=== clock_divider_n ===
==> clock_divider_n/pinout.png <==
Pins as bars across the die edge, other pins in gray.
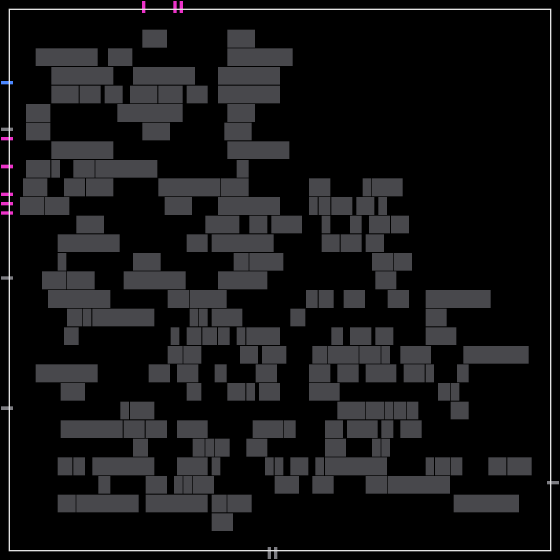

===== src/rtl/clock_divider_n.sv =====
// clock_divider_n
//   Programmable integer clock divider. Produces a registered, glitch-free
//   divided clock and a one-cycle tick on every divided rising edge. A newly
//   loaded divisor is held as "pending" and only takes over at a period
//   boundary (wrap), so no partial or truncated period is ever produced.
//
// Ports
//   clock_i       system clock, rising edge
//   reset_i       asynchronous reset, active low
//   enable_i      1 = divider runs, 0 = counting/output frozen, tick forced 0
//   load_i        strobe: capture div_value_i (clamped to >= 2) as pending
//   div_value_i   requested divisor N (2 .. 2^WIDTH-1)
//   clock_out_o   divided clock: high for ceil(N/2) cycles, low for the rest
//   tick_o        one-cycle pulse on the first high cycle of each period
//   pending_o     a loaded divisor is waiting for the next wrap
module clock_divider_n #(
    parameter int WIDTH     = 8,
    parameter int RESET_DIV = 8
) (
    input  logic             clock_i,
    input  logic             reset_i,
    input  logic             enable_i,
    input  logic             load_i,
    input  logic [WIDTH-1:0] div_value_i,
    output logic             clock_out_o,
    output logic             tick_o,
    output logic             pending_o
);

    localparam logic [WIDTH-1:0] RST_DIV = WIDTH'(RESET_DIV);
    localparam logic [WIDTH-1:0] RST_CNT = WIDTH'(RESET_DIV - 1);
    localparam logic [WIDTH-1:0] MIN_DIV = WIDTH'(2);

    logic [WIDTH-1:0] cnt_q, cnt_d;
    logic [WIDTH-1:0] active_div_q, active_div_d;
    logic [WIDTH-1:0] pend_div_q, pend_div_d;
    logic             pending_q, pending_d;
    logic             clock_out_q, clock_out_d;
    logic             tick_q, tick_d;

    logic             wrap;
    logic [WIDTH-1:0] cnt_inc;
    logic [WIDTH-1:0] half;
    logic [WIDTH-1:0] next_div;

    // Counter resets to N-1 so the first enabled edge is a wrap and the
    // divided clock starts with its high phase and a tick.
    assign wrap     = (cnt_q == active_div_q - WIDTH'(1));
    assign cnt_inc  = cnt_q + WIDTH'(1);
    // ceil(N/2) without widening: N>>1 plus the dropped LSB.
    assign half     = (active_div_q >> 1) + {{(WIDTH-1){1'b0}}, active_div_q[0]};
    // The divisor that governs the period starting at the next wrap.
    assign next_div = pending_q ? pend_div_q : active_div_q;

    always_comb begin
        cnt_d        = cnt_q;
        active_div_d = active_div_q;
        pend_div_d   = pend_div_q;
        pending_d    = pending_q;
        clock_out_d  = clock_out_q;
        tick_d       = 1'b0;

        if (enable_i) begin
            if (wrap) begin
                // cnt becomes 0, which is always < H since H >= 1.
                cnt_d        = '0;
                active_div_d = next_div;
                clock_out_d  = 1'b1;
                tick_d       = 1'b1;
            end else begin
                cnt_d        = cnt_inc;
                clock_out_d  = (cnt_inc < half);
            end
        end

        // A load on the applying wrap edge re-arms pending with the new value;
        // the old pending value was already consumed through next_div above.
        if (load_i) begin
            pend_div_d = (div_value_i < MIN_DIV) ? MIN_DIV : div_value_i;
            pending_d  = 1'b1;
        end else if (enable_i && wrap && pending_q) begin
            pending_d  = 1'b0;
        end
    end

    always_ff @(posedge clock_i or negedge reset_i) begin
        if (!reset_i) begin
            cnt_q        <= RST_CNT;
            active_div_q <= RST_DIV;
            pend_div_q   <= RST_DIV;
            pending_q    <= 1'b0;
            clock_out_q  <= 1'b0;
            tick_q       <= 1'b0;
        end else begin
            cnt_q        <= cnt_d;
            active_div_q <= active_div_d;
            pend_div_q   <= pend_div_d;
            pending_q    <= pending_d;
            clock_out_q  <= clock_out_d;
            tick_q       <= tick_d;
        end
    end

    assign clock_out_o = clock_out_q;
    assign tick_o      = tick_q;
    assign pending_o   = pending_q;

endmodule


===== config.mk =====
export PLATFORM = sky130hd
export DESIGN_NAME = clock_divider_n
export DESIGN_NICKNAME = d
export VERILOG_FILES = /design/src/rtl/clock_divider_n.sv
export SDC_FILE = /design/constraint.sdc
export NUM_CORES = 1
export LEC_CHECK = 0
export CAP_MARGIN = 20
export CORE_MARGIN = 1
export CORE_UTILIZATION = 30
export CTS_BUF_LIST = sky130_fd_sc_hd__clkbuf_8
export DETAILED_ROUTE_END_ITERATION = 7
export PLACE_DENSITY = 0.43
export SLEW_MARGIN = 20
export SYNTH_ARGS = -nofsm -noshare
export SYNTH_HDL_FRONTEND = slang
export SYNTH_SLANG_ARGS = --single-unit

===== constraint.sdc =====
create_clock -name clock_i -period 3.4 [get_ports clock_i]
set_clock_uncertainty 0.2 [all_clocks]
set_input_delay 1.02 -clock clock_i [delete_from_list [all_inputs] [get_ports clock_i]]
set_output_delay 1.02 -clock clock_i [all_outputs]
set_load 0.01 [all_outputs]

=== mem_stage ===
===== src/rtl/mem_stage.sv =====
// MEM pipeline stage: data-memory request/response FSM, lane steering and the MEM/WB register.
// Define MEM_MISALIGN_TRAP_EN to trap misaligned half/word accesses instead of issuing them.
module mem_stage #(
    parameter int TIMEOUT_CYC = 15
) (
    input  logic        clk,
    input  logic        rst,
    input  logic        in_valid,
    input  logic [31:0] alu_result,
    input  logic [31:0] store_data,
    input  logic [2:0]  funct3,
    input  logic        mem_read,
    input  logic        mem_write,
    input  logic [1:0]  memtoreg_in,
    input  logic [6:0]  opcode_in,
    input  logic [4:0]  rd_in,
    input  logic        regwrite_in,
    input  logic [31:0] return_addr_in,
    input  logic [31:0] imm_in,
    input  logic [31:0] pc_offset_in,
    output logic        dmem_req,
    output logic        dmem_we,
    output logic [31:0] dmem_addr,
    output logic [31:0] dmem_wdata,
    output logic [3:0]  dmem_be,
    input  logic        dmem_ack,
    input  logic [31:0] dmem_rdata,
    output logic        stall,
    output logic [31:0] mem_out,
    output logic [31:0] alu_out,
    output logic [31:0] return_addr,
    output logic [31:0] imm_out,
    output logic [31:0] pc_signed_offset,
    output logic [1:0]  memtoreg,
    output logic [6:0]  opcode_out_d,
    output logic [4:0]  rd_out,
    output logic        regwrite_out,
    output logic        wb_valid,
    output logic        bus_err,
    output logic        misalign
);

    // state | meaning
    // IDLE  | no access outstanding; a valid mem op requests combinationally
    // WAIT  | access issued without ack; counting towards TIMEOUT_CYC
    localparam int CW = $clog2(TIMEOUT_CYC + 1);

    typedef enum logic {IDLE, WAIT} state_t;

    state_t        state;
    state_t        state_nxt;
    logic [CW-1:0] cnt;
    logic          mem_op;
    logic          mis;
    logic          timeout;
    logic [7:0]    byte_sel;
    logic [15:0]   half_sel;
    logic [31:0]   load_data;

    assign mem_op = in_valid & (mem_read | mem_write);

`ifdef MEM_MISALIGN_TRAP_EN
    assign mis = mem_op & (((funct3[1:0] == 2'b01) & alu_result[0]) |
                           (funct3[1] & (alu_result[1:0] != 2'b00)));
`else
    assign mis = 1'b0;
`endif

    assign timeout = (state == WAIT) && (cnt == CW'(TIMEOUT_CYC));

    // The IDLE cycle that issued the request counts as the first waited cycle.
    always_ff @(posedge clk) begin
        if (rst) begin
            state <= IDLE;
            cnt   <= '0;
        end else begin
            state <= state_nxt;
            cnt   <= (state_nxt == WAIT) ? cnt + CW'(1) : '0;
        end
    end

    always_comb begin
        state_nxt = state;
        case (state)
            IDLE: if (dmem_req && !dmem_ack) state_nxt = WAIT;
            WAIT: if (timeout || dmem_ack)   state_nxt = IDLE;
        endcase
    end

    // Request is gated by rst so nothing is issued while the stage is being reset.
    always_comb begin
        dmem_req = 1'b0;
        case (state)
            IDLE: dmem_req = mem_op & ~mis & ~rst;
            WAIT: dmem_req = ~timeout & ~rst;
        endcase
        stall = dmem_req & ~dmem_ack;
    end

    assign dmem_addr = {alu_result[31:2], 2'b00};
    assign dmem_we   = mem_write;

    always_comb begin
        case (funct3[1:0])
            2'b00: begin
                dmem_be    = 4'b0001 << alu_result[1:0];
                dmem_wdata = {4{store_data[7:0]}};
            end
            2'b01: begin
                dmem_be    = 4'b0011 << {alu_result[1], 1'b0};
                dmem_wdata = {2{store_data[15:0]}};
            end
            default: begin
                dmem_be    = 4'b1111;
                dmem_wdata = store_data;
            end
        endcase
    end

    always_comb begin
        case (alu_result[1:0])
            2'b00:   byte_sel = dmem_rdata[7:0];
            2'b01:   byte_sel = dmem_rdata[15:8];
            2'b10:   byte_sel = dmem_rdata[23:16];
            default: byte_sel = dmem_rdata[31:24];
        endcase
        half_sel = alu_result[1] ? dmem_rdata[31:16] : dmem_rdata[15:0];
        case (funct3)
            3'b000:  load_data = {{24{byte_sel[7]}}, byte_sel};
            3'b001:  load_data = {{16{half_sel[15]}}, half_sel};
            3'b100:  load_data = {24'b0, byte_sel};
            3'b101:  load_data = {16'b0, half_sel};
            default: load_data = dmem_rdata;
        endcase
    end

    // A stalled slot leaves a bubble; completion, timeout and trap all retire it.
    always_ff @(posedge clk) begin
        if (rst) begin
            wb_valid         <= 1'b0;
            regwrite_out     <= 1'b0;
            bus_err          <= 1'b0;
            misalign         <= 1'b0;
            mem_out          <= '0;
            alu_out          <= '0;
            return_addr      <= '0;
            imm_out          <= '0;
            pc_signed_offset <= '0;
            memtoreg         <= '0;
            opcode_out_d     <= '0;
            rd_out           <= '0;
        end else begin
            wb_valid         <= in_valid & ~stall;
            regwrite_out     <= in_valid & ~stall & regwrite_in & ~timeout & ~mis;
            bus_err          <= timeout;
            misalign         <= mis;
            mem_out          <= load_data;
            alu_out          <= alu_result;
            return_addr      <= return_addr_in;
            imm_out          <= imm_in;
            pc_signed_offset <= pc_offset_in;
            memtoreg         <= memtoreg_in;
            opcode_out_d     <= opcode_in;
            rd_out           <= rd_in;
        end
    end

endmodule

===== config.mk =====
export PLATFORM = sky130hd
export DESIGN_NAME = mem_stage
export DESIGN_NICKNAME = d
export VERILOG_FILES = /design/src/rtl/mem_stage.sv
export SDC_FILE = /design/constraint.sdc
export NUM_CORES = 1
export LEC_CHECK = 0
export CAP_MARGIN = 15
export CORE_AREA = 2 2 182 184
export CTS_BUF_LIST = sky130_fd_sc_hd__clkbuf_4 sky130_fd_sc_hd__clkbuf_8
export DETAILED_ROUTE_END_ITERATION = 16
export DIE_AREA = 0 0 184 186
export HOLD_SLACK_MARGIN = 0.03
export RECOVER_POWER = 25
export SKIP_CTS_REPAIR_TIMING = 1
export SYNTH_ARGS = -nofsm -noshare
export SYNTH_HDL_FRONTEND = slang
export SYNTH_SLANG_ARGS = --single-unit
export TNS_END_PERCENT = 5

===== constraint.sdc =====
create_clock -name clk -period 2.2 [get_ports clk]
set_input_delay 0.22 -clock clk [delete_from_list [all_inputs] [get_ports clk]]
set_output_delay 0.22 -clock clk [all_outputs]
set_load 0.05 [all_outputs]


==> notes/layouts.md <==
Pictures saved along the way, in no particular order.

Clock nets.
Plate I
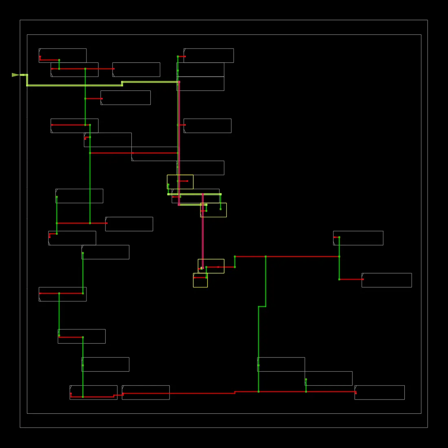
Plate II
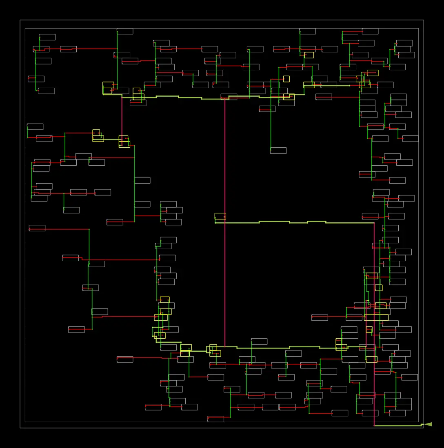
Of these, most clock buffers: Plate II
Of these, most sequential cells: Plate II
Plate I -> clock_divider_n
Plate II -> mem_stage

==> mem_stage/layers.png <==
Only two layers are drawn.
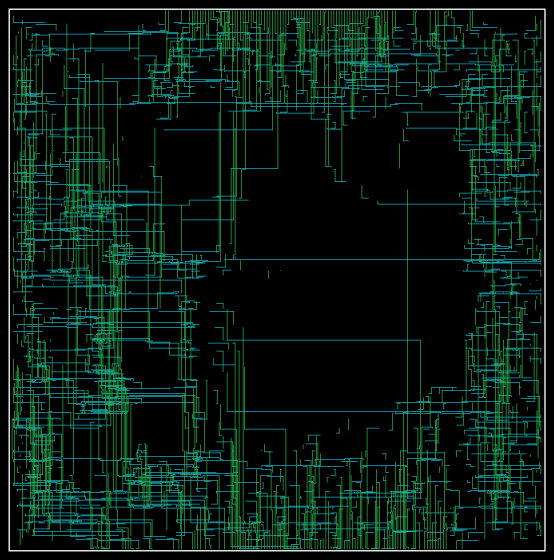
| layer | color | wire length |
|---|---|---|
| M1 | cyan | 8590 µm |
| M2 | green | 12300 µm |
sum of routed wire length over all layers: 23900 µm
via total after detailed routing: 5539
DR WL/cell: 16.8 µm
Tot GR Track Use: 13.5%

==> mem_stage/class_map.png <==
Fill, decap, tap and diode cells in gray.
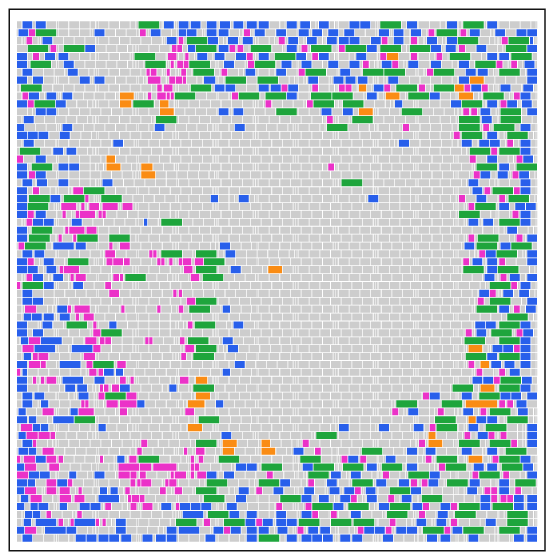
| class | color | cells | share of their area |
|---|---|---|---|
| clock drivers and dummy loads | orange | 32 | 3.7% |
| remaining logic cells | magenta | 323 | 20% |
| remaining buffers and delay cells | blue | 475 | 43% |
| registers | green | 182 | 33% |

==> run_summary.xml, mem_stage <==
<?xml version="1.0" encoding="UTF-8"?>
<metrics>
  <group name="clock_tree">
    <metric name="max-clock-path-buffers" unit="">2</metric>
    <metric name="cts_tree" unit="">yes</metric>
    <metric name="clockRootBuffer" unit="">sky130_fd_sc_hd__clkbuf_8</metric>
  </group>
  <group name="layout">
    <metric name="n_fill_cell" unit="">3262</metric>
    <metric name="layout_top_cell_excl_fill_tap" unit="">sky130_fd_sc_hd__clkdlybuf4s50_1</metric>
    <metric name="final_net_count" unit="">1216</metric>
  </group>
  <group name="logic_synthesis">
    <metric name="synth.comb.largest_family" unit="">simple AND/OR/NAND/NOR gates</metric>
    <metric name="netlist.area_leader.share" unit="%">58.0</metric>
    <metric name="muxShareOfSynthArea" unit="%">6.65</metric>
    <metric name="ys_async_sr_fraction" unit="%">0</metric>
  </group>
  <group name="power">
    <metric name="comb-power" unit="W">0.00233</metric>
    <metric name="p_sw_share" unit="%">34.1</metric>
  </group>
  <group name="critical_path">
    <metric name="regToRegEndpoint" unit="">cnt[1]</metric>
    <metric name="crit_family" unit="">simple AND/OR/NAND/NOR gates</metric>
    <metric name="critical_path.startpoint_type" unit="">flop</metric>
  </group>
  <group name="timing">
    <metric name="maxClockFrequency" unit="MHz">495</metric>
  </group>
  <group name="status">
    <metric name="outcome" unit="">completed</metric>
  </group>
  <group name="place">
    <metric name="globalplace.congestion" unit="">0.733</metric>
    <metric name="dp_slack" unit="ns">0.142</metric>
  </group>
</metrics>
==> clock_divider_n/gates.png <==
Scale bar: 20 µm.
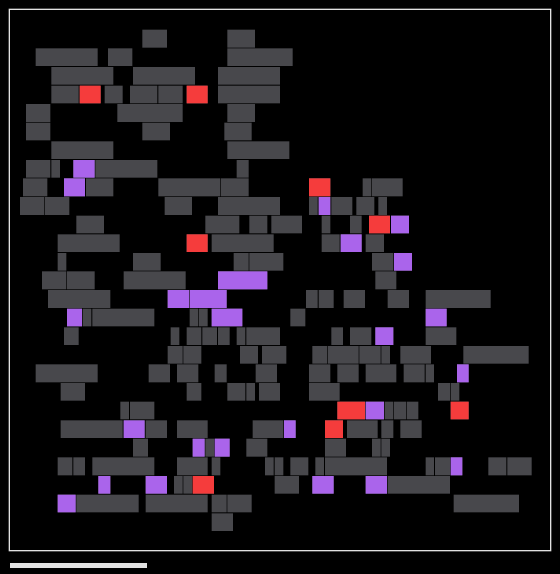
| family | color | cells |
|---|---|---|
| non-inverting ao/oa cells | red | 9 |
| aoi and oai cells | purple | 25 |
combinational fraction of the cell area: 50.2%
Commonest Layout Cell: sky130_fd_sc_hd__dfrtp_1

==> clock_divider_n/layers.png <==
Only two layers are drawn.
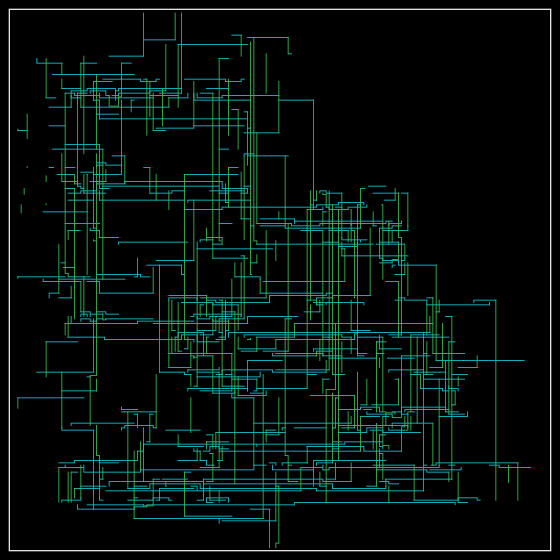
| layer | color | wire length |
|---|---|---|
| M2 | green | 1790 µm |
| M1 | cyan | 2010 µm |

Notes on clock_divider_n/pinout.png above:
| port | color | pins | direction | edge |
|---|---|---|---|---|
| div_value_i | magenta | 8 | input | 5 left, 3 top |
| clock_i | blue | 1 | input | left |

==> run_summary.xml, clock_divider_n <==
<?xml version="1.0" encoding="UTF-8"?>
<metrics>
  <group name="critical_path">
    <metric name="crit_slowest_cell" unit="">sky130_fd_sc_hd__a211oi_4</metric>
    <metric name="path_cells" unit="">inv_1, ha_1, nor3b_1, xnor2_1, o221ai_1, a211oi_4, mux2_2</metric>
    <metric name="regToRegEndpoint" unit="">active_div_q[2]</metric>
  </group>
  <group name="layout">
    <metric name="seq_area_share" unit="%">33.9</metric>
    <metric name="syn_to_final_growth" unit="%">13.1</metric>
    <metric name="regArea" unit="µm²">682</metric>
    <metric name="antenna-diode-count" unit="">0</metric>
  </group>
  <group name="status">
    <metric name="outcome" unit="">completed</metric>
  </group>
  <group name="power">
    <metric name="total_power" unit="W">0.000898</metric>
    <metric name="power.ir.vdd_worst" unit="mV">0.174</metric>
    <metric name="power_density" unit="nW/µm²">446</metric>
    <metric name="maxPowerGroup" unit="">registers</metric>
  </group>
  <group name="logic_synthesis">
    <metric name="synth-cells-yosys" unit="">173</metric>
  </group>
  <group name="route">
    <metric name="sum_of_routed_wire_length_over_all_layers" unit="µm">3920</metric>
    <metric name="route.layer.met1.wl" unit="µm">2010</metric>
    <metric name="met3RoutedLength" unit="µm">85</metric>
  </group>
  <group name="min_path">
    <metric name="hold_depth" unit="">1</metric>
  </group>
</metrics>

=== universal_shifter ===
==> universal_shifter/layers.png <==
Only two layers are drawn.
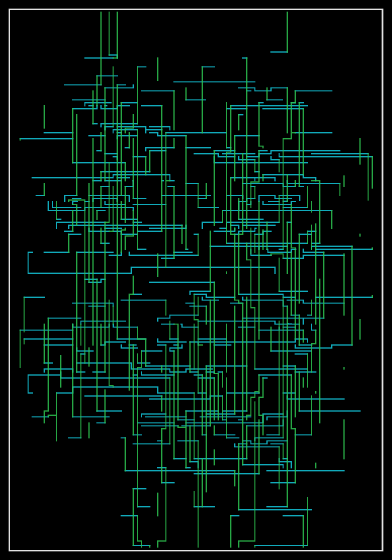

File: config.mk
export PLATFORM = sky130hd
export DESIGN_NAME = universal_shifter
export DESIGN_NICKNAME = d
export VERILOG_FILES = /design/src/rtl/universal_shifter.sv
export SDC_FILE = /design/constraint.sdc
export NUM_CORES = 1
export LEC_CHECK = 0
export CAP_MARGIN = 30
export CORE_ASPECT_RATIO = 1.5
export CORE_MARGIN = 2
export CORE_UTILIZATION = 50
export CTS_BUF_LIST = sky130_fd_sc_hd__clkbuf_16
export DETAILED_ROUTE_END_ITERATION = 6
export PLACE_DENSITY_LB_ADDON = 0.12
export SYNTH_ARGS = -nofsm -noshare
export SYNTH_HDL_FRONTEND = slang
export SYNTH_SLANG_ARGS = --single-unit
File: constraint.sdc
create_clock -name clk -period 4.3 [get_ports clk]
set_input_delay 0.43 -clock clk [delete_from_list [all_inputs] [get_ports clk]]
set_output_delay 0.43 -clock clk [all_outputs]
set_load 0.01 [all_outputs]
File: src/rtl/universal_shifter.sv
// ---------------------------------------------------------------------------
// universal_shifter
//
// Multi-cycle universal shift register. A command (LOAD, SHR, SHL, ROR, ROL,
// ASR) is accepted with start while not busy. A shift of k bits runs one bit
// per clock, and the register contents are always visible on Q.
//
// Configuration macro: UNIVERSAL_SHIFTER_ROTATE_EN
//   defined   : ROR (011) and ROL (100) rotate the register.
//   undefined : 011 and 100 are reserved one-cycle no-ops. No rotate logic
//               is built.
//
// Handshake: start is sampled on a rising edge only while the block is in
// IDLE or DONE (busy=0). A start seen while busy=1 is dropped, not queued.
// busy is high for exactly the k cycles of a k-bit shift. done is a
// one-cycle pulse in the cycle after the completing edge.
//
// Ports:
//   clk      in   clock; all state changes on the rising edge
//   clr      in   asynchronous active-low reset
//   start    in   command strobe
//   op       in   [2:0] command code
//   amt      in   [CNT_W-1:0] shift count, clamped to WIDTH
//   D        in   [WIDTH-1:0] parallel load data
//   D_sr     in   serial bit entering the MSB on SHR (sampled each step)
//   D_sl     in   serial bit entering the LSB on SHL (sampled each step)
//   Q        out  [WIDTH-1:0] register contents
//   busy     out  high while a shift is executing
//   done     out  one-cycle completion pulse
//   o_state  out  [1:0] debug view of the FSM (0 IDLE, 1 SHIFT, 2 DONE)
// ---------------------------------------------------------------------------
module universal_shifter #(
    parameter int WIDTH = 8,
    parameter int CNT_W = $clog2(WIDTH + 1)
) (
    input  logic             clk,
    input  logic             clr,
    input  logic             start,
    input  logic [2:0]       op,
    input  logic [CNT_W-1:0] amt,
    input  logic [WIDTH-1:0] D,
    input  logic             D_sr,
    input  logic             D_sl,
    output logic [WIDTH-1:0] Q,
    output logic             busy,
    output logic             done,
    output logic [1:0]       o_state
);

    localparam logic [2:0] OP_LOAD = 3'b000;
    localparam logic [2:0] OP_SHR  = 3'b001;
    localparam logic [2:0] OP_SHL  = 3'b010;
    localparam logic [2:0] OP_ROR  = 3'b011;
    localparam logic [2:0] OP_ROL  = 3'b100;
    localparam logic [2:0] OP_ASR  = 3'b101;

    typedef enum logic [1:0] {
        ST_IDLE  = 2'd0,
        ST_SHIFT = 2'd1,
        ST_DONE  = 2'd2
    } state_t;

    state_t           r_state;
    state_t           w_next;
    logic [2:0]       r_op;
    logic [CNT_W-1:0] r_cnt;
    logic [WIDTH-1:0] r_q;
    logic [CNT_W-1:0] w_amt;
    logic [WIDTH-1:0] w_step;
    logic             w_accept;
    logic             w_is_shift;

    // A new command can be taken in IDLE and also in DONE, so that
    // back-to-back commands are possible.
    assign w_accept = start && (r_state != ST_SHIFT);

    // Counts above WIDTH would only repeat work, so clamp them.
    assign w_amt = (amt > CNT_W'(WIDTH)) ? CNT_W'(WIDTH) : amt;

    // Which op codes start a multi-cycle shift. Everything else except LOAD
    // completes as a one-cycle no-op.
    always_comb begin
        w_is_shift = 1'b0;
        case (op)
            OP_SHR, OP_SHL, OP_ASR: w_is_shift = 1'b1;
`ifdef UNIVERSAL_SHIFTER_ROTATE_EN
            OP_ROR, OP_ROL:         w_is_shift = 1'b1;
`endif
            default:                w_is_shift = 1'b0;
        endcase
    end

    // One-bit step for the captured op. The serial fill bits are read live.
    always_comb begin
        w_step = r_q;
        case (r_op)
            OP_SHR: w_step = {D_sr, r_q[WIDTH-1:1]};
            OP_SHL: w_step = {r_q[WIDTH-2:0], D_sl};
            OP_ASR: w_step = {r_q[WIDTH-1], r_q[WIDTH-1:1]};
`ifdef UNIVERSAL_SHIFTER_ROTATE_EN
            OP_ROR: w_step = {r_q[0], r_q[WIDTH-1:1]};
            OP_ROL: w_step = {r_q[WIDTH-2:0], r_q[WIDTH-1]};
`endif
            default: w_step = r_q;
        endcase
    end

    // Next-state logic
    always_comb begin
        w_next = r_state;
        case (r_state)
            ST_IDLE, ST_DONE: begin
                if (w_accept) begin
                    if (w_is_shift && (w_amt != '0)) begin
                        w_next = ST_SHIFT;
                    end else begin
                        w_next = ST_DONE;
                    end
                end else begin
                    w_next = ST_IDLE;
                end
            end
            ST_SHIFT: begin
                // The step that takes the counter from 1 to 0 is the last one.
                if (r_cnt == CNT_W'(1)) begin
                    w_next = ST_DONE;
                end else begin
                    w_next = ST_SHIFT;
                end
            end
            default: w_next = ST_IDLE;
        endcase
    end

    always_ff @(posedge clk or negedge clr) begin
        if (!clr) begin
            r_state <= ST_IDLE;
            r_op    <= OP_LOAD;
            r_cnt   <= '0;
            r_q     <= '0;
        end else begin
            r_state <= w_next;
            if (w_accept) begin
                r_op <= op;
                if (op == OP_LOAD) begin
                    r_q <= D;
                end else if (w_is_shift) begin
                    r_cnt <= w_amt;
                end
            end else if (r_state == ST_SHIFT) begin
                r_q   <= w_step;
                r_cnt <= r_cnt - CNT_W'(1);
            end
        end
    end

    assign Q       = r_q;
    assign busy    = (r_state == ST_SHIFT);
    assign done    = (r_state == ST_DONE);
    assign o_state = r_state;

endmodule

=== bcd_calendar ===
==> src/rtl/calendar_pkg.sv <==
// Shared BCD date helpers: month constants, digit-wise increment/decrement,
// leap-year test and month length lookup on 2-digit BCD values.
package calendar_pkg;

    localparam logic [7:0] JAN = 8'h01;
    localparam logic [7:0] FEB = 8'h02;
    localparam logic [7:0] MAR = 8'h03;
    localparam logic [7:0] APR = 8'h04;
    localparam logic [7:0] MAY = 8'h05;
    localparam logic [7:0] JUN = 8'h06;
    localparam logic [7:0] JUL = 8'h07;
    localparam logic [7:0] AUG = 8'h08;
    localparam logic [7:0] SEP = 8'h09;
    localparam logic [7:0] OCT = 8'h10;
    localparam logic [7:0] NOV = 8'h11;
    localparam logic [7:0] DEC = 8'h12;

    // 99 wraps to 00 so the year counter needs no special case.
    function automatic logic [7:0] bcd_inc(input logic [7:0] v);
        logic [3:0] t;
        logic [3:0] o;
        t = v[7:4];
        o = v[3:0];
        if (o >= 4'd9) begin
            o = 4'd0;
            t = (t >= 4'd9) ? 4'd0 : t + 4'd1;
        end else begin
            o = o + 4'd1;
        end
        return {t, o};
    endfunction

    // 00 wraps to 99.
    function automatic logic [7:0] bcd_dec(input logic [7:0] v);
        logic [3:0] t;
        logic [3:0] o;
        t = v[7:4];
        o = v[3:0];
        if (o == 4'd0) begin
            o = 4'd9;
            t = (t == 4'd0) ? 4'd9 : t - 4'd1;
        end else begin
            o = o - 4'd1;
        end
        return {t, o};
    endfunction

    function automatic logic bcd_valid(input logic [7:0] v);
        return (v[7:4] <= 4'd9) && (v[3:0] <= 4'd9);
    endfunction

    // Divisible by 4 on decimal digits: even tens need ones 0/4/8, odd tens 2/6.
    function automatic logic is_leap(input logic [7:0] y);
        logic [3:0] o;
        o = y[3:0];
        if (!y[4]) begin
            return (o == 4'd0) || (o == 4'd4) || (o == 4'd8);
        end
        return (o == 4'd2) || (o == 4'd6);
    endfunction

    function automatic logic [7:0] days_in_month(input logic [7:0] m,
                                                 input logic [7:0] y,
                                                 input logic       leap_en);
        case (m)
            APR, JUN, SEP, NOV: return 8'h30;
            FEB:                return (leap_en && is_leap(y)) ? 8'h29 : 8'h28;
            default:            return 8'h31;
        endcase
    endfunction

endpackage

==> src/rtl/month_length.sv <==
// Combinational last-day-of-month lookup for a BCD month/year pair.
module month_length
    import calendar_pkg::*;
#(
    parameter logic LEAP_EN = 1'b1
) (
    input  logic [7:0] i_month,
    input  logic [7:0] i_year,
    output logic [7:0] o_last_day
);

    assign o_last_day = days_in_month(i_month, i_year, LEAP_EN);

endmodule

==> src/rtl/bcd_calendar.sv <==
// BCD month/day/year counter with up/down ticking, leap years and a validated
// parallel load; every output comes straight from a register.
module bcd_calendar
    import calendar_pkg::*;
#(
    parameter logic [7:0] START_MONTH = 8'h01,
    parameter logic [7:0] START_DAY   = 8'h01,
    parameter logic [7:0] START_YEAR  = 8'h00,
    parameter logic       LEAP_EN     = 1'b1
) (
    input  logic       clock,
    input  logic       reset_n,
    input  logic       tick,
    input  logic       dir,
    input  logic       load,
    input  logic [7:0] load_month,
    input  logic [7:0] load_day,
    input  logic [7:0] load_year,
    output logic [7:0] month,
    output logic [7:0] day,
    output logic [7:0] year,
    output logic       year_wrap,
    output logic       load_err
);

    logic [7:0] r_month;
    logic [7:0] r_day;
    logic [7:0] r_year;
    logic       r_year_wrap;
    logic       r_load_err;

    logic [7:0] w_prev_month;
    logic [7:0] w_prev_year;
    logic [7:0] w_aux_month;
    logic [7:0] w_aux_year;
    logic [7:0] w_last_cur;
    logic [7:0] w_last_aux;
    logic       w_load_ok;

    assign w_prev_month = (r_month == JAN) ? DEC : bcd_dec(r_month);
    assign w_prev_year  = (r_month == JAN) ? bcd_dec(r_year) : r_year;

    // The second lookup serves load validation, or the month a down tick enters.
    assign w_aux_month = load ? load_month : w_prev_month;
    assign w_aux_year  = load ? load_year  : w_prev_year;

    month_length #(.LEAP_EN(LEAP_EN)) u_len_cur (
        .i_month    (r_month),
        .i_year     (r_year),
        .o_last_day (w_last_cur)
    );

    month_length #(.LEAP_EN(LEAP_EN)) u_len_aux (
        .i_month    (w_aux_month),
        .i_year     (w_aux_year),
        .o_last_day (w_last_aux)
    );

    assign w_load_ok = bcd_valid(load_month) && bcd_valid(load_day) && bcd_valid(load_year)
                    && (load_month >= JAN) && (load_month <= DEC)
                    && (load_day >= 8'h01) && (load_day <= w_last_aux);

    always_ff @(posedge clock or negedge reset_n) begin
        if (!reset_n) begin
            r_month     <= START_MONTH;
            r_day       <= START_DAY;
            r_year      <= START_YEAR;
            r_year_wrap <= 1'b0;
            r_load_err  <= 1'b0;
        end else begin
            r_year_wrap <= 1'b0;
            r_load_err  <= 1'b0;
            if (load) begin
                if (w_load_ok) begin
                    r_month <= load_month;
                    r_day   <= load_day;
                    r_year  <= load_year;
                end else begin
                    r_load_err <= 1'b1;
                end
            end else if (tick) begin
                if (!dir) begin
                    if (r_day < w_last_cur) begin
                        r_day <= bcd_inc(r_day);
                    end else begin
                        r_day <= 8'h01;
                        if (r_month == DEC) begin
                            r_month     <= JAN;
                            r_year      <= bcd_inc(r_year);
                            r_year_wrap <= (r_year == 8'h99);
                        end else begin
                            r_month <= bcd_inc(r_month);
                        end
                    end
                end else begin
                    if (r_day > 8'h01) begin
                        r_day <= bcd_dec(r_day);
                    end else begin
                        r_month     <= w_prev_month;
                        r_year      <= w_prev_year;
                        r_day       <= w_last_aux;
                        r_year_wrap <= (r_month == JAN) && (r_year == 8'h00);
                    end
                end
            end
        end
    end

    assign month     = r_month;
    assign day       = r_day;
    assign year      = r_year;
    assign year_wrap = r_year_wrap;
    assign load_err  = r_load_err;

endmodule

==> config.mk <==
export PLATFORM = sky130hd
export DESIGN_NAME = bcd_calendar
export DESIGN_NICKNAME = d
export VERILOG_FILES = /design/src/rtl/calendar_pkg.sv /design/src/rtl/month_length.sv /design/src/rtl/bcd_calendar.sv
export SDC_FILE = /design/constraint.sdc
export NUM_CORES = 1
export LEC_CHECK = 0
export CAP_MARGIN = 20
export CORE_ASPECT_RATIO = 1.75
export CORE_UTILIZATION = 45
export DETAILED_ROUTE_END_ITERATION = 16
export PLACE_DENSITY = 0.72
export SLEW_MARGIN = 0
export SYNTH_ARGS = -nofsm -noshare
export SYNTH_HDL_FRONTEND = slang
export SYNTH_SLANG_ARGS = --single-unit
==> constraint.sdc <==
create_clock -name clock -period 4.9 [get_ports clock]
set_input_delay 1.225 -clock clock [delete_from_list [all_inputs] [get_ports clock]]
set_output_delay 1.225 -clock clock [all_outputs]
set_load 0.01 [all_outputs]
=== lz4_src_arbiter ===
**config.mk**
```make
export PLATFORM = sky130hd
export DESIGN_NAME = lz4_src_arbiter
export DESIGN_NICKNAME = d
export VERILOG_FILES = /design/src/rtl/lz4_arb_pkg.sv /design/src/rtl/lz4_rr_pick.sv /design/src/rtl/lz4_src_arbiter.sv
export SDC_FILE = /design/constraint.sdc
export NUM_CORES = 1
export LEC_CHECK = 0
export CAP_MARGIN = 10
export CORE_UTILIZATION = 48
export CTS_BUF_LIST = sky130_fd_sc_hd__clkbuf_8
export DETAILED_ROUTE_END_ITERATION = 8
export PLACE_DENSITY = 0.95
export SYNTH_ARGS = -nofsm -noshare
export SYNTH_HDL_FRONTEND = slang
export SYNTH_SLANG_ARGS = --single-unit
```
**constraint.sdc**
```tcl
create_clock -name clk -period 5.15 [get_ports clk]
set_clock_uncertainty 0.1 [all_clocks]
set_input_delay 1.545 -clock clk [delete_from_list [all_inputs] [get_ports clk]]
set_output_delay 1.545 -clock clk [all_outputs]
set_load 0.05 [all_outputs]
```
**src/rtl/lz4_arb_pkg.sv**
```systemverilog
// Shared source indices, FSM encoding and pointer helper for the LZ4 source arbiter.
package lz4_arb_pkg;

   localparam int unsigned SRC_WB   = 0;
   localparam int unsigned SRC_UART = 1;
   localparam int unsigned SRC_LA   = 2;
   localparam int unsigned N_SRC    = 3;

   typedef enum logic {
      IDLE = 1'b0,
      LOCK = 1'b1
   } arb_state_t;

   // Next round-robin start position: one past idx, wrapping LA back to WB.
   function automatic logic [1:0] rr_next(input logic [1:0] idx);
      return (idx == 2'(SRC_LA)) ? 2'(SRC_WB) : idx + 2'd1;
   endfunction

endpackage

```
**src/rtl/lz4_rr_pick.sv**
```systemverilog
// Combinational round-robin picker: first request at or after ptr, wrapping LA to WB.
module lz4_rr_pick
   import lz4_arb_pkg::*;
(
   input  logic [2:0] req,
   input  logic [1:0] ptr,
   output logic [2:0] gnt,
   output logic [1:0] idx,
   output logic       any
);

   logic [1:0] sel;

   always_comb begin
      gnt = '0;
      idx = '0;
      any = 1'b0;
      sel = '0;
      for (int unsigned k = 0; k < N_SRC; k++) begin
         sel = 2'((32'(ptr) + k) % N_SRC);
         if (!any && req[sel]) begin
            any      = 1'b1;
            gnt[sel] = 1'b1;
            idx      = sel;
         end
      end
   end

endmodule

```
**src/rtl/lz4_src_arbiter.sv**
```systemverilog
// Frame-level round-robin arbiter feeding the LZ4 decoder through one registered stage.
// Optional mid-frame idle timeout is built only when LZ4_ARB_TIMEOUT_EN is defined.
module lz4_src_arbiter
   import lz4_arb_pkg::*;
#(
   parameter int unsigned TIMEOUT_CYCLES = 1024,
   parameter int unsigned TMR_W          = $clog2(TIMEOUT_CYCLES + 1)
)(
   input  logic        clk,
   input  logic        rst,
   input  logic        enable,
   input  logic [2:0]  req_valid,
   input  logic [23:0] req_data,
   input  logic [2:0]  req_last,
   output logic [2:0]  req_ready,
   output logic        dec_valid,
   output logic [7:0]  dec_data,
   output logic        dec_last,
   input  logic        dec_ready,
   output logic [2:0]  grant,
   output logic        busy,
   output logic        abort
);

   arb_state_t       state_q, state_d;
   logic [2:0]       grant_d;
   logic [1:0]       gidx_q, gidx_d;
   logic [1:0]       rr_q, rr_d;
   logic             abort_d;
   logic [2:0]       pick_gnt;
   logic [1:0]       pick_idx;
   logic             pick_any;
   logic             out_free, xfer, last_g, idle_g, timeout;
   logic [7:0]       data_g;
   logic [TMR_W-1:0] timer;

   lz4_rr_pick u_pick (
      .req (req_valid),
      .ptr (rr_q),
      .gnt (pick_gnt),
      .idx (pick_idx),
      .any (pick_any)
   );

   assign out_free  = ~dec_valid | dec_ready;
   assign req_ready = grant & {N_SRC{out_free}};
   assign xfer      = |(req_valid & req_ready);
   assign last_g    = |(req_last & grant);
   assign idle_g    = (state_q == LOCK) & ~|(req_valid & grant);

   always_comb begin
      case (gidx_q)
         2'(SRC_UART): data_g = req_data[15:8];
         2'(SRC_LA):   data_g = req_data[23:16];
         default:      data_g = req_data[7:0];
      endcase
   end

   always_comb begin
      state_d = state_q;
      grant_d = grant;
      gidx_d  = gidx_q;
      rr_d    = rr_q;
      abort_d = 1'b0;
      case (state_q)
         IDLE: begin
            if (enable && pick_any) begin
               state_d = LOCK;
               grant_d = pick_gnt;
               gidx_d  = pick_idx;
            end
         end
         LOCK: begin
            if (xfer && last_g) begin
               state_d = IDLE;
               grant_d = '0;
               rr_d    = rr_next(gidx_q);
            end else if (timeout) begin
               state_d = IDLE;
               grant_d = '0;
               rr_d    = rr_next(gidx_q);
               abort_d = 1'b1;
            end
         end
         default: state_d = IDLE;
      endcase
   end

   always_ff @(posedge clk or posedge rst) begin
      if (rst) begin
         state_q <= IDLE;
         grant   <= '0;
         gidx_q  <= '0;
         rr_q    <= '0;
         busy    <= 1'b0;
         abort   <= 1'b0;
      end else begin
         state_q <= state_d;
         grant   <= grant_d;
         gidx_q  <= gidx_d;
         rr_q    <= rr_d;
         busy    <= (state_d == LOCK);
         abort   <= abort_d;
      end
   end

   // Output stage ignores the grant so a byte pending at frame end or abort still drains.
   always_ff @(posedge clk or posedge rst) begin
      if (rst) begin
         dec_valid <= 1'b0;
         dec_data  <= '0;
         dec_last  <= 1'b0;
      end else if (xfer) begin
         dec_valid <= 1'b1;
         dec_data  <= data_g;
         dec_last  <= last_g;
      end else if (dec_ready) begin
         dec_valid <= 1'b0;
      end
   end

`ifdef LZ4_ARB_TIMEOUT_EN
   localparam bit TMO_EN = 1'b1;

   always_ff @(posedge clk or posedge rst) begin
      if (rst) begin
         timer <= '0;
      end else if (state_q != LOCK || xfer || timeout) begin
         timer <= '0;
      end else if (idle_g) begin
         timer <= timer + TMR_W'(1);
      end
   end
`else
   localparam bit TMO_EN = 1'b0;

   assign timer = '0;
`endif

   // Fires on the idle cycle that brings the count to TIMEOUT_CYCLES.
   assign timeout = TMO_EN & idle_g & (timer == TMR_W'(TIMEOUT_CYCLES - 1));

endmodule

```
=== mem_stage_flat ===
### config.mk
export PLATFORM = sky130hd
export DESIGN_NAME = mem_stage_flat
export DESIGN_NICKNAME = d
export VERILOG_FILES = /design/src/rtl/mem_stage_if.sv /design/src/rtl/mem_stage.sv /design/src/flat_wrapper.sv
export SDC_FILE = /design/constraint.sdc
export NUM_CORES = 1
export LEC_CHECK = 0
export ABC_CLOCK_PERIOD_IN_PS = 2660
export CAP_MARGIN = 15
export CORE_AREA = 2 2 185 187
export DETAILED_ROUTE_END_ITERATION = 10
export DIE_AREA = 0 0 187 189
export GPL_ROUTABILITY_DRIVEN = 0
export GPL_TIMING_DRIVEN = 0
export PLACE_DENSITY = 0.7
export SYNTH_ARGS = -nofsm -noshare
export SYNTH_HDL_FRONTEND = slang
export SYNTH_SLANG_ARGS = --single-unit
### constraint.sdc
create_clock -name clk -period 2.66 [get_ports clk]
set_input_delay 0.532 -clock clk [delete_from_list [all_inputs] [get_ports clk]]
set_output_delay 0.532 -clock clk [all_outputs]
set_load 0.1 [all_outputs]
### src/rtl/mem_stage_if.sv
// -----------------------------------------------------------------------------
// mem_stage_if
//   Data-memory port between the M-stage access controller and the data
//   memory (or the bus bridge in front of it).
//
//   Request side (driven by the controller, modport master):
//     dmem_req    request valid, held until dmem_ready
//     dmem_we     1 = write, 0 = read
//     dmem_addr   doubleword-aligned address
//     dmem_wdata  store data already shifted into its byte lane
//     dmem_be     byte enables for the write
//   Response side (driven by the memory, modport slave):
//     dmem_ready  request accepted this cycle
//     dmem_rvalid read data valid (always after acceptance, never with it)
//     dmem_rdata  8-byte aligned doubleword
// -----------------------------------------------------------------------------
interface mem_stage_if #(
  parameter int XLEN = 64
);
  logic            dmem_req;
  logic            dmem_we;
  logic [XLEN-1:0] dmem_addr;
  logic [XLEN-1:0] dmem_wdata;
  logic [7:0]      dmem_be;
  logic            dmem_ready;
  logic            dmem_rvalid;
  logic [XLEN-1:0] dmem_rdata;

  modport master (
    output dmem_req, dmem_we, dmem_addr, dmem_wdata, dmem_be,
    input  dmem_ready, dmem_rvalid, dmem_rdata
  );

  modport slave (
    input  dmem_req, dmem_we, dmem_addr, dmem_wdata, dmem_be,
    output dmem_ready, dmem_rvalid, dmem_rdata
  );
endinterface

### src/rtl/mem_stage.sv
// -----------------------------------------------------------------------------
// mem_stage
//   EX/MEM pipeline register plus data-memory access controller for the
//   RV64I-Zba 5-stage core. Captures the execute-stage results, performs
//   loads/stores over a req/ready + rvalid port with byte-lane alignment and
//   load sign/zero extension, and stalls the pipeline while an access is
//   outstanding.
//
//   Ports:
//     clk, rst_n           clock (rising edge), async active-low reset
//     ALUResult_E..funct3_E execute-stage results and control
//     ALUResult_M          registered ALU result (forwarding and WB)
//     Rd_M, RegWrite_M     registered destination / write enable
//                          (write enable dropped on a misaligned access)
//     MemRead_M            registered load flag (hazard unit, WB select)
//     ReadData_M           extended load data, valid while in DONE
//     Stall_M              freeze IF/ID/EX/M registers
//     Misaligned_M         current M op is a misaligned load/store
//     dmem                 data-memory port (mem_stage_if.master)
// -----------------------------------------------------------------------------
module mem_stage #(
  parameter int XLEN = 64
) (
  input  logic            clk,
  input  logic            rst_n,
  input  logic [XLEN-1:0] ALUResult_E,
  input  logic [XLEN-1:0] WriteData_E,
  input  logic [4:0]      Rd_E,
  input  logic            RegWrite_E,
  input  logic            MemRead_E,
  input  logic            MemWrite_E,
  input  logic [2:0]      funct3_E,
  output logic [XLEN-1:0] ALUResult_M,
  output logic [4:0]      Rd_M,
  output logic            RegWrite_M,
  output logic            MemRead_M,
  output logic [XLEN-1:0] ReadData_M,
  output logic            Stall_M,
  output logic            Misaligned_M,
  mem_stage_if.master     dmem
);

  typedef enum logic [1:0] {
    IDLE = 2'd0,
    REQ  = 2'd1,
    WAIT = 2'd2,
    DONE = 2'd3
  } state_t;

  state_t state_q, state_d;

  logic [XLEN-1:0] alu_result_q, alu_result_d;
  logic [XLEN-1:0] write_data_q, write_data_d;
  logic [4:0]      rd_q, rd_d;
  logic            reg_write_q, reg_write_d;
  logic            mem_read_q, mem_read_d;
  logic            mem_write_q, mem_write_d;
  logic [2:0]      funct3_q, funct3_d;
  logic            misaligned_q, misaligned_d;
  logic [XLEN-1:0] read_data_q, read_data_d;

  logic            stall;
  logic            capture;
  logic            mem_op_e;
  logic            mis_e;
  logic [2:0]      off_m;

  // ---------------------------------------------------------------------------
  // Helpers
  // ---------------------------------------------------------------------------

  // size: 00=B, 01=H, 10=W, 11=D
  function automatic logic is_misaligned(input logic [1:0] size,
                                         input logic [2:0] off);
    logic mis;
    case (size)
      2'b00:   mis = 1'b0;
      2'b01:   mis = off[0];
      2'b10:   mis = |off[1:0];
      default: mis = |off;
    endcase
    return mis;
  endfunction

  function automatic logic [7:0] lane_be(input logic [1:0] size,
                                         input logic [2:0] off);
    logic [7:0] be;
    case (size)
      2'b00:   be = 8'h01 << off;
      2'b01:   be = 8'h03 << off;
      2'b10:   be = 8'h0F << off;
      default: be = 8'hFF;
    endcase
    return be;
  endfunction

  // Shift the addressed field down to bit 0, truncate to the access size and
  // extend. funct3[2] selects zero extension (LBU/LHU/LWU).
  function automatic logic [XLEN-1:0] load_extend(input logic [XLEN-1:0] rdata,
                                                  input logic [2:0]      f3,
                                                  input logic [2:0]      off);
    logic [XLEN-1:0] field;
    logic [XLEN-1:0] res;
    logic            zext;
    field = rdata >> {off, 3'b000};
    zext  = f3[2];
    case (f3[1:0])
      2'b00:   res = zext ? {56'd0, field[7:0]}
                          : {{56{field[7]}}, field[7:0]};
      2'b01:   res = zext ? {48'd0, field[15:0]}
                          : {{48{field[15]}}, field[15:0]};
      2'b10:   res = zext ? {32'd0, field[31:0]}
                          : {{32{field[31]}}, field[31:0]};
      default: res = field;
    endcase
    return res;
  endfunction

  // ---------------------------------------------------------------------------
  // FSM: state register
  // ---------------------------------------------------------------------------
  always_ff @(posedge clk or negedge rst_n) begin
    if (!rst_n) begin
      state_q <= IDLE;
    end else begin
      state_q <= state_d;
    end
  end

  // Stall is a pure decode of the registered state, so nothing from the
  // memory response reaches the upstream freeze combinationally.
  assign stall   = (state_q == REQ) || (state_q == WAIT);
  assign capture = !stall;

  assign mem_op_e = MemRead_E | MemWrite_E;
  assign mis_e    = mem_op_e & is_misaligned(funct3_E[1:0], ALUResult_E[2:0]);
  assign off_m    = alu_result_q[2:0];

  // ---------------------------------------------------------------------------
  // FSM: next state
  // ---------------------------------------------------------------------------
  always_comb begin
    state_d = state_q;
    if (capture) begin
      state_d = (mem_op_e && !mis_e) ? REQ : IDLE;
    end else begin
      case (state_q)
        // rvalid is never looked at here: a response always follows acceptance.
        REQ: begin
          if (dmem.dmem_ready) begin
            state_d = mem_write_q ? DONE : WAIT;
          end
        end
        WAIT: begin
          if (dmem.dmem_rvalid) begin
            state_d = DONE;
          end
        end
        default: state_d = state_q;
      endcase
    end
  end

  // ---------------------------------------------------------------------------
  // FSM: outputs
  // ---------------------------------------------------------------------------
  always_comb begin
    dmem.dmem_req   = (state_q == REQ);
    dmem.dmem_we    = (state_q == REQ) & mem_write_q;
    dmem.dmem_be    = (state_q == REQ) ? lane_be(funct3_q[1:0], off_m) : 8'h00;
    dmem.dmem_addr  = {alu_result_q[XLEN-1:3], 3'b000};
    dmem.dmem_wdata = write_data_q << {off_m, 3'b000};
    Stall_M         = stall;
  end

  // ---------------------------------------------------------------------------
  // M register next values
  // ---------------------------------------------------------------------------
  always_comb begin
    alu_result_d = alu_result_q;
    write_data_d = write_data_q;
    rd_d         = rd_q;
    reg_write_d  = reg_write_q;
    mem_read_d   = mem_read_q;
    mem_write_d  = mem_write_q;
    funct3_d     = funct3_q;
    misaligned_d = misaligned_q;
    read_data_d  = read_data_q;

    if (capture) begin
      alu_result_d = ALUResult_E;
      write_data_d = WriteData_E;
      rd_d         = Rd_E;
      reg_write_d  = RegWrite_E & ~mis_e;
      mem_read_d   = MemRead_E;
      mem_write_d  = MemWrite_E;
      funct3_d     = funct3_E;
      misaligned_d = mis_e;
      read_data_d  = '0;
    end else if ((state_q == WAIT) && dmem.dmem_rvalid) begin
      read_data_d  = load_extend(dmem.dmem_rdata, funct3_q, off_m);
    end
  end

  always_ff @(posedge clk or negedge rst_n) begin
    if (!rst_n) begin
      alu_result_q <= '0;
      write_data_q <= '0;
      rd_q         <= '0;
      reg_write_q  <= 1'b0;
      mem_read_q   <= 1'b0;
      mem_write_q  <= 1'b0;
      funct3_q     <= '0;
      misaligned_q <= 1'b0;
      read_data_q  <= '0;
    end else begin
      alu_result_q <= alu_result_d;
      write_data_q <= write_data_d;
      rd_q         <= rd_d;
      reg_write_q  <= reg_write_d;
      mem_read_q   <= mem_read_d;
      mem_write_q  <= mem_write_d;
      funct3_q     <= funct3_d;
      misaligned_q <= misaligned_d;
      read_data_q  <= read_data_d;
    end
  end

  assign ALUResult_M  = alu_result_q;
  assign Rd_M         = rd_q;
  assign RegWrite_M   = reg_write_q;
  assign MemRead_M    = mem_read_q;
  assign ReadData_M   = read_data_q;
  assign Misaligned_M = misaligned_q;

endmodule

### src/flat_wrapper.sv
// flat-port wrapper written by rule: the top's interface ports become plain ports
module mem_stage_flat 
#(
  parameter int XLEN = 64
)
  (clk, rst_n, ALUResult_E, WriteData_E, Rd_E, RegWrite_E, MemRead_E, MemWrite_E, funct3_E, ALUResult_M, Rd_M, RegWrite_M, MemRead_M, ReadData_M, Stall_M, Misaligned_M, dmem_dmem_req, dmem_dmem_we, dmem_dmem_addr, dmem_dmem_wdata, dmem_dmem_be, dmem_dmem_ready, dmem_dmem_rvalid, dmem_dmem_rdata);
  mem_stage_if #(.XLEN(XLEN)) dmem_i ();
  input  logic clk;
  input  logic rst_n;
  input  logic [XLEN-1:0] ALUResult_E;
  input  logic [XLEN-1:0] WriteData_E;
  input  logic [4:0] Rd_E;
  input  logic RegWrite_E;
  input  logic MemRead_E;
  input  logic MemWrite_E;
  input  logic [2:0] funct3_E;
  output logic [XLEN-1:0] ALUResult_M;
  output logic [4:0] Rd_M;
  output logic RegWrite_M;
  output logic MemRead_M;
  output logic [XLEN-1:0] ReadData_M;
  output logic Stall_M;
  output logic Misaligned_M;
  output wire logic [$bits(dmem_i.dmem_req)-1:0] dmem_dmem_req;
  output wire logic [$bits(dmem_i.dmem_we)-1:0] dmem_dmem_we;
  output wire logic [$bits(dmem_i.dmem_addr)-1:0] dmem_dmem_addr;
  output wire logic [$bits(dmem_i.dmem_wdata)-1:0] dmem_dmem_wdata;
  output wire logic [$bits(dmem_i.dmem_be)-1:0] dmem_dmem_be;
  input wire logic [$bits(dmem_i.dmem_ready)-1:0] dmem_dmem_ready;
  input wire logic [$bits(dmem_i.dmem_rvalid)-1:0] dmem_dmem_rvalid;
  input wire logic [$bits(dmem_i.dmem_rdata)-1:0] dmem_dmem_rdata;
  assign dmem_dmem_req = dmem_i.dmem_req;
  assign dmem_dmem_we = dmem_i.dmem_we;
  assign dmem_dmem_addr = dmem_i.dmem_addr;
  assign dmem_dmem_wdata = dmem_i.dmem_wdata;
  assign dmem_dmem_be = dmem_i.dmem_be;
  assign dmem_i.dmem_ready = dmem_dmem_ready;
  assign dmem_i.dmem_rvalid = dmem_dmem_rvalid;
  assign dmem_i.dmem_rdata = dmem_dmem_rdata;
  mem_stage #(.XLEN(XLEN)) u_core (.clk(clk), .rst_n(rst_n), .ALUResult_E(ALUResult_E), .WriteData_E(WriteData_E), .Rd_E(Rd_E), .RegWrite_E(RegWrite_E), .MemRead_E(MemRead_E), .MemWrite_E(MemWrite_E), .funct3_E(funct3_E), .ALUResult_M(ALUResult_M), .Rd_M(Rd_M), .RegWrite_M(RegWrite_M), .MemRead_M(MemRead_M), .ReadData_M(ReadData_M), .Stall_M(Stall_M), .Misaligned_M(Misaligned_M), .dmem(dmem_i));
endmodule

==> screenshots <==
Clock nets.
picture 1
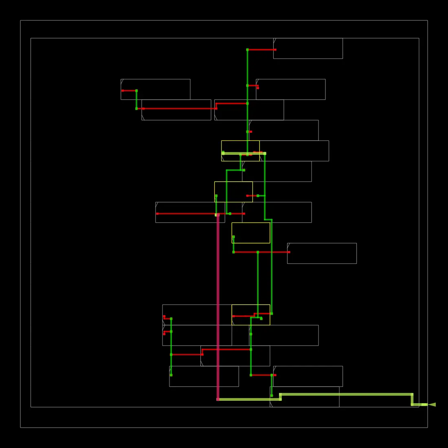
picture 2
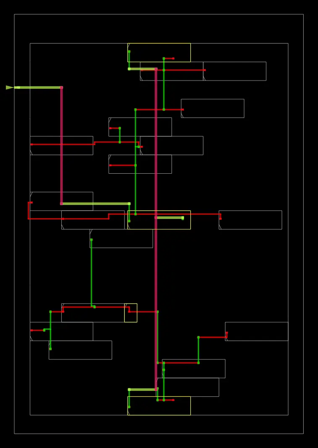
picture 3
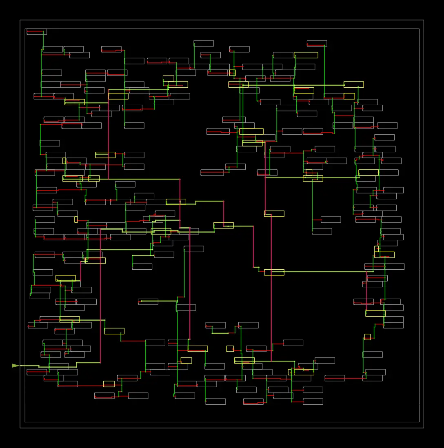
picture 4
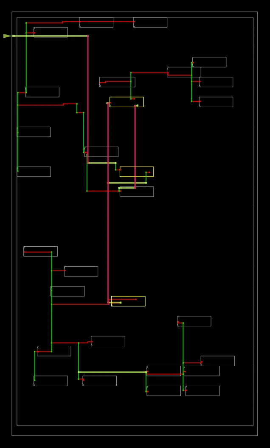
Of these, most sequential cells: picture 3
Of these, most clock buffers: picture 3
Picture 1 comes from lz4_src_arbiter.
Picture 4 comes from bcd_calendar.
Picture 2 comes from universal_shifter.
Picture 3 comes from mem_stage_flat.

==> mem_stage_flat/gates.png <==
Scale bar: 50 µm.
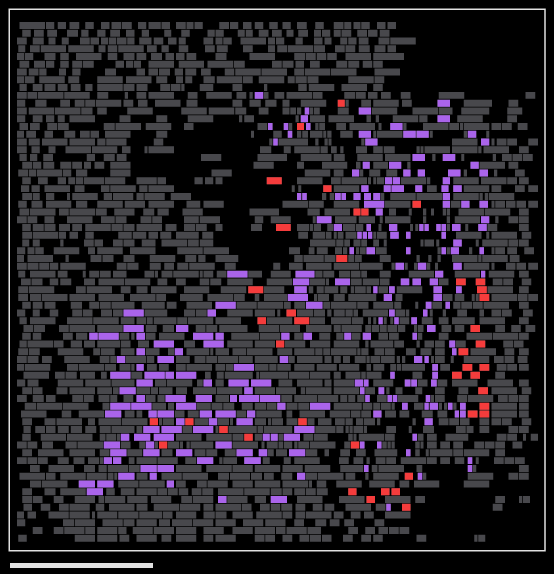
| family | color | cells | most used |
|---|---|---|---|
| non-inverting ao/oa cells | red | 42 | a221o_1 |
| aoi and oai cells | purple | 227 | o21ai_0 |

==> mem_stage_flat/pinout.png <==
Pins as bars across the die edge, other pins in gray.
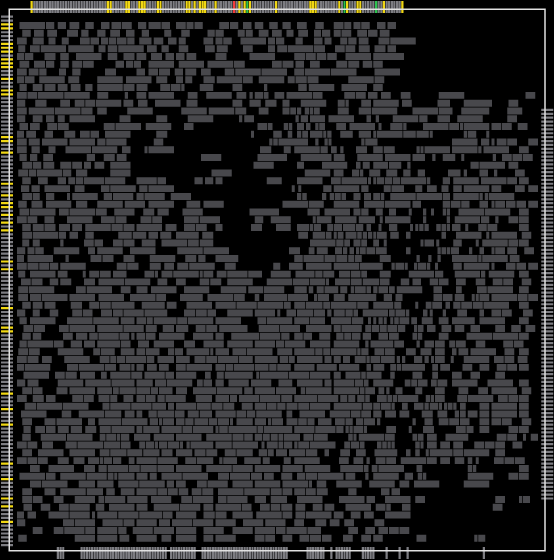
| port | color | pins | direction | edge |
|---|---|---|---|---|
| RegWrite_M | red | 1 | output | top |
| funct3_E | green | 3 | input | top |
| ALUResult_E | yellow | 64 | input | 34 left, 30 top |

==> run_summary.xml, mem_stage_flat <==
<?xml version="1.0" encoding="UTF-8"?>
<metrics>
  <group name="min_path">
    <metric name="min_delay_worst_endpoint" unit="">u_core.ReadData_M[50]</metric>
  </group>
  <group name="route">
    <metric name="detailroute.wirelength.met2" unit="µm">29100</metric>
    <metric name="sum_of_routed_wire_length_over_all_layers" unit="µm">60700</metric>
    <metric name="drt_first_pass_iters" unit="">5</metric>
    <metric name="initialDrtViolationCount" unit="">1097</metric>
  </group>
  <group name="status">
    <metric name="outcome" unit="">complete, but fails checks</metric>
    <metric name="violations" unit="">negative setup slack</metric>
  </group>
  <group name="timing">
    <metric name="setup_viol" unit="">71</metric>
    <metric name="post-route-worst-setup-slack" unit="ns">-0.334</metric>
    <metric name="final-max-slew-violation-count" unit="">0</metric>
    <metric name="minimum_clock_period" unit="ns">2.99</metric>
  </group>
  <group name="global_route">
    <metric name="grt_pass1_vias" unit="">13500</metric>
  </group>
  <group name="logic_synthesis">
    <metric name="ys_dominant_reg_cell" unit="">sky130_fd_sc_hd__dfrtp_1</metric>
  </group>
  <group name="flow_run">
    <metric name="openroad.warnings" unit="">34</metric>
  </group>
  <group name="critical_path">
    <metric name="cp_capture_type" unit="">output port</metric>
  </group>
  <group name="layout">
    <metric name="layout_top_cell_excl_fill_tap" unit="">sky130_fd_sc_hd__clkdlybuf4s50_1</metric>
    <metric name="post-route-util" unit="%">67.8</metric>
  </group>
</metrics>
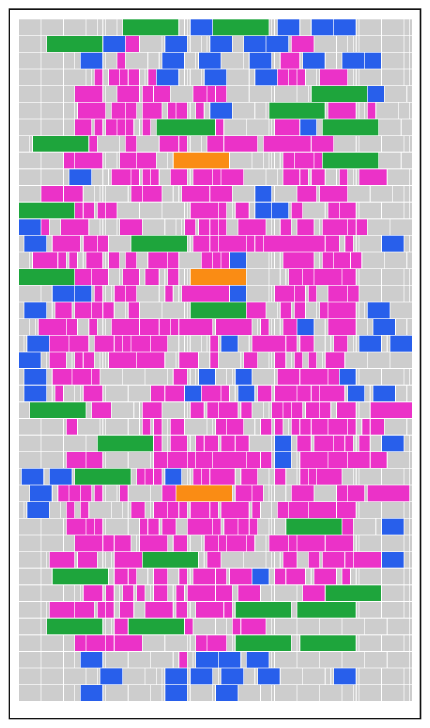
(bcd_calendar/class_map.png)
Fill, decap, tap and diode cells in gray.
| class | color | cells | share of their area |
|---|---|---|---|
| registers | green | 26 | 16% |
| remaining buffers and delay cells | blue | 75 | 17% |
| clock-net drivers | orange | 3 | 1.9% |
| remaining logic cells | magenta | 369 | 64% |

==> run_summary.xml, bcd_calendar <==
<?xml version="1.0" encoding="UTF-8"?>
<metrics>
  <group name="critical_path">
    <metric name="rr_startpoint" unit="">month[5]</metric>
    <metric name="crit_slowest_cell" unit="">sky130_fd_sc_hd__clkdlybuf4s50_1</metric>
    <metric name="cp_capture_type" unit="">flop</metric>
    <metric name="critPathArrivalTime" unit="ns">4.81</metric>
  </group>
  <group name="floorplan">
    <metric name="row_count" unit="">41</metric>
    <metric name="die-width" unit="µm">67.0</metric>
  </group>
  <group name="timing">
    <metric name="worst_pin_slew" unit="ns">0.915</metric>
    <metric name="setup_viol" unit="">0</metric>
    <metric name="slew_headroom" unit="%">38.7</metric>
    <metric name="final.hold.worst_slack" unit="ns">0.592</metric>
    <metric name="grt_setup_unrepaired" unit="">false</metric>
  </group>
  <group name="status">
    <metric name="outcome" unit="">completed</metric>
  </group>
  <group name="layout">
    <metric name="instances_no_fill" unit="">559</metric>
    <metric name="antenna-diode-count" unit="">0</metric>
  </group>
  <group name="clock_tree">
    <metric name="hold_buffers" unit="">0</metric>
    <metric name="post_cts_gate_resize_count" unit="">0</metric>
    <metric name="tritoncts.num_buffers" unit="">3</metric>
  </group>
  <group name="logic_synthesis">
    <metric name="simple_gate_share_of_the_synthesized_area" unit="%">26.1</metric>
    <metric name="synth-cells-yosys" unit="">413</metric>
    <metric name="synth.comb.largest_family" unit="">AND-OR/OR-AND gates</metric>
  </group>
  <group name="global_route">
    <metric name="grt-busiest-layer" unit="">met2</metric>
  </group>
  <group name="place">
    <metric name="dp_slack" unit="ns">0.129</metric>
  </group>
  <group name="route">
    <metric name="vias_per_cell" unit="">6.71</metric>
    <metric name="initialDrtViolationCount" unit="">436</metric>
  </group>
</metrics>
==> universal_shifter/pinout.png <==
Pins as bars across the die edge, other pins in gray.
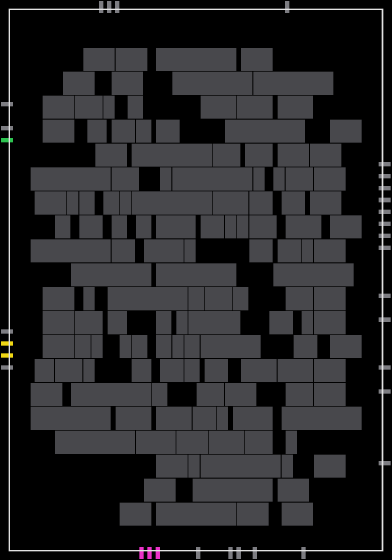
| port | color | pins | direction | edge |
|---|---|---|---|---|
| o_state | yellow | 2 | output | left |
| busy | green | 1 | output | left |
| op | magenta | 3 | input | bottom |
all pins by edge: 13 right, 8 bottom, 7 left, 4 top
count of input and output buffers: 31
horizontal die dimension: 42.3 µm
Die Span Y: 61.4 µm

About universal_shifter/layers.png:
| layer | color | wire length |
|---|---|---|
| M1 | cyan | 1030 µm |
| M2 | green | 1270 µm |
sum of routed wire length over all layers: 2470 µm
Tot GR Track Use: 22.6%
DR WL/cell: 15.4 µm
via total after detailed routing: 965

==> run_summary.xml, universal_shifter <==
<?xml version="1.0" encoding="UTF-8"?>
<metrics>
  <group name="status">
    <metric name="outcome" unit="">completed</metric>
  </group>
  <group name="timing">
    <metric name="grt_setup_unrepaired" unit="">false</metric>
    <metric name="setup-tns-final" unit="ns">0</metric>
    <metric name="final-max-slew-violation-count" unit="">0</metric>
  </group>
  <group name="critical_path">
    <metric name="path_class" unit="">reg -&gt; out</metric>
  </group>
  <group name="global_route">
    <metric name="grt_pass1_vias" unit="">986</metric>
    <metric name="grt_use_met2" unit="%">39.8</metric>
    <metric name="grt_start_max_net_pins" unit="">24</metric>
    <metric name="antenna_found_initial" unit="">0</metric>
  </group>
  <group name="logic_synthesis">
    <metric name="ys_seq_share" unit="%">38.8</metric>
    <metric name="ys_top_cells_by_area" unit="">sky130_fd_sc_hd__dfrtp_1 (39%), sky130_fd_sc_hd__mux2_2 (10%), sky130_fd_sc_hd__a2bb2oi_1 (5.6%)</metric>
    <metric name="simple_gate_share_of_the_synthesized_area" unit="%">19.0</metric>
    <metric name="muxShareOfSynthArea" unit="%">10.3</metric>
    <metric name="yosys-stat-area" unit="µm²">1100</metric>
    <metric name="netlist.area_leader.share" unit="%">38.8</metric>
    <metric name="xor_share" unit="%">0.798</metric>
  </group>
  <group name="floorplan">
    <metric name="io-pin-count" unit="">32</metric>
  </group>
  <group name="route">
    <metric name="post-route-drc-count" unit="">0</metric>
  </group>
  <group name="layout">
    <metric name="clock_cell_area_share" unit="%">5.45</metric>
    <metric name="nMultiInputCombCells" unit="">81</metric>
    <metric name="n_fill_cell" unit="">146</metric>
    <metric name="instances_no_fill" unit="">160</metric>
  </group>
  <group name="min_path">
    <metric name="min_delay_worst_endpoint" unit="">r_cnt[3]</metric>
  </group>
  <group name="clock_tree">
    <metric name="cts_tree" unit="">yes</metric>
    <metric name="tritoncts.num_buffers" unit="">3</metric>
  </group>
</metrics>
==> lz4_src_arbiter/pinout.png <==
Pins as bars across the die edge, other pins in gray.
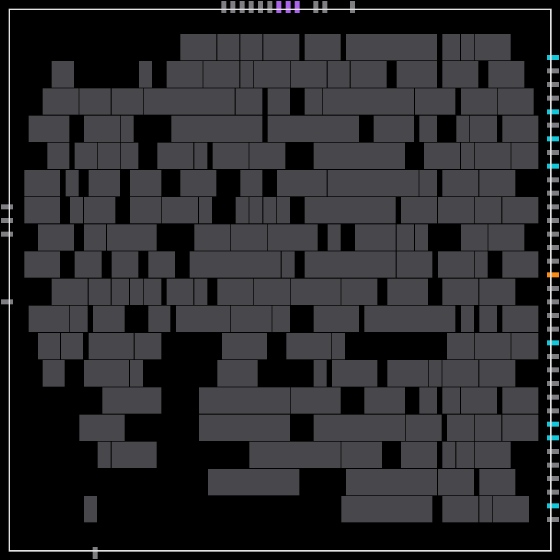
| port | color | pins | direction | edge |
|---|---|---|---|---|
| dec_data | cyan | 8 | output | right |
| req_ready | purple | 3 | output | top |
| dec_last | orange | 1 | output | right |
all pins by edge: 35 right, 12 top, 4 left, 1 bottom

==> run_summary.xml, lz4_src_arbiter <==
<?xml version="1.0" encoding="UTF-8"?>
<metrics>
  <group name="logic_synthesis">
    <metric name="netlist_top_cells_count" unit="">sky130_fd_sc_hd__dfrtp_1 (18), sky130_fd_sc_hd__mux2_2 (12), sky130_fd_sc_hd__nand2_1 (11)</metric>
    <metric name="synthesis.yosys.warnings" unit="">0</metric>
  </group>
  <group name="clock_tree">
    <metric name="cts_num_sinks" unit="">18</metric>
    <metric name="post_cts_gate_resize_count" unit="">0</metric>
  </group>
  <group name="flow_run">
    <metric name="number_of_max_capacitance_violations_reported" unit="">0</metric>
  </group>
  <group name="critical_path">
    <metric name="timing.critical_path.fanout_max" unit="">5</metric>
  </group>
  <group name="min_path">
    <metric name="min_delay_worst_endpoint" unit="">dec_data[4]</metric>
  </group>
  <group name="layout">
    <metric name="comb_area_share" unit="%">41.8</metric>
    <metric name="layout_top_cell_excl_fill_tap" unit="">sky130_fd_sc_hd__clkdlybuf4s50_1</metric>
    <metric name="clock_cell_area_share" unit="%">2.99</metric>
    <metric name="syn_to_final_growth" unit="%">41.8</metric>
    <metric name="final.clkbuf_count" unit="">4</metric>
    <metric name="n_sequential_cell" unit="">18</metric>
  </group>
  <group name="place">
    <metric name="post-place-cells" unit="">208</metric>
  </group>
  <group name="route">
    <metric name="ant_nets" unit="">0</metric>
    <metric name="met3RoutedLength" unit="µm">272</metric>
  </group>
  <group name="timing">
    <metric name="final.hold.worst_slack" unit="ns">0.407</metric>
  </group>
  <group name="floorplan">
    <metric name="well_tap_count" unit="">30</metric>
  </group>
  <group name="status">
    <metric name="outcome" unit="">completed</metric>
  </group>
</metrics>

=== axi_ss_bridge ===
==> axi_ss_bridge/ff_map.png <==
Scale bar: 50 µm. Other sequential cells in the stronger gray, the rest of the logic in the fainter gray.
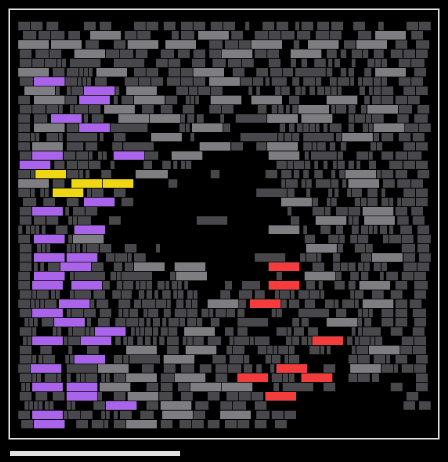

--- src/rtl/axi_ss_bridge.sv ---
// axi_ss_bridge
//   AXI4 slave that turns every AXI beat into one transaction on the simple
//   peripheral bus (req/gnt/rvalid). One read or write burst is serviced at a
//   time, with one beat outstanding on the peripheral side.
// Ports
//   clk, reset        : clock, asynchronous active-high reset
//   S_AXI_AW*/W*/B*   : AXI write address, data and response channels
//   S_AXI_AR*/R*      : AXI read address and data channels
//   ss_req/we/be/addr/wdata : registered peripheral request, held until ss_gnt
//   ss_gnt            : request accepted this cycle
//   ss_rvalid/rdata/err : peripheral response, used only while waiting for it
module axi_ss_bridge #(
  parameter int AW = 32,
  parameter int DW = 32
) (
  input  logic          clk,
  input  logic          reset,
  input  logic [AW-1:0] S_AXI_AWADDR,
  input  logic [7:0]    S_AXI_AWLEN,
  input  logic [2:0]    S_AXI_AWSIZE,
  input  logic [1:0]    S_AXI_AWBURST,
  input  logic          S_AXI_AWVALID,
  output logic          S_AXI_AWREADY,
  input  logic [DW-1:0] S_AXI_WDATA,
  input  logic [3:0]    S_AXI_WSTRB,
  input  logic          S_AXI_WLAST,
  input  logic          S_AXI_WVALID,
  output logic          S_AXI_WREADY,
  output logic [1:0]    S_AXI_BRESP,
  output logic          S_AXI_BVALID,
  input  logic          S_AXI_BREADY,
  input  logic [AW-1:0] S_AXI_ARADDR,
  input  logic [7:0]    S_AXI_ARLEN,
  input  logic [2:0]    S_AXI_ARSIZE,
  input  logic [1:0]    S_AXI_ARBURST,
  input  logic          S_AXI_ARVALID,
  output logic          S_AXI_ARREADY,
  output logic [DW-1:0] S_AXI_RDATA,
  output logic [1:0]    S_AXI_RRESP,
  output logic          S_AXI_RLAST,
  output logic          S_AXI_RVALID,
  input  logic          S_AXI_RREADY,
  output logic          ss_req,
  output logic          ss_we,
  output logic [3:0]    ss_be,
  output logic [AW-1:0] ss_addr,
  output logic [DW-1:0] ss_wdata,
  input  logic          ss_gnt,
  input  logic          ss_rvalid,
  input  logic [DW-1:0] ss_rdata,
  input  logic          ss_err
);

  typedef enum logic [2:0] {
    IDLE, RD_REQ, RD_WAIT, RD_OUT, WR_DATA, WR_REQ, WR_WAIT, WR_RESP
  } state_t;

  state_t        state;
  logic          rd_pri;   // 1: read wins a simultaneous AR/AW request
  logic [7:0]    cnt;      // beats remaining after the current one
  logic [1:0]    burst;
  logic          sticky;   // any beat of the current write saw ss_err
  logic [AW-1:0] next_addr;
  logic          wr_err;
  logic          ar_hs, aw_hs;

  // Size and WLAST carry no information here: beats are always 32-bit and
  // the beat count comes from AWLEN.
  logic unused_ok;
  assign unused_ok = ^{S_AXI_AWSIZE, S_AXI_ARSIZE, S_AXI_WLAST};

  assign S_AXI_ARREADY = (state == IDLE) && S_AXI_ARVALID && (rd_pri || !S_AXI_AWVALID);
  assign S_AXI_AWREADY = (state == IDLE) && S_AXI_AWVALID && (!rd_pri || !S_AXI_ARVALID);
  assign ar_hs = S_AXI_ARVALID && S_AXI_ARREADY;
  assign aw_hs = S_AXI_AWVALID && S_AXI_AWREADY;

  // FIXED holds the address; INCR and WRAP both step by one word and wrap
  // naturally at 2^AW.
  assign next_addr = (burst == 2'b00) ? ss_addr : ss_addr + AW'(4);
  assign wr_err    = sticky | ss_err;

  always_ff @(posedge clk or posedge reset) begin
    if (reset) begin
      state        <= IDLE;
      rd_pri       <= 1'b1;
      cnt          <= '0;
      burst        <= '0;
      sticky       <= 1'b0;
      ss_req       <= 1'b0;
      ss_we        <= 1'b0;
      ss_be        <= '0;
      ss_addr      <= '0;
      ss_wdata     <= '0;
      S_AXI_WREADY <= 1'b0;
      S_AXI_BVALID <= 1'b0;
      S_AXI_BRESP  <= '0;
      S_AXI_RVALID <= 1'b0;
      S_AXI_RDATA  <= '0;
      S_AXI_RRESP  <= '0;
      S_AXI_RLAST  <= 1'b0;
    end else begin
      case (state)
        IDLE: begin
          if (ar_hs) begin
            ss_addr <= S_AXI_ARADDR;
            cnt     <= S_AXI_ARLEN;
            burst   <= S_AXI_ARBURST;
            rd_pri  <= 1'b0;
            ss_req  <= 1'b1;
            ss_we   <= 1'b0;
            ss_be   <= 4'hF;
            state   <= RD_REQ;
          end else if (aw_hs) begin
            ss_addr      <= S_AXI_AWADDR;
            cnt          <= S_AXI_AWLEN;
            burst        <= S_AXI_AWBURST;
            rd_pri       <= 1'b1;
            S_AXI_WREADY <= 1'b1;
            state        <= WR_DATA;
          end
        end
        RD_REQ: if (ss_gnt) begin
          ss_req <= 1'b0;
          state  <= RD_WAIT;
        end
        RD_WAIT: if (ss_rvalid) begin
          S_AXI_RDATA  <= ss_rdata;
          S_AXI_RRESP  <= ss_err ? 2'b10 : 2'b00;
          S_AXI_RVALID <= 1'b1;
          S_AXI_RLAST  <= (cnt == 8'd0);
          state        <= RD_OUT;
        end
        RD_OUT: if (S_AXI_RREADY) begin
          S_AXI_RVALID <= 1'b0;
          S_AXI_RLAST  <= 1'b0;
          if (S_AXI_RLAST) begin
            state <= IDLE;
          end else begin
            cnt     <= cnt - 8'd1;
            ss_addr <= next_addr;
            ss_req  <= 1'b1;
            state   <= RD_REQ;
          end
        end
        WR_DATA: if (S_AXI_WVALID) begin
          S_AXI_WREADY <= 1'b0;
          ss_wdata     <= S_AXI_WDATA;
          ss_be        <= S_AXI_WSTRB;
          ss_we        <= 1'b1;
          ss_req       <= 1'b1;
          state        <= WR_REQ;
        end
        WR_REQ: if (ss_gnt) begin
          ss_req <= 1'b0;
          state  <= WR_WAIT;
        end
        WR_WAIT: if (ss_rvalid) begin
          sticky <= wr_err;
          if (cnt == 8'd0) begin
            S_AXI_BVALID <= 1'b1;
            S_AXI_BRESP  <= wr_err ? 2'b10 : 2'b00;
            state        <= WR_RESP;
          end else begin
            cnt          <= cnt - 8'd1;
            ss_addr      <= next_addr;
            S_AXI_WREADY <= 1'b1;
            state        <= WR_DATA;
          end
        end
        WR_RESP: if (S_AXI_BREADY) begin
          S_AXI_BVALID <= 1'b0;
          sticky       <= 1'b0;
          state        <= IDLE;
        end
        default: state <= IDLE;
      endcase
    end
  end

endmodule

--- config.mk ---
export PLATFORM = sky130hd
export DESIGN_NAME = axi_ss_bridge
export DESIGN_NICKNAME = d
export VERILOG_FILES = /design/src/rtl/axi_ss_bridge.sv
export SDC_FILE = /design/constraint.sdc
export NUM_CORES = 1
export LEC_CHECK = 0
export CAP_MARGIN = 20
export CORE_MARGIN = 2
export CORE_UTILIZATION = 43
export DETAILED_ROUTE_END_ITERATION = 12
export PLACE_DENSITY = 0.82
export SLEW_MARGIN = 25
export SYNTH_ARGS = -nofsm -noshare
export SYNTH_HDL_FRONTEND = slang
export SYNTH_SLANG_ARGS = --single-unit
--- constraint.sdc ---
create_clock -name clk -period 6.23 [get_ports clk]
set_input_delay 1.5575 -clock clk [delete_from_list [all_inputs] [get_ports clk]]
set_output_delay 1.5575 -clock clk [all_outputs]
set_load 0.05 [all_outputs]
=== mul_issue_arbiter ===
<file path="src/rtl/mul_issue_arbiter.sv">
`default_nettype none
// ============================================================================
// Module   : mul_issue_arbiter
// Brief    : Round-robin, credit-limited issue of multiply operations from
//            several reservation stations into one shared mul unit. Tracks
//            the tag/source of every in-flight operation and buffers results
//            for a back-pressured common data bus, with pipeline flush.
// Revision : 1.0 - initial release
// ============================================================================
module mul_issue_arbiter #(
    parameter int NUM_REQ = 2,
    parameter int TAG_W   = 6,
    parameter int DEPTH   = 4
) (
    input  logic                       clk_i,
    input  logic                       reset_ni,
    input  logic [NUM_REQ-1:0]         req_valid_i,
    output logic [NUM_REQ-1:0]         req_ready_o,
    input  logic [NUM_REQ*32-1:0]      req_pc_i,
    input  logic [NUM_REQ*32-1:0]      req_inst_i,
    input  logic [NUM_REQ*32-1:0]      req_rs1_value_i,
    input  logic [NUM_REQ*32-1:0]      req_rs2_value_i,
    input  logic [NUM_REQ*TAG_W-1:0]   req_tag_i,
    output logic                       mul_request_o,
    output logic [31:0]                mul_pc_o,
    output logic [31:0]                mul_inst_o,
    output logic [31:0]                mul_rs1_value_o,
    output logic [31:0]                mul_rs2_value_o,
    input  logic                       mul_writeback_valid_i,
    input  logic [31:0]                mul_writeback_value_i,
    output logic                       cdb_valid_o,
    input  logic                       cdb_ready_i,
    output logic [TAG_W-1:0]           cdb_tag_o,
    output logic [$clog2(NUM_REQ)-1:0] cdb_src_o,
    output logic [31:0]                cdb_value_o,
    input  logic                       flush_i,
    output logic                       busy_o,
    output logic                       error_o
);

    localparam int c_SRC_W = $clog2(NUM_REQ);
    localparam int c_PTR_W = $clog2(DEPTH);
    localparam int c_CNT_W = c_PTR_W + 1;
    localparam int c_OCC_W = c_CNT_W + 1;

    // Round-robin pointer: index that currently has highest priority
    logic [c_SRC_W-1:0] r_prio;

    // Tag FIFO: one entry per operation issued but not yet written back
    logic [DEPTH-1:0]   r_tf_live;
    logic [TAG_W-1:0]   r_tf_tag [DEPTH];
    logic [c_SRC_W-1:0] r_tf_src [DEPTH];
    logic [c_PTR_W-1:0] r_tf_rd;
    logic [c_PTR_W-1:0] r_tf_wr;
    logic [c_CNT_W-1:0] r_tf_cnt;

    // Result FIFO: completed results waiting for the CDB
    logic [TAG_W-1:0]   r_rf_tag [DEPTH];
    logic [c_SRC_W-1:0] r_rf_src [DEPTH];
    logic [31:0]        r_rf_val [DEPTH];
    logic [c_PTR_W-1:0] r_rf_rd;
    logic [c_PTR_W-1:0] r_rf_wr;
    logic [c_CNT_W-1:0] r_rf_cnt;

    // Issue register towards the multiplier
    logic               r_mul_req;
    logic [31:0]        r_mul_pc;
    logic [31:0]        r_mul_inst;
    logic [31:0]        r_mul_rs1;
    logic [31:0]        r_mul_rs2;
    logic               r_error;

    logic [c_OCC_W-1:0] w_occ;
    logic               w_credit;
    logic               w_found;
    logic [c_SRC_W-1:0] w_idx;
    logic [c_SRC_W-1:0] w_win;
    logic               w_grant;
    logic [TAG_W-1:0]   w_grant_tag;
    logic               w_tf_empty;
    logic               w_wb_pop;
    logic               w_head_live;
    logic               w_rf_push;
    logic               w_rf_pop;
    logic               w_rf_nonempty;

    // Credit: every operation holds one slot from grant until it leaves on
    // the CDB or is dropped, so the two FIFOs can never overflow.
    assign w_occ    = c_OCC_W'(r_tf_cnt) + c_OCC_W'(r_rf_cnt);
    assign w_credit = (w_occ < c_OCC_W'(DEPTH));

    // Pick the first valid requester scanning upward from the priority pointer
    always_comb begin
        w_found = 1'b0;
        w_win   = '0;
        w_idx   = '0;
        for (int k = 0; k < NUM_REQ; k++) begin
            w_idx = c_SRC_W'((int'(r_prio) + k) % NUM_REQ);
            if (!w_found && req_valid_i[w_idx]) begin
                w_found = 1'b1;
                w_win   = w_idx;
            end
        end
    end

    // Ready is held low while reset is asserted so nothing is accepted then
    assign w_grant     = reset_ni & w_found & w_credit & ~flush_i;
    assign req_ready_o = w_grant ? ({{(NUM_REQ-1){1'b0}}, 1'b1} << w_win) : '0;
    assign w_grant_tag = req_tag_i[w_win*TAG_W +: TAG_W];

    // Writeback retires the tag FIFO head; an empty FIFO makes it a protocol error
    assign w_tf_empty    = (r_tf_cnt == '0);
    assign w_wb_pop      = mul_writeback_valid_i & ~w_tf_empty;
    assign w_head_live   = r_tf_live[r_tf_rd];
    assign w_rf_push     = w_wb_pop & w_head_live & ~flush_i;
    assign w_rf_nonempty = (r_rf_cnt != '0);
    assign w_rf_pop      = w_rf_nonempty & cdb_ready_i & ~flush_i;

    // Tag FIFO pointers, count and live bits; flush kills every entry
    always_ff @(posedge clk_i or negedge reset_ni) begin
        if (!reset_ni) begin
            r_tf_live <= '0;
            r_tf_rd   <= '0;
            r_tf_wr   <= '0;
            r_tf_cnt  <= '0;
        end else begin
            if (w_grant) begin
                r_tf_wr <= r_tf_wr + c_PTR_W'(1);
            end
            if (w_wb_pop) begin
                r_tf_rd <= r_tf_rd + c_PTR_W'(1);
            end
            r_tf_cnt <= r_tf_cnt + c_CNT_W'(w_grant) - c_CNT_W'(w_wb_pop);
            if (flush_i) begin
                r_tf_live <= '0;
            end else if (w_grant) begin
                r_tf_live[r_tf_wr] <= 1'b1;
            end
        end
    end

    // Result FIFO pointers and count; flush discards all buffered results
    always_ff @(posedge clk_i or negedge reset_ni) begin
        if (!reset_ni) begin
            r_rf_rd  <= '0;
            r_rf_wr  <= '0;
            r_rf_cnt <= '0;
        end else if (flush_i) begin
            r_rf_rd  <= '0;
            r_rf_wr  <= '0;
            r_rf_cnt <= '0;
        end else begin
            if (w_rf_push) begin
                r_rf_wr <= r_rf_wr + c_PTR_W'(1);
            end
            if (w_rf_pop) begin
                r_rf_rd <= r_rf_rd + c_PTR_W'(1);
            end
            r_rf_cnt <= r_rf_cnt + c_CNT_W'(w_rf_push) - c_CNT_W'(w_rf_pop);
        end
    end

    // FIFO payload storage; validity is tracked by the counts above
    always_ff @(posedge clk_i) begin
        if (w_grant) begin
            r_tf_tag[r_tf_wr] <= w_grant_tag;
            r_tf_src[r_tf_wr] <= w_win;
        end
        if (w_rf_push) begin
            r_rf_tag[r_rf_wr] <= r_tf_tag[r_tf_rd];
            r_rf_src[r_rf_wr] <= r_tf_src[r_tf_rd];
            r_rf_val[r_rf_wr] <= mul_writeback_value_i;
        end
    end

    // Issue register, round-robin pointer update and sticky error flag
    always_ff @(posedge clk_i or negedge reset_ni) begin
        if (!reset_ni) begin
            r_mul_req  <= 1'b0;
            r_mul_pc   <= '0;
            r_mul_inst <= '0;
            r_mul_rs1  <= '0;
            r_mul_rs2  <= '0;
            r_prio     <= '0;
            r_error    <= 1'b0;
        end else begin
            r_mul_req <= w_grant;
            if (w_grant) begin
                r_mul_pc   <= req_pc_i[w_win*32 +: 32];
                r_mul_inst <= req_inst_i[w_win*32 +: 32];
                r_mul_rs1  <= req_rs1_value_i[w_win*32 +: 32];
                r_mul_rs2  <= req_rs2_value_i[w_win*32 +: 32];
                r_prio     <= c_SRC_W'((int'(w_win) + 1) % NUM_REQ);
            end
            if (mul_writeback_valid_i && w_tf_empty) begin
                r_error <= 1'b1;
            end
        end
    end

    assign mul_request_o   = r_mul_req;
    assign mul_pc_o        = r_mul_pc;
    assign mul_inst_o      = r_mul_inst;
    assign mul_rs1_value_o = r_mul_rs1;
    assign mul_rs2_value_o = r_mul_rs2;

    // CDB shows the result FIFO head; payload is forced to zero when empty
    assign cdb_valid_o = w_rf_nonempty;
    assign cdb_tag_o   = w_rf_nonempty ? r_rf_tag[r_rf_rd] : '0;
    assign cdb_src_o   = w_rf_nonempty ? r_rf_src[r_rf_rd] : '0;
    assign cdb_value_o = w_rf_nonempty ? r_rf_val[r_rf_rd] : '0;

    assign busy_o  = ~w_tf_empty | w_rf_nonempty;
    assign error_o = r_error;

endmodule
`default_nettype wire

</file>
<file path="config.mk">
export PLATFORM = sky130hd
export DESIGN_NAME = mul_issue_arbiter
export DESIGN_NICKNAME = d
export VERILOG_FILES = /design/src/rtl/mul_issue_arbiter.sv
export SDC_FILE = /design/constraint.sdc
export NUM_CORES = 1
export LEC_CHECK = 0
export CAP_MARGIN = 15
export CELL_PAD_IN_SITES_DETAIL_PLACEMENT = 0
export CELL_PAD_IN_SITES_GLOBAL_PLACEMENT = 1
export CORE_MARGIN = 4
export CORE_UTILIZATION = 38
export CTS_BUF_LIST = sky130_fd_sc_hd__clkbuf_8
export CTS_CLUSTER_SIZE = 20
export DETAILED_ROUTE_END_ITERATION = 8
export GPL_TIMING_DRIVEN = 0
export PLACE_DENSITY_LB_ADDON = 0.1
export SLEW_MARGIN = 30
export SYNTH_ARGS = -nofsm -noshare
export SYNTH_HDL_FRONTEND = slang
export SYNTH_SLANG_ARGS = --single-unit
</file>
<file path="constraint.sdc">
create_clock -name clk_i -period 4.35 [get_ports clk_i]
set_input_delay 0.6525 -clock clk_i [delete_from_list [all_inputs] [get_ports clk_i]]
set_output_delay 0.6525 -clock clk_i [all_outputs]
set_load 0.01 [all_outputs]
</file>
=== interval_timer_ctrl_flat ===
### config.mk
export PLATFORM = sky130hd
export DESIGN_NAME = interval_timer_ctrl_flat
export DESIGN_NICKNAME = d
export VERILOG_FILES = /design/src/rtl/interval_timer_ctrl_pkg.sv /design/src/rtl/interval_timer_ctrl_if.sv /design/src/rtl/interval_timer_ctrl_mod_counter_var.sv /design/src/rtl/interval_timer_ctrl.sv /design/src/flat_wrapper.sv
export SDC_FILE = /design/constraint.sdc
export NUM_CORES = 1
export LEC_CHECK = 0
export CORE_MARGIN = 3
export CORE_UTILIZATION = 45
export CTS_CLUSTER_DIAMETER = 60
export CTS_CLUSTER_SIZE = 25
export DETAILED_ROUTE_END_ITERATION = 12
export PLACE_DENSITY_LB_ADDON = 0.15
export SETUP_SLACK_MARGIN = 0.05
export SLEW_MARGIN = 20
export SYNTH_ARGS = -nofsm -noshare
export SYNTH_HDL_FRONTEND = slang
export SYNTH_SLANG_ARGS = --single-unit
### constraint.sdc
create_clock -name clk -period 2.7 [get_ports clk]
set_input_delay 0.54 -clock clk [delete_from_list [all_inputs] [get_ports clk]]
set_output_delay 0.54 -clock clk [all_outputs]
set_load 0.01 [all_outputs]
### src/rtl/interval_timer_ctrl_pkg.sv
// Shared definitions for the interval timer controller: state encoding,
// default widths and a width helper.
package interval_timer_ctrl_pkg;

    localparam int DEF_W  = 8;
    localparam int DEF_RW = 4;

    typedef enum logic [1:0] {
        ST_IDLE = 2'd0,
        ST_RUN  = 2'd1,
        ST_DONE = 2'd2
    } state_t;

    // Bits needed to represent values 0..value-1.
    function automatic int clogb2(input int value);
        int r;
        r = 0;
        for (int v = value - 1; v > 0; v = v >> 1) begin
            r++;
        end
        return r;
    endfunction

endpackage

### src/rtl/interval_timer_ctrl_if.sv
// Control/status bundle between a host and the interval timer controller.
interface interval_timer_ctrl_if
    import interval_timer_ctrl_pkg::*;
#(
    parameter int W  = DEF_W,
    parameter int RW = DEF_RW
);
    logic          start;
    logic          stop;
    logic          tick;
    logic [W-1:0]  period;
    logic [RW-1:0] reps;
    logic [W-1:0]  Q;
    logic          busy;
    logic          rollover;
    logic          done;
    logic          err;

    modport master (
        output start, stop, tick, period, reps,
        input  Q, busy, rollover, done, err
    );

    modport slave (
        input  start, stop, tick, period, reps,
        output Q, busy, rollover, done, err
    );
endinterface

### src/rtl/interval_timer_ctrl_mod_counter_var.sv
// Modulo counter with a runtime modulus; wrap flags the enabled P-1 -> 0 step.
module mod_counter_var
    import interval_timer_ctrl_pkg::*;
#(
    parameter int W = DEF_W
) (
    input  logic         clk,
    input  logic         aclr,
    input  logic         clr,
    input  logic         enable,
    input  logic [W-1:0] modulus,
    output logic [W-1:0] Q,
    output logic         wrap
);

    assign wrap = enable && (Q == modulus - 1'b1);

    // Clear has priority so a stop on a terminal-count tick still zeroes Q.
    always_ff @(posedge clk or negedge aclr) begin
        if (!aclr) begin
            Q <= '0;
        end else if (clr) begin
            Q <= '0;
        end else if (enable) begin
            Q <= wrap ? '0 : Q + 1'b1;
        end
    end

endmodule

### src/rtl/interval_timer_ctrl.sv
// Run sequencer around a modulo counter: start/stop, repetition count,
// registered rollover/done/err pulses.
module interval_timer_ctrl
    import interval_timer_ctrl_pkg::*;
#(
    parameter int W  = DEF_W,
    parameter int RW = DEF_RW
) (
    input  logic                 clk,
    input  logic                 aclr,
    interval_timer_ctrl_if.slave bus
);

    state_t        state_q, state_d;
    logic [W-1:0]  period_q;
    logic [RW-1:0] rep_q;
    logic [W-1:0]  count;
    logic          wrap;
    logic          cnt_en, cnt_clr;
    logic          load, rep_dec, roll_d, err_d;
    logic          busy, rollover, done, err;

    // Stop masks the tick, so a coincident wrap is never seen.
    assign cnt_en  = (state_q == ST_RUN) && bus.tick && !bus.stop;
    assign cnt_clr = (state_q != ST_RUN) || bus.stop;

    mod_counter_var #(.W(W)) u_cnt (
        .clk     (clk),
        .aclr    (aclr),
        .clr     (cnt_clr),
        .enable  (cnt_en),
        .modulus (period_q),
        .Q       (count),
        .wrap    (wrap)
    );

    always_comb begin
        state_d = state_q;
        load    = 1'b0;
        rep_dec = 1'b0;
        roll_d  = 1'b0;
        err_d   = 1'b0;
        case (state_q)
            ST_IDLE: begin
                if (bus.start) begin
                    if (bus.period != '0) begin
                        load    = 1'b1;
                        state_d = ST_RUN;
                    end else begin
                        err_d = 1'b1;
                    end
                end
            end
            ST_RUN: begin
                if (bus.stop) begin
                    state_d = ST_IDLE;
                end else if (wrap) begin
                    roll_d = 1'b1;
                    // reps==0 means free-running; it is never decremented.
                    if (rep_q == RW'(1)) begin
                        state_d = ST_DONE;
                    end else if (rep_q > RW'(1)) begin
                        rep_dec = 1'b1;
                    end
                end
            end
            ST_DONE: state_d = ST_IDLE;
            default: state_d = ST_IDLE;
        endcase
    end

    always_ff @(posedge clk or negedge aclr) begin
        if (!aclr) begin
            state_q  <= ST_IDLE;
            period_q <= '0;
            rep_q    <= '0;
            busy     <= 1'b0;
            rollover <= 1'b0;
            done     <= 1'b0;
            err      <= 1'b0;
        end else begin
            state_q <= state_d;
            if (load) begin
                period_q <= bus.period;
                rep_q    <= bus.reps;
            end else if (rep_dec) begin
                rep_q <= rep_q - 1'b1;
            end
            busy     <= (state_d == ST_RUN);
            rollover <= roll_d;
            done     <= (state_d == ST_DONE);
            err      <= err_d;
        end
    end

    assign bus.Q        = count;
    assign bus.busy     = busy;
    assign bus.rollover = rollover;
    assign bus.done     = done;
    assign bus.err      = err;

endmodule
### src/flat_wrapper.sv
// flat-port wrapper written by rule: the top's interface ports become plain ports
module interval_timer_ctrl_flat import interval_timer_ctrl_pkg::*;
#(
    parameter int W  = DEF_W,
    parameter int RW = DEF_RW
)
  (clk, aclr, bus_start, bus_stop, bus_tick, bus_period, bus_reps, bus_Q, bus_busy, bus_rollover, bus_done, bus_err);
  interval_timer_ctrl_if #(.W(W), .RW(RW)) bus_i ();
  input  logic clk;
  input  logic aclr;
  input wire logic [$bits(bus_i.start)-1:0] bus_start;
  input wire logic [$bits(bus_i.stop)-1:0] bus_stop;
  input wire logic [$bits(bus_i.tick)-1:0] bus_tick;
  input wire logic [$bits(bus_i.period)-1:0] bus_period;
  input wire logic [$bits(bus_i.reps)-1:0] bus_reps;
  output wire logic [$bits(bus_i.Q)-1:0] bus_Q;
  output wire logic [$bits(bus_i.busy)-1:0] bus_busy;
  output wire logic [$bits(bus_i.rollover)-1:0] bus_rollover;
  output wire logic [$bits(bus_i.done)-1:0] bus_done;
  output wire logic [$bits(bus_i.err)-1:0] bus_err;
  assign bus_i.start = bus_start;
  assign bus_i.stop = bus_stop;
  assign bus_i.tick = bus_tick;
  assign bus_i.period = bus_period;
  assign bus_i.reps = bus_reps;
  assign bus_Q = bus_i.Q;
  assign bus_busy = bus_i.busy;
  assign bus_rollover = bus_i.rollover;
  assign bus_done = bus_i.done;
  assign bus_err = bus_i.err;
  interval_timer_ctrl #(.W(W), .RW(RW)) u_core (.clk(clk), .aclr(aclr), .bus(bus_i));
endmodule
==> axi_ss_bridge/layers.png <==
Only two layers are drawn.
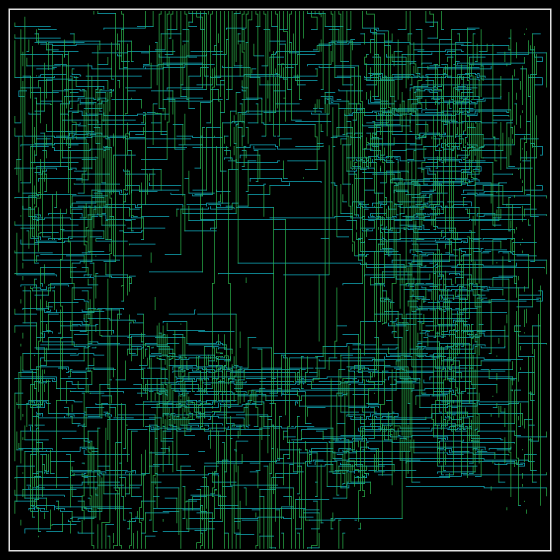
| layer | color | wire length |
|---|---|---|
| M2 | green | 9940 µm |
| M1 | cyan | 7820 µm |

==> axi_ss_bridge/gates.png <==
Scale bar: 50 µm.
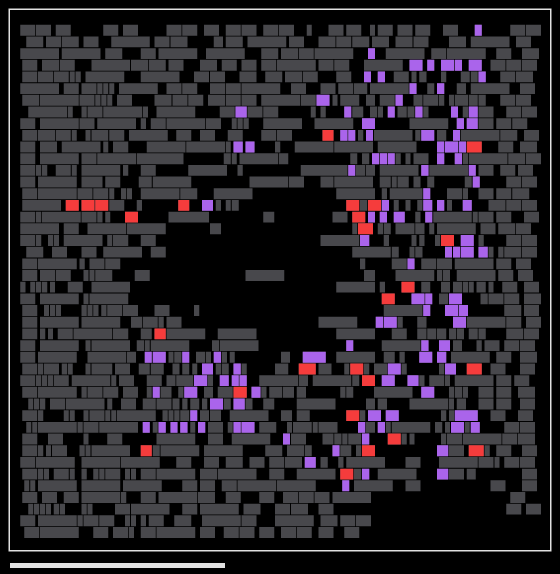
| family | color | cells | most used |
|---|---|---|---|
| aoi and oai cells | purple | 117 | o21ai_0 |
| non-inverting ao/oa cells | red | 26 | o22a_1 |
combinational fraction of the cell area: 31.0%
Commonest Layout Cell: sky130_fd_sc_hd__clkdlybuf4s50_1
number of cells in the finished layout apart from fillers: 1124

About axi_ss_bridge/ff_map.png:
| signal | color | flops |
|---|---|---|
| ss_be | yellow | 4 |
| cnt | red | 8 |
| ss_wdata | purple | 32 |
share of the core filled with cells: 67.1%
area of all sequential standard cells: 3080 µm²
fraction of standard cell area that is sequential: 31.6%

==> run_summary.xml, axi_ss_bridge <==
<?xml version="1.0" encoding="UTF-8"?>
<metrics>
  <group name="global_route">
    <metric name="grt_pass1_vias" unit="">6318</metric>
    <metric name="grt_use_met2" unit="%">43.8</metric>
  </group>
  <group name="layout">
    <metric name="nMultiInputCombCells" unit="">493</metric>
  </group>
  <group name="min_path">
    <metric name="hold_depth" unit="">2</metric>
  </group>
  <group name="floorplan">
    <metric name="die_span_y" unit="µm">126</metric>
    <metric name="io-pin-count" unit="">281</metric>
  </group>
  <group name="power">
    <metric name="power_frac_seq" unit="%">27.7</metric>
    <metric name="seq_power" unit="W">0.00149</metric>
  </group>
  <group name="flow_run">
    <metric name="number_of_max_capacitance_violations_reported" unit="">0</metric>
  </group>
  <group name="clock_tree">
    <metric name="clkTransAtPathRegs" unit="ns">0.06</metric>
    <metric name="tritoncts.num_buffers" unit="">17</metric>
    <metric name="clock_insertion_delay_worst_skew" unit="ns">0.42</metric>
  </group>
  <group name="logic_synthesis">
    <metric name="ys_seq_share" unit="%">48.3</metric>
    <metric name="synth.comb.largest_family" unit="">simple AND/OR/NAND/NOR gates</metric>
    <metric name="synth_flops" unit="">123</metric>
    <metric name="yosys-stat-area" unit="µm²">6370</metric>
  </group>
  <group name="timing">
    <metric name="minimum_clock_period" unit="ns">5.31</metric>
  </group>
  <group name="critical_path">
    <metric name="crit_required" unit="ns">4.67</metric>
    <metric name="crit_path_frequent_cell" unit="">sky130_fd_sc_hd__clkdlybuf4s50_1</metric>
    <metric name="timing.critical_path.fanout_max" unit="">6</metric>
    <metric name="crit_family" unit="">buffers and inverters</metric>
  </group>
  <group name="route">
    <metric name="met3RoutedLength" unit="µm">2110</metric>
    <metric name="route.layer.met1.wl" unit="µm">7820</metric>
  </group>
  <group name="status">
    <metric name="outcome" unit="">completed</metric>
  </group>
</metrics>
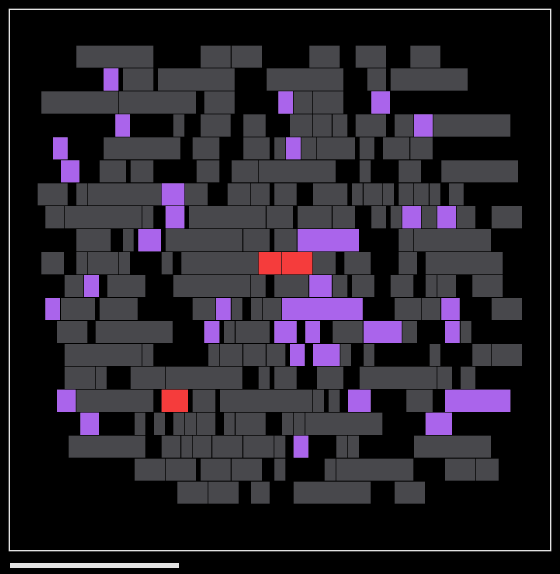
(interval_timer_ctrl_flat/gates.png)
Scale bar: 20 µm.
| family | color | cells |
|---|---|---|
| non-inverting ao/oa cells | red | 3 |
| aoi and oai cells | purple | 33 |

==> run_summary.xml, interval_timer_ctrl_flat <==
<?xml version="1.0" encoding="UTF-8"?>
<metrics>
  <group name="global_route">
    <metric name="grt_pass1_vias" unit="">1447</metric>
  </group>
  <group name="floorplan">
    <metric name="die-width" unit="µm">64</metric>
    <metric name="die_span_y" unit="µm">64</metric>
    <metric name="io-pin-count" unit="">29</metric>
  </group>
  <group name="timing">
    <metric name="final-max-slew-violation-count" unit="">0</metric>
    <metric name="hold_viol_final" unit="">0</metric>
    <metric name="worst_pin_slew" unit="ns">0.548</metric>
  </group>
  <group name="logic_synthesis">
    <metric name="xor_share" unit="%">4.05</metric>
    <metric name="synth_flops" unit="">26</metric>
    <metric name="synthDistinctLibCells" unit="">39</metric>
    <metric name="netlist.area_leader.share" unit="%">43.0</metric>
    <metric name="ys_dominant_reg_cell" unit="">sky130_fd_sc_hd__dfrtp_1</metric>
    <metric name="synth.largest_area_cell" unit="">sky130_fd_sc_hd__dfrtp_1</metric>
  </group>
  <group name="layout">
    <metric name="nMultiInputCombCells" unit="">128</metric>
    <metric name="clock_cell_area_share" unit="%">2.53</metric>
    <metric name="seq_area_share" unit="%">31.3</metric>
  </group>
  <group name="clock_tree">
    <metric name="cts_num_sinks" unit="">26</metric>
    <metric name="clock_insertion_delay_worst_skew" unit="ns">0.34</metric>
    <metric name="post_cts_gate_resize_count" unit="">9</metric>
    <metric name="cts.repair_timing.setup_buffer_count" unit="">2</metric>
  </group>
  <group name="critical_path">
    <metric name="timing.critical_path.to" unit="">u_core.rep_q[1]</metric>
    <metric name="cp_capture_type" unit="">flop</metric>
  </group>
  <group name="power">
    <metric name="p_comb_share" unit="%">28.9</metric>
    <metric name="power.leakage" unit="nW">0.824</metric>
    <metric name="comb-power" unit="W">0.000312</metric>
  </group>
  <group name="route">
    <metric name="dr_total_vias" unit="">1397</metric>
  </group>
  <group name="status">
    <metric name="outcome" unit="">completed</metric>
  </group>
  <group name="place">
    <metric name="dp_slack" unit="ns">-0.0102</metric>
  </group>
  <group name="flow_run">
    <metric name="number_of_max_capacitance_violations_reported" unit="">0</metric>
  </group>
</metrics>
==> mul_issue_arbiter/pinout.png <==
Pins as bars across the die edge, other pins in gray.
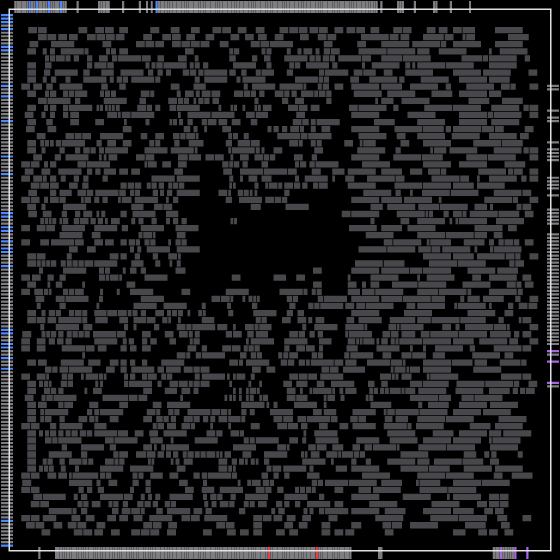
| port | color | pins | direction | edge |
|---|---|---|---|---|
| cdb_tag_o | purple | 6 | output | 3 bottom, 3 right |
| req_ready_o | red | 2 | output | bottom |
| mul_inst_o | blue | 32 | output | 27 left, 5 top |
horizontal die dimension: 208 µm
count of input and output buffers: 478

==> run_summary.xml, mul_issue_arbiter <==
<?xml version="1.0" encoding="UTF-8"?>
<metrics>
  <group name="route">
    <metric name="sum_of_routed_wire_length_over_all_layers" unit="µm">56200</metric>
  </group>
  <group name="critical_path">
    <metric name="crit_required" unit="ns">3.70</metric>
    <metric name="cp_capture_type" unit="">output port</metric>
    <metric name="regToRegEndpoint" unit="">r_rf_cnt[2]</metric>
  </group>
  <group name="clock_tree">
    <metric name="clkTransAtPathRegs" unit="ns">0.06</metric>
  </group>
  <group name="status">
    <metric name="outcome" unit="">completed</metric>
  </group>
  <group name="logic_synthesis">
    <metric name="syn_inst" unit="">1168</metric>
    <metric name="synth-cells-yosys" unit="">1168</metric>
    <metric name="xor_share" unit="%">0.520</metric>
  </group>
  <group name="min_path">
    <metric name="hold_depth" unit="">2</metric>
    <metric name="min_delay_worst_endpoint" unit="">r_rf_rd[1]</metric>
  </group>
  <group name="layout">
    <metric name="layout_top_cells_excl_fill_tap" unit="">sky130_fd_sc_hd__clkdlybuf4s50_1 (477), sky130_fd_sc_hd__a31oi_1 (256), sky130_fd_sc_hd__edfxtp_1 (184)</metric>
    <metric name="n_all_buffers" unit="">633</metric>
  </group>
  <group name="power">
    <metric name="internal-power" unit="W">0.00795</metric>
    <metric name="p_comb_share" unit="%">41.5</metric>
  </group>
  <group name="global_route">
    <metric name="global_route.usage.met1" unit="%">30.1</metric>
  </group>
</metrics>

=== mealey_diff_decoder_flat ===
==> mealey_diff_decoder_flat/gates.png <==
Scale bar: 20 µm.
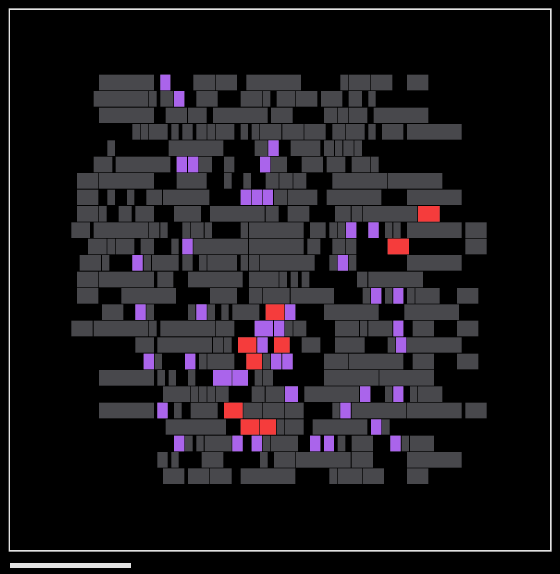

--- config.mk ---
export PLATFORM = sky130hd
export DESIGN_NAME = mealey_diff_decoder_flat
export DESIGN_NICKNAME = d
export VERILOG_FILES = /design/src/rtl/mealey_diff_decoder_if.sv /design/src/rtl/mealey_diff_decoder.sv /design/src/flat_wrapper.sv
export SDC_FILE = /design/constraint.sdc
export NUM_CORES = 1
export LEC_CHECK = 0
export CORE_MARGIN = 10
export CORE_UTILIZATION = 50
export CTS_BUF_LIST = sky130_fd_sc_hd__clkbuf_8
export DETAILED_ROUTE_END_ITERATION = 6
export GPL_TIMING_DRIVEN = 0
export PLACE_DENSITY = 0.8
export SKIP_CTS_REPAIR_TIMING = 1
export SLEW_MARGIN = 10
export SYNTH_ARGS = -nofsm -noshare
export SYNTH_HDL_FRONTEND = slang
export SYNTH_SLANG_ARGS = --single-unit
--- constraint.sdc ---
create_clock -name system1000 -period 2.97 [get_ports system1000]
set_input_delay 0.297 -clock system1000 [delete_from_list [all_inputs] [get_ports system1000]]
set_output_delay 0.297 -clock system1000 [all_outputs]
set_load 0.01 [all_outputs]
--- src/rtl/mealey_diff_decoder_if.sv ---
// Stream bus for the differential decoder: accumulated samples in, recovered increments out.
interface mealey_diff_decoder_if;
  logic              in_valid;
  logic signed [8:0] in_data;
  logic              in_ready;
  logic              out_valid;
  logic signed [8:0] out_data;
  logic              out_ready;

  modport master (
    output in_valid, in_data, out_ready,
    input  in_ready, out_valid, out_data
  );

  modport slave (
    input  in_valid, in_data, out_ready,
    output in_ready, out_valid, out_data
  );
endinterface

--- src/rtl/mealey_diff_decoder.sv ---
// Differential decoder: inverts a 9-bit wrapping accumulator (out = in - prev)
// and buffers results in a 2-entry FIFO with valid/ready on both sides.
module mealey_diff_decoder (
  input  logic                  system1000,
  input  logic                  system1000_rstn,
  input  logic                  clear,
  mealey_diff_decoder_if.slave  bus,
  output logic [15:0]           sample_cnt
);

  localparam int unsigned DW = 9;
  localparam int unsigned CW = 16;

  typedef enum logic [1:0] {
    ST_EMPTY = 2'd0,
    ST_ONE   = 2'd1,
    ST_FULL  = 2'd2
  } state_t;

  state_t          r_state;
  state_t          w_state_nxt;
  logic [DW-1:0]   r_prev;
  logic [DW-1:0]   r_head;
  logic [DW-1:0]   r_tail;
  logic [CW-1:0]   r_cnt;
  logic [DW-1:0]   w_diff;
  logic            w_accept;
  logic            w_pop;
  logic            w_head_ld;
  logic            w_head_from_tail;
  logic            w_tail_ld;

  assign bus.in_ready  = (r_state != ST_FULL) && !clear;
  assign bus.out_valid = (r_state != ST_EMPTY);
  assign bus.out_data  = r_head;
  assign sample_cnt    = r_cnt;

  assign w_accept = bus.in_valid && bus.in_ready;
  assign w_pop    = bus.out_valid && bus.out_ready && !clear;
  assign w_diff   = DW'(bus.in_data) - r_prev;

  always_ff @(posedge system1000 or negedge system1000_rstn) begin
    if (!system1000_rstn) r_state <= ST_EMPTY;
    else                  r_state <= w_state_nxt;
  end

  // Buffer occupancy and which data register loads; head is always the oldest entry.
  always_comb begin
    w_state_nxt      = r_state;
    w_head_ld        = 1'b0;
    w_head_from_tail = 1'b0;
    w_tail_ld        = 1'b0;
    if (clear) begin
      w_state_nxt = ST_EMPTY;
    end else begin
      case (r_state)
        ST_EMPTY: begin
          if (w_accept) begin
            w_state_nxt = ST_ONE;
            w_head_ld   = 1'b1;
          end
        end
        ST_ONE: begin
          if (w_accept && w_pop) begin
            w_head_ld = 1'b1;
          end else if (w_accept) begin
            w_state_nxt = ST_FULL;
            w_tail_ld   = 1'b1;
          end else if (w_pop) begin
            w_state_nxt = ST_EMPTY;
          end
        end
        ST_FULL: begin
          if (w_pop) begin
            w_state_nxt      = ST_ONE;
            w_head_from_tail = 1'b1;
          end
        end
        default: w_state_nxt = ST_EMPTY;
      endcase
    end
  end

  always_ff @(posedge system1000 or negedge system1000_rstn) begin
    if (!system1000_rstn) begin
      r_prev <= '0;
      r_head <= '0;
      r_tail <= '0;
      r_cnt  <= '0;
    end else begin
      if (clear) begin
        r_prev <= '0;
        r_cnt  <= '0;
      end else if (w_accept) begin
        r_prev <= DW'(bus.in_data);
        r_cnt  <= r_cnt + CW'(1);
      end
      if (w_head_ld)             r_head <= w_diff;
      else if (w_head_from_tail) r_head <= r_tail;
      if (w_tail_ld)             r_tail <= w_diff;
    end
  end

endmodule
--- src/flat_wrapper.sv ---
// flat-port wrapper written by rule: the top's interface ports become plain ports
module mealey_diff_decoder_flat 
  (system1000, system1000_rstn, clear, sample_cnt, bus_in_valid, bus_in_data, bus_out_ready, bus_in_ready, bus_out_valid, bus_out_data);
  mealey_diff_decoder_if bus_i ();
  input  logic system1000;
  input  logic system1000_rstn;
  input  logic clear;
  output logic [15:0] sample_cnt;
  input wire logic [$bits(bus_i.in_valid)-1:0] bus_in_valid;
  input wire logic [$bits(bus_i.in_data)-1:0] bus_in_data;
  input wire logic [$bits(bus_i.out_ready)-1:0] bus_out_ready;
  output wire logic [$bits(bus_i.in_ready)-1:0] bus_in_ready;
  output wire logic [$bits(bus_i.out_valid)-1:0] bus_out_valid;
  output wire logic [$bits(bus_i.out_data)-1:0] bus_out_data;
  assign bus_i.in_valid = bus_in_valid;
  assign bus_i.in_data = bus_in_data;
  assign bus_i.out_ready = bus_out_ready;
  assign bus_in_ready = bus_i.in_ready;
  assign bus_out_valid = bus_i.out_valid;
  assign bus_out_data = bus_i.out_data;
  mealey_diff_decoder u_core (.system1000(system1000), .system1000_rstn(system1000_rstn), .clear(clear), .bus(bus_i), .sample_cnt(sample_cnt));
endmodule
=== wb_arbiter_flat ===
<file path="src/rtl/wb_arbiter_if.sv">
// Writeback arbiter bus: four result lanes in,
// one register-file write port and hazard mask out.
interface wb_arbiter_if #(
  parameter int NREGS = 16
);
  logic [3:0]       lane_valid;
  logic [3:0]       lane_ready;
  logic [3:0]       alu_rd;
  logic [3:0]       ld_rd;
  logic [3:0]       mul_rd;
  logic [3:0]       div_rd;
  logic [31:0]      alu_data;
  logic [31:0]      ld_data;
  logic [31:0]      mul_data;
  logic [31:0]      div_data;
  logic             rf_we;
  logic [3:0]       rf_waddr;
  logic [31:0]      rf_wdata;
  logic [NREGS-1:0] busy_mask;
  logic [3:0]       lane_grant;

  modport master (
    output lane_valid,
    output alu_rd, ld_rd, mul_rd, div_rd,
    output alu_data, ld_data, mul_data, div_data,
    input  lane_ready,
    input  rf_we, rf_waddr, rf_wdata,
    input  busy_mask, lane_grant
  );

  modport slave (
    input  lane_valid,
    input  alu_rd, ld_rd, mul_rd, div_rd,
    input  alu_data, ld_data, mul_data, div_data,
    output lane_ready,
    output rf_we, rf_waddr, rf_wdata,
    output busy_mask, lane_grant
  );
endinterface

</file>
<file path="src/rtl/wb_arbiter.sv">
// Writeback arbiter: per-lane FIFOs drained round-robin
// into the single register-file write port.
module wb_arbiter #(
  parameter int DEPTH = 2,
  parameter int NREGS = 16
) (
  input  logic         clk,
  input  logic         rst_n,
  wb_arbiter_if.slave  bus
);
  localparam int AW = $clog2(DEPTH);
  localparam int CW = AW + 1;

  logic [3:0]    in_rd   [4];
  logic [31:0]   in_data [4];

  logic [3:0]    rd_q   [4][DEPTH];
  logic [31:0]   data_q [4][DEPTH];
  logic [AW-1:0] wptr [4];
  logic [AW-1:0] rptr [4];
  logic [CW-1:0] cnt  [4];

  logic [1:0]       rr_ptr;
  logic [3:0]       ready;
  logic [3:0]       push;
  logic [3:0]       pop;
  logic [3:0]       cand;
  logic             found;
  logic [1:0]       win;
  logic [AW-1:0]    off;
  logic [NREGS-1:0] mask;

  assign in_rd[3]   = bus.alu_rd;
  assign in_rd[2]   = bus.ld_rd;
  assign in_rd[1]   = bus.mul_rd;
  assign in_rd[0]   = bus.div_rd;
  assign in_data[3] = bus.alu_data;
  assign in_data[2] = bus.ld_data;
  assign in_data[1] = bus.mul_data;
  assign in_data[0] = bus.div_data;

  // ready looks only at registered count, never at this cycle's pop
  always_comb begin
    cand  = '0;
    ready = '0;
    for (int i = 0; i < 4; i++) begin
      cand[i]  = (cnt[i] != '0);
      ready[i] = (cnt[i] != CW'(DEPTH));
    end
  end

  assign push = bus.lane_valid & ready;

  always_comb begin
    found = 1'b0;
    win   = rr_ptr;
    for (int j = 0; j < 4; j++) begin
      if (!found && cand[rr_ptr - 2'(j)]) begin
        found = 1'b1;
        win   = rr_ptr - 2'(j);
      end
    end
  end

  assign pop = found ? (4'b0001 << win) : 4'b0000;

  always_ff @(posedge clk) begin
    for (int i = 0; i < 4; i++) begin
      if (push[i]) begin
        rd_q[i][wptr[i]]   <= in_rd[i];
        data_q[i][wptr[i]] <= in_data[i];
      end
    end
  end

  always_ff @(posedge clk or negedge rst_n) begin
    if (!rst_n) begin
      for (int i = 0; i < 4; i++) begin
        wptr[i] <= '0;
        rptr[i] <= '0;
        cnt[i]  <= '0;
      end
    end else begin
      for (int i = 0; i < 4; i++) begin
        if (push[i])
          wptr[i] <= wptr[i] + AW'(1);
        if (pop[i])
          rptr[i] <= rptr[i] + AW'(1);
        if (push[i] && !pop[i])
          cnt[i] <= cnt[i] + CW'(1);
        else if (!push[i] && pop[i])
          cnt[i] <= cnt[i] - CW'(1);
      end
    end
  end

  always_ff @(posedge clk or negedge rst_n) begin
    if (!rst_n) begin
      bus.rf_we      <= 1'b0;
      bus.rf_waddr   <= '0;
      bus.rf_wdata   <= '0;
      bus.lane_grant <= '0;
      rr_ptr         <= 2'd3;
    end else if (found) begin
      bus.rf_we      <= 1'b1;
      bus.rf_waddr   <= rd_q[win][rptr[win]];
      bus.rf_wdata   <= data_q[win][rptr[win]];
      bus.lane_grant <= pop;
      rr_ptr         <= win - 2'd1;
    end else begin
      bus.rf_we      <= 1'b0;
      bus.lane_grant <= '0;
    end
  end

  // live entries sit at offsets 0..cnt-1 from the read pointer
  always_comb begin
    mask = '0;
    off  = '0;
    for (int i = 0; i < 4; i++) begin
      for (int e = 0; e < DEPTH; e++) begin
        off = AW'(e) - rptr[i];
        if ({1'b0, off} < cnt[i])
          mask[rd_q[i][e]] = 1'b1;
      end
    end
    if (bus.rf_we)
      mask[bus.rf_waddr] = 1'b1;
  end

  assign bus.busy_mask  = mask;
  assign bus.lane_ready = ready;
endmodule

</file>
<file path="src/flat_wrapper.sv">
// flat-port wrapper written by rule: the top's interface ports become plain ports
module wb_arbiter_flat 
#(
  parameter int DEPTH = 2,
  parameter int NREGS = 16
)
  (clk, rst_n, bus_lane_valid, bus_alu_rd, bus_ld_rd, bus_mul_rd, bus_div_rd, bus_alu_data, bus_ld_data, bus_mul_data, bus_div_data, bus_lane_ready, bus_rf_we, bus_rf_waddr, bus_rf_wdata, bus_busy_mask, bus_lane_grant);
  wb_arbiter_if #(.NREGS(NREGS)) bus_i ();
  input  logic clk;
  input  logic rst_n;
  input wire logic [$bits(bus_i.lane_valid)-1:0] bus_lane_valid;
  input wire logic [$bits(bus_i.alu_rd)-1:0] bus_alu_rd;
  input wire logic [$bits(bus_i.ld_rd)-1:0] bus_ld_rd;
  input wire logic [$bits(bus_i.mul_rd)-1:0] bus_mul_rd;
  input wire logic [$bits(bus_i.div_rd)-1:0] bus_div_rd;
  input wire logic [$bits(bus_i.alu_data)-1:0] bus_alu_data;
  input wire logic [$bits(bus_i.ld_data)-1:0] bus_ld_data;
  input wire logic [$bits(bus_i.mul_data)-1:0] bus_mul_data;
  input wire logic [$bits(bus_i.div_data)-1:0] bus_div_data;
  output wire logic [$bits(bus_i.lane_ready)-1:0] bus_lane_ready;
  output wire logic [$bits(bus_i.rf_we)-1:0] bus_rf_we;
  output wire logic [$bits(bus_i.rf_waddr)-1:0] bus_rf_waddr;
  output wire logic [$bits(bus_i.rf_wdata)-1:0] bus_rf_wdata;
  output wire logic [$bits(bus_i.busy_mask)-1:0] bus_busy_mask;
  output wire logic [$bits(bus_i.lane_grant)-1:0] bus_lane_grant;
  assign bus_i.lane_valid = bus_lane_valid;
  assign bus_i.alu_rd = bus_alu_rd;
  assign bus_i.ld_rd = bus_ld_rd;
  assign bus_i.mul_rd = bus_mul_rd;
  assign bus_i.div_rd = bus_div_rd;
  assign bus_i.alu_data = bus_alu_data;
  assign bus_i.ld_data = bus_ld_data;
  assign bus_i.mul_data = bus_mul_data;
  assign bus_i.div_data = bus_div_data;
  assign bus_lane_ready = bus_i.lane_ready;
  assign bus_rf_we = bus_i.rf_we;
  assign bus_rf_waddr = bus_i.rf_waddr;
  assign bus_rf_wdata = bus_i.rf_wdata;
  assign bus_busy_mask = bus_i.busy_mask;
  assign bus_lane_grant = bus_i.lane_grant;
  wb_arbiter #(.DEPTH(DEPTH), .NREGS(NREGS)) u_core (.clk(clk), .rst_n(rst_n), .bus(bus_i));
endmodule
</file>
<file path="config.mk">
export PLATFORM = sky130hd
export DESIGN_NAME = wb_arbiter_flat
export DESIGN_NICKNAME = d
export VERILOG_FILES = /design/src/rtl/wb_arbiter_if.sv /design/src/rtl/wb_arbiter.sv /design/src/flat_wrapper.sv
export SDC_FILE = /design/constraint.sdc
export NUM_CORES = 1
export LEC_CHECK = 0
export CAP_MARGIN = 40
export CORE_ASPECT_RATIO = 0.9
export CORE_MARGIN = 3
export CORE_UTILIZATION = 50
export CTS_CLUSTER_DIAMETER = 120
export DETAILED_ROUTE_END_ITERATION = 7
export PLACE_DENSITY = 0.74
export SKIP_CTS_REPAIR_TIMING = 1
export SYNTH_ARGS = -nofsm -noshare
export SYNTH_HDL_FRONTEND = slang
export SYNTH_SLANG_ARGS = --single-unit
</file>
<file path="constraint.sdc">
create_clock -name clk -period 3.9 [get_ports clk]
set_clock_uncertainty 0.15 [all_clocks]
set_input_delay 0.78 -clock clk [delete_from_list [all_inputs] [get_ports clk]]
set_output_delay 0.78 -clock clk [all_outputs]
set_load 0.005 [all_outputs]
</file>
==> mealey_diff_decoder_flat/clock_nets.png <==
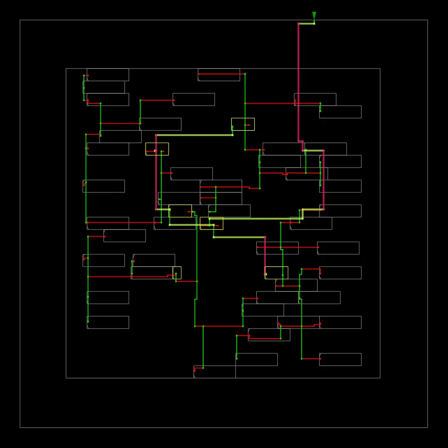
clock buffer count from CTS: 5
power dissipated in the clock network: 0.000353 W
Clock Skew: 0.00417 ns
clock tree sinks: 45
Seq cells: 45

==> mealey_diff_decoder_flat/layers.png <==
Only two layers are drawn.
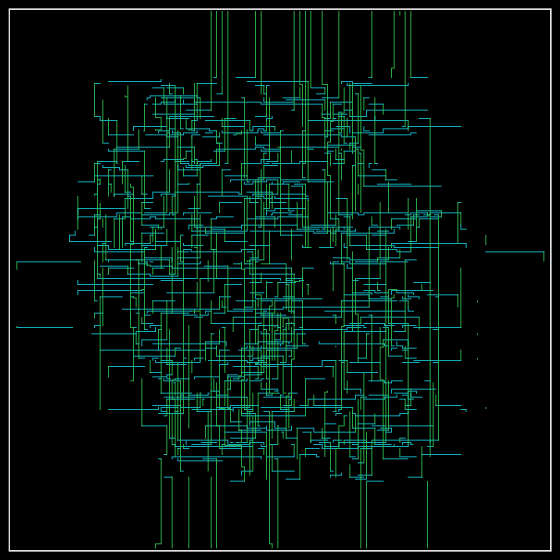
| layer | color | wire length |
|---|---|---|
| M2 | green | 2580 µm |
| M1 | cyan | 2300 µm |
sum of routed wire length over all layers: 5210 µm
Tot GR Track Use: 13.9%
via total after detailed routing: 1919
DR WL/cell: 14.7 µm

## Picture notes: mealey_diff_decoder_flat/gates.png
| family | color | cells | most used |
|---|---|---|---|
| aoi and oai cells | purple | 42 | a21oi_1 |
| non-inverting ao/oa cells | red | 9 | o21a_1 |

==> run_summary.xml, mealey_diff_decoder_flat <==
<?xml version="1.0" encoding="UTF-8"?>
<metrics>
  <group name="layout">
    <metric name="comb_area_share" unit="%">40.0</metric>
    <metric name="n_fill_cell" unit="">366</metric>
  </group>
  <group name="timing">
    <metric name="final.hold.worst_slack" unit="ns">-0.0297</metric>
    <metric name="hold_viol_final" unit="">21</metric>
  </group>
  <group name="status">
    <metric name="violations" unit="">negative hold slack</metric>
    <metric name="outcome" unit="">complete, but fails checks</metric>
  </group>
  <group name="logic_synthesis">
    <metric name="synth.most_common_cell" unit="">sky130_fd_sc_hd__dfrtp_1</metric>
    <metric name="syn-cell-area" unit="µm²">2420</metric>
  </group>
  <group name="critical_path">
    <metric name="crit_path_max_incr_delay" unit="ns">0.60</metric>
  </group>
</metrics>
==> wb_arbiter_flat/ff_map.png <==
Scale bar: 50 µm. Other sequential cells in the stronger gray, the rest of the logic in the fainter gray.
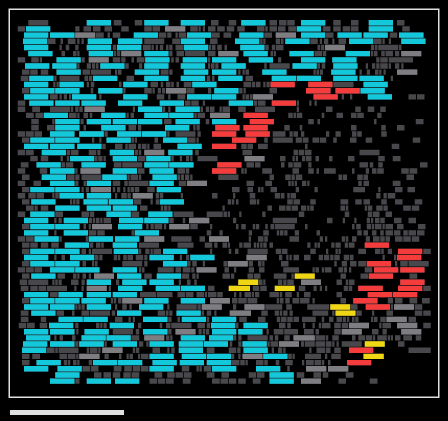
| signal | color | flops |
|---|---|---|
| u_core.data_q | cyan | 256 |
| u_core.cnt | yellow | 8 |
| u_core.rd_q | red | 32 |
not colored: 51
sequential group power: 0.00590 W
share of the core filled with cells: 64.3%
area of all sequential standard cells: 10100 µm²
fraction of standard cell area that is sequential: 53.9%

==> run_summary.xml, wb_arbiter_flat <==
<?xml version="1.0" encoding="UTF-8"?>
<metrics>
  <group name="clock_tree">
    <metric name="cts_num_sinks" unit="">347</metric>
    <metric name="max-clock-path-buffers" unit="">3</metric>
    <metric name="cts_tree" unit="">yes</metric>
  </group>
  <group name="floorplan">
    <metric name="core_area" unit="µm²">29200</metric>
  </group>
  <group name="timing">
    <metric name="setup-tns-final" unit="ns">0</metric>
  </group>
  <group name="route">
    <metric name="detailroute.wirelength.met2" unit="µm">21000</metric>
    <metric name="drt_first_pass_iters" unit="">5</metric>
  </group>
  <group name="logic_synthesis">
    <metric name="synthesis.yosys.warnings" unit="">0</metric>
    <metric name="average_instance_area_after_synthesis" unit="µm²">12.5</metric>
  </group>
  <group name="layout">
    <metric name="comb_area_share" unit="%">23.9</metric>
    <metric name="buf_share" unit="%">13.4</metric>
    <metric name="final_net_count" unit="">1571</metric>
  </group>
  <group name="power">
    <metric name="p_clk" unit="W">0.00318</metric>
    <metric name="maxPowerGroup" unit="">combinational cells</metric>
  </group>
  <group name="place">
    <metric name="placement.cell_area" unit="µm²">17600</metric>
    <metric name="dp_slack" unit="ns">0.429</metric>
  </group>
  <group name="critical_path">
    <metric name="regToRegEndpoint" unit="">u_core.bus.rf_wdata[15]</metric>
    <metric name="crit_required" unit="ns">2.97</metric>
    <metric name="cp_capture_type" unit="">output port</metric>
  </group>
  <group name="status">
    <metric name="outcome" unit="">completed</metric>
  </group>
  <group name="global_route">
    <metric name="antenna_found_initial" unit="">7</metric>
  </group>
</metrics>

==> screenshots <==
I/O pins on the die edge.
Pins as bars across the die edge, other pins in gray.
shot_01.png
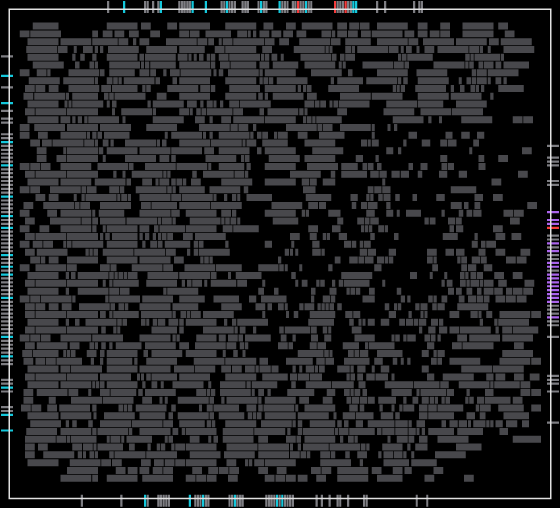
shot_02.png
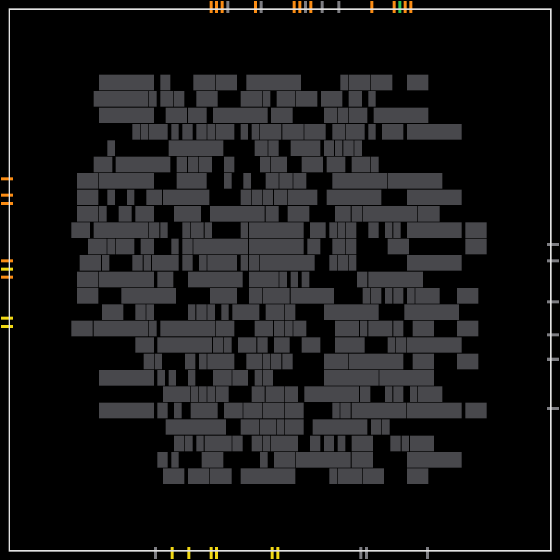
shot_01.png comes from wb_arbiter_flat.
shot_02.png comes from mealey_diff_decoder_flat.

Key to shot_01.png:
| port | color | pins | direction | edge |
|---|---|---|---|---|
| bus_ld_data | cyan | 32 | input | 16 left, 10 top, 6 bottom |
| bus_mul_rd | red | 4 | input | 3 top, 1 right |
| bus_busy_mask | purple | 16 | output | right |
all pins by edge: 75 left, 53 top, 43 bottom, 40 right



==> gallery <==
Register map, names as in the netlist.
image #1
Scale bar: 20 µm. Other sequential cells in the stronger gray, the rest of the logic in the fainter gray.
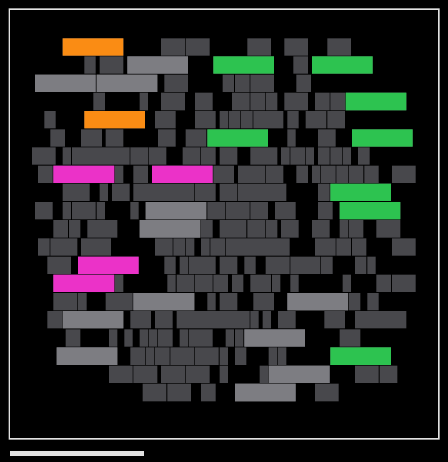
image #2
Scale bar: 50 µm. Other sequential cells in the stronger gray, the rest of the logic in the fainter gray.
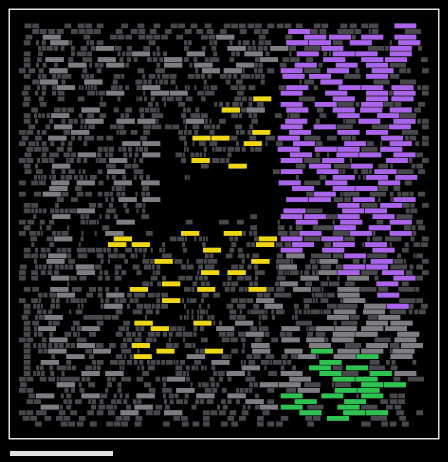
image #3
Scale bar: 20 µm. Other sequential cells in the stronger gray, the rest of the logic in the fainter gray.
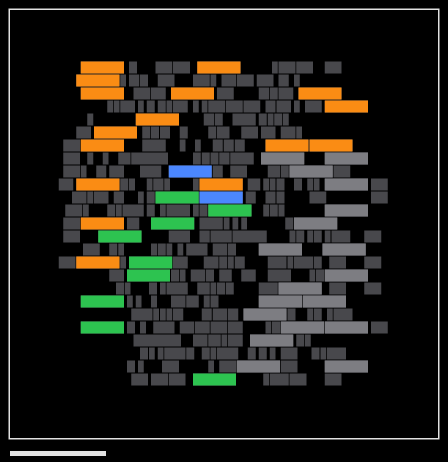
image #4
Scale bar: 20 µm. Other sequential cells in the stronger gray, the rest of the logic in the fainter gray.
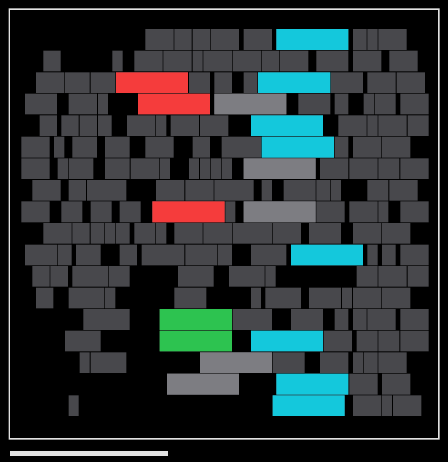
image #5
Scale bar: 50 µm. Other sequential cells in the stronger gray, the rest of the logic in the fainter gray.
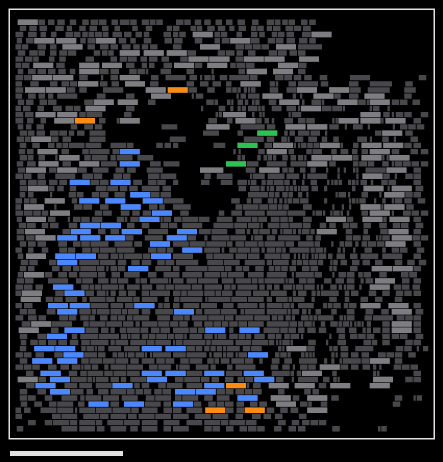
image #6
Scale bar: 10 µm. Other sequential cells in the stronger gray, the rest of the logic in the fainter gray.
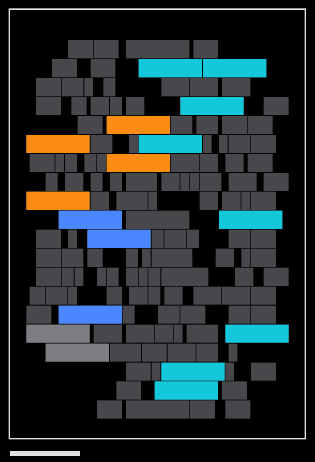
- mealey_diff_decoder_flat = image #3
- mul_issue_arbiter = image #2
- mem_stage_flat = image #5
- lz4_src_arbiter = image #4
- universal_shifter = image #6
- interval_timer_ctrl_flat = image #1
- largest die: image #2
- most sequential cells: image #2


## Gallery

Gate families picked out.
panel A
Scale bar: 10 µm.
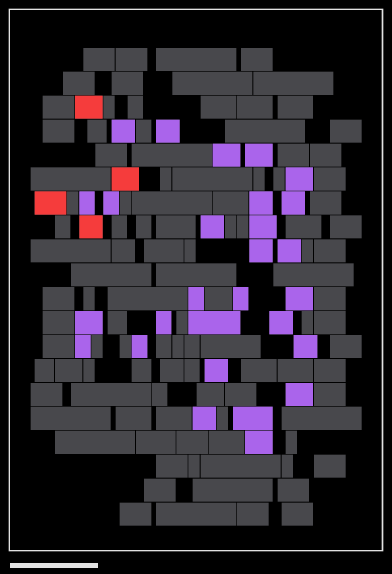
panel B
Scale bar: 20 µm.
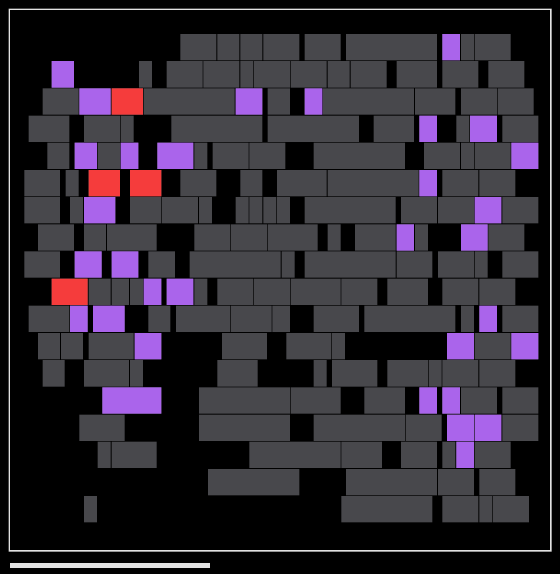
panel C
Scale bar: 20 µm.
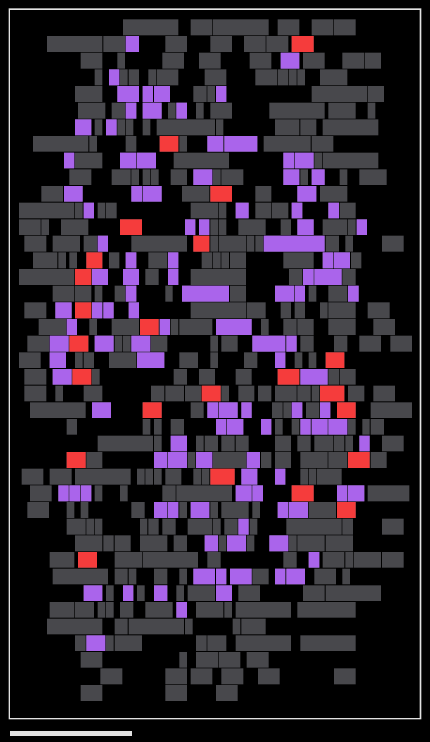
panel D
Scale bar: 50 µm.
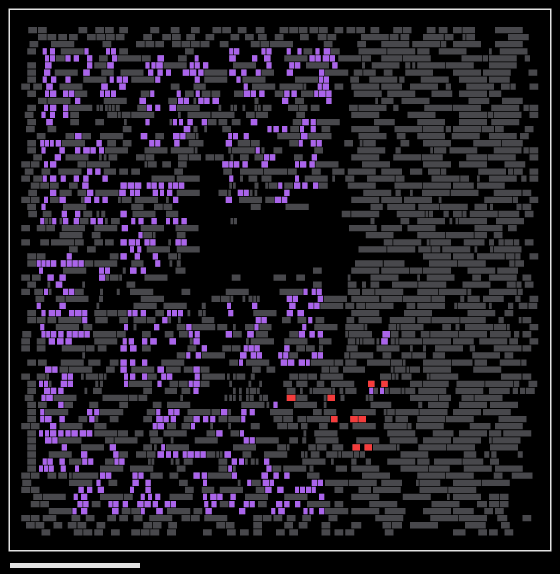
| from | picture |
|---|---|
| bcd_calendar | panel C |
| lz4_src_arbiter | panel B |
| universal_shifter | panel A |
| mul_issue_arbiter | panel D |

Key to panel B:
| family | color | cells |
|---|---|---|
| aoi and oai cells | purple | 32 |
| non-inverting ao/oa cells | red | 4 |

No activity file was given, so power comes from the tool's default toggle rates.
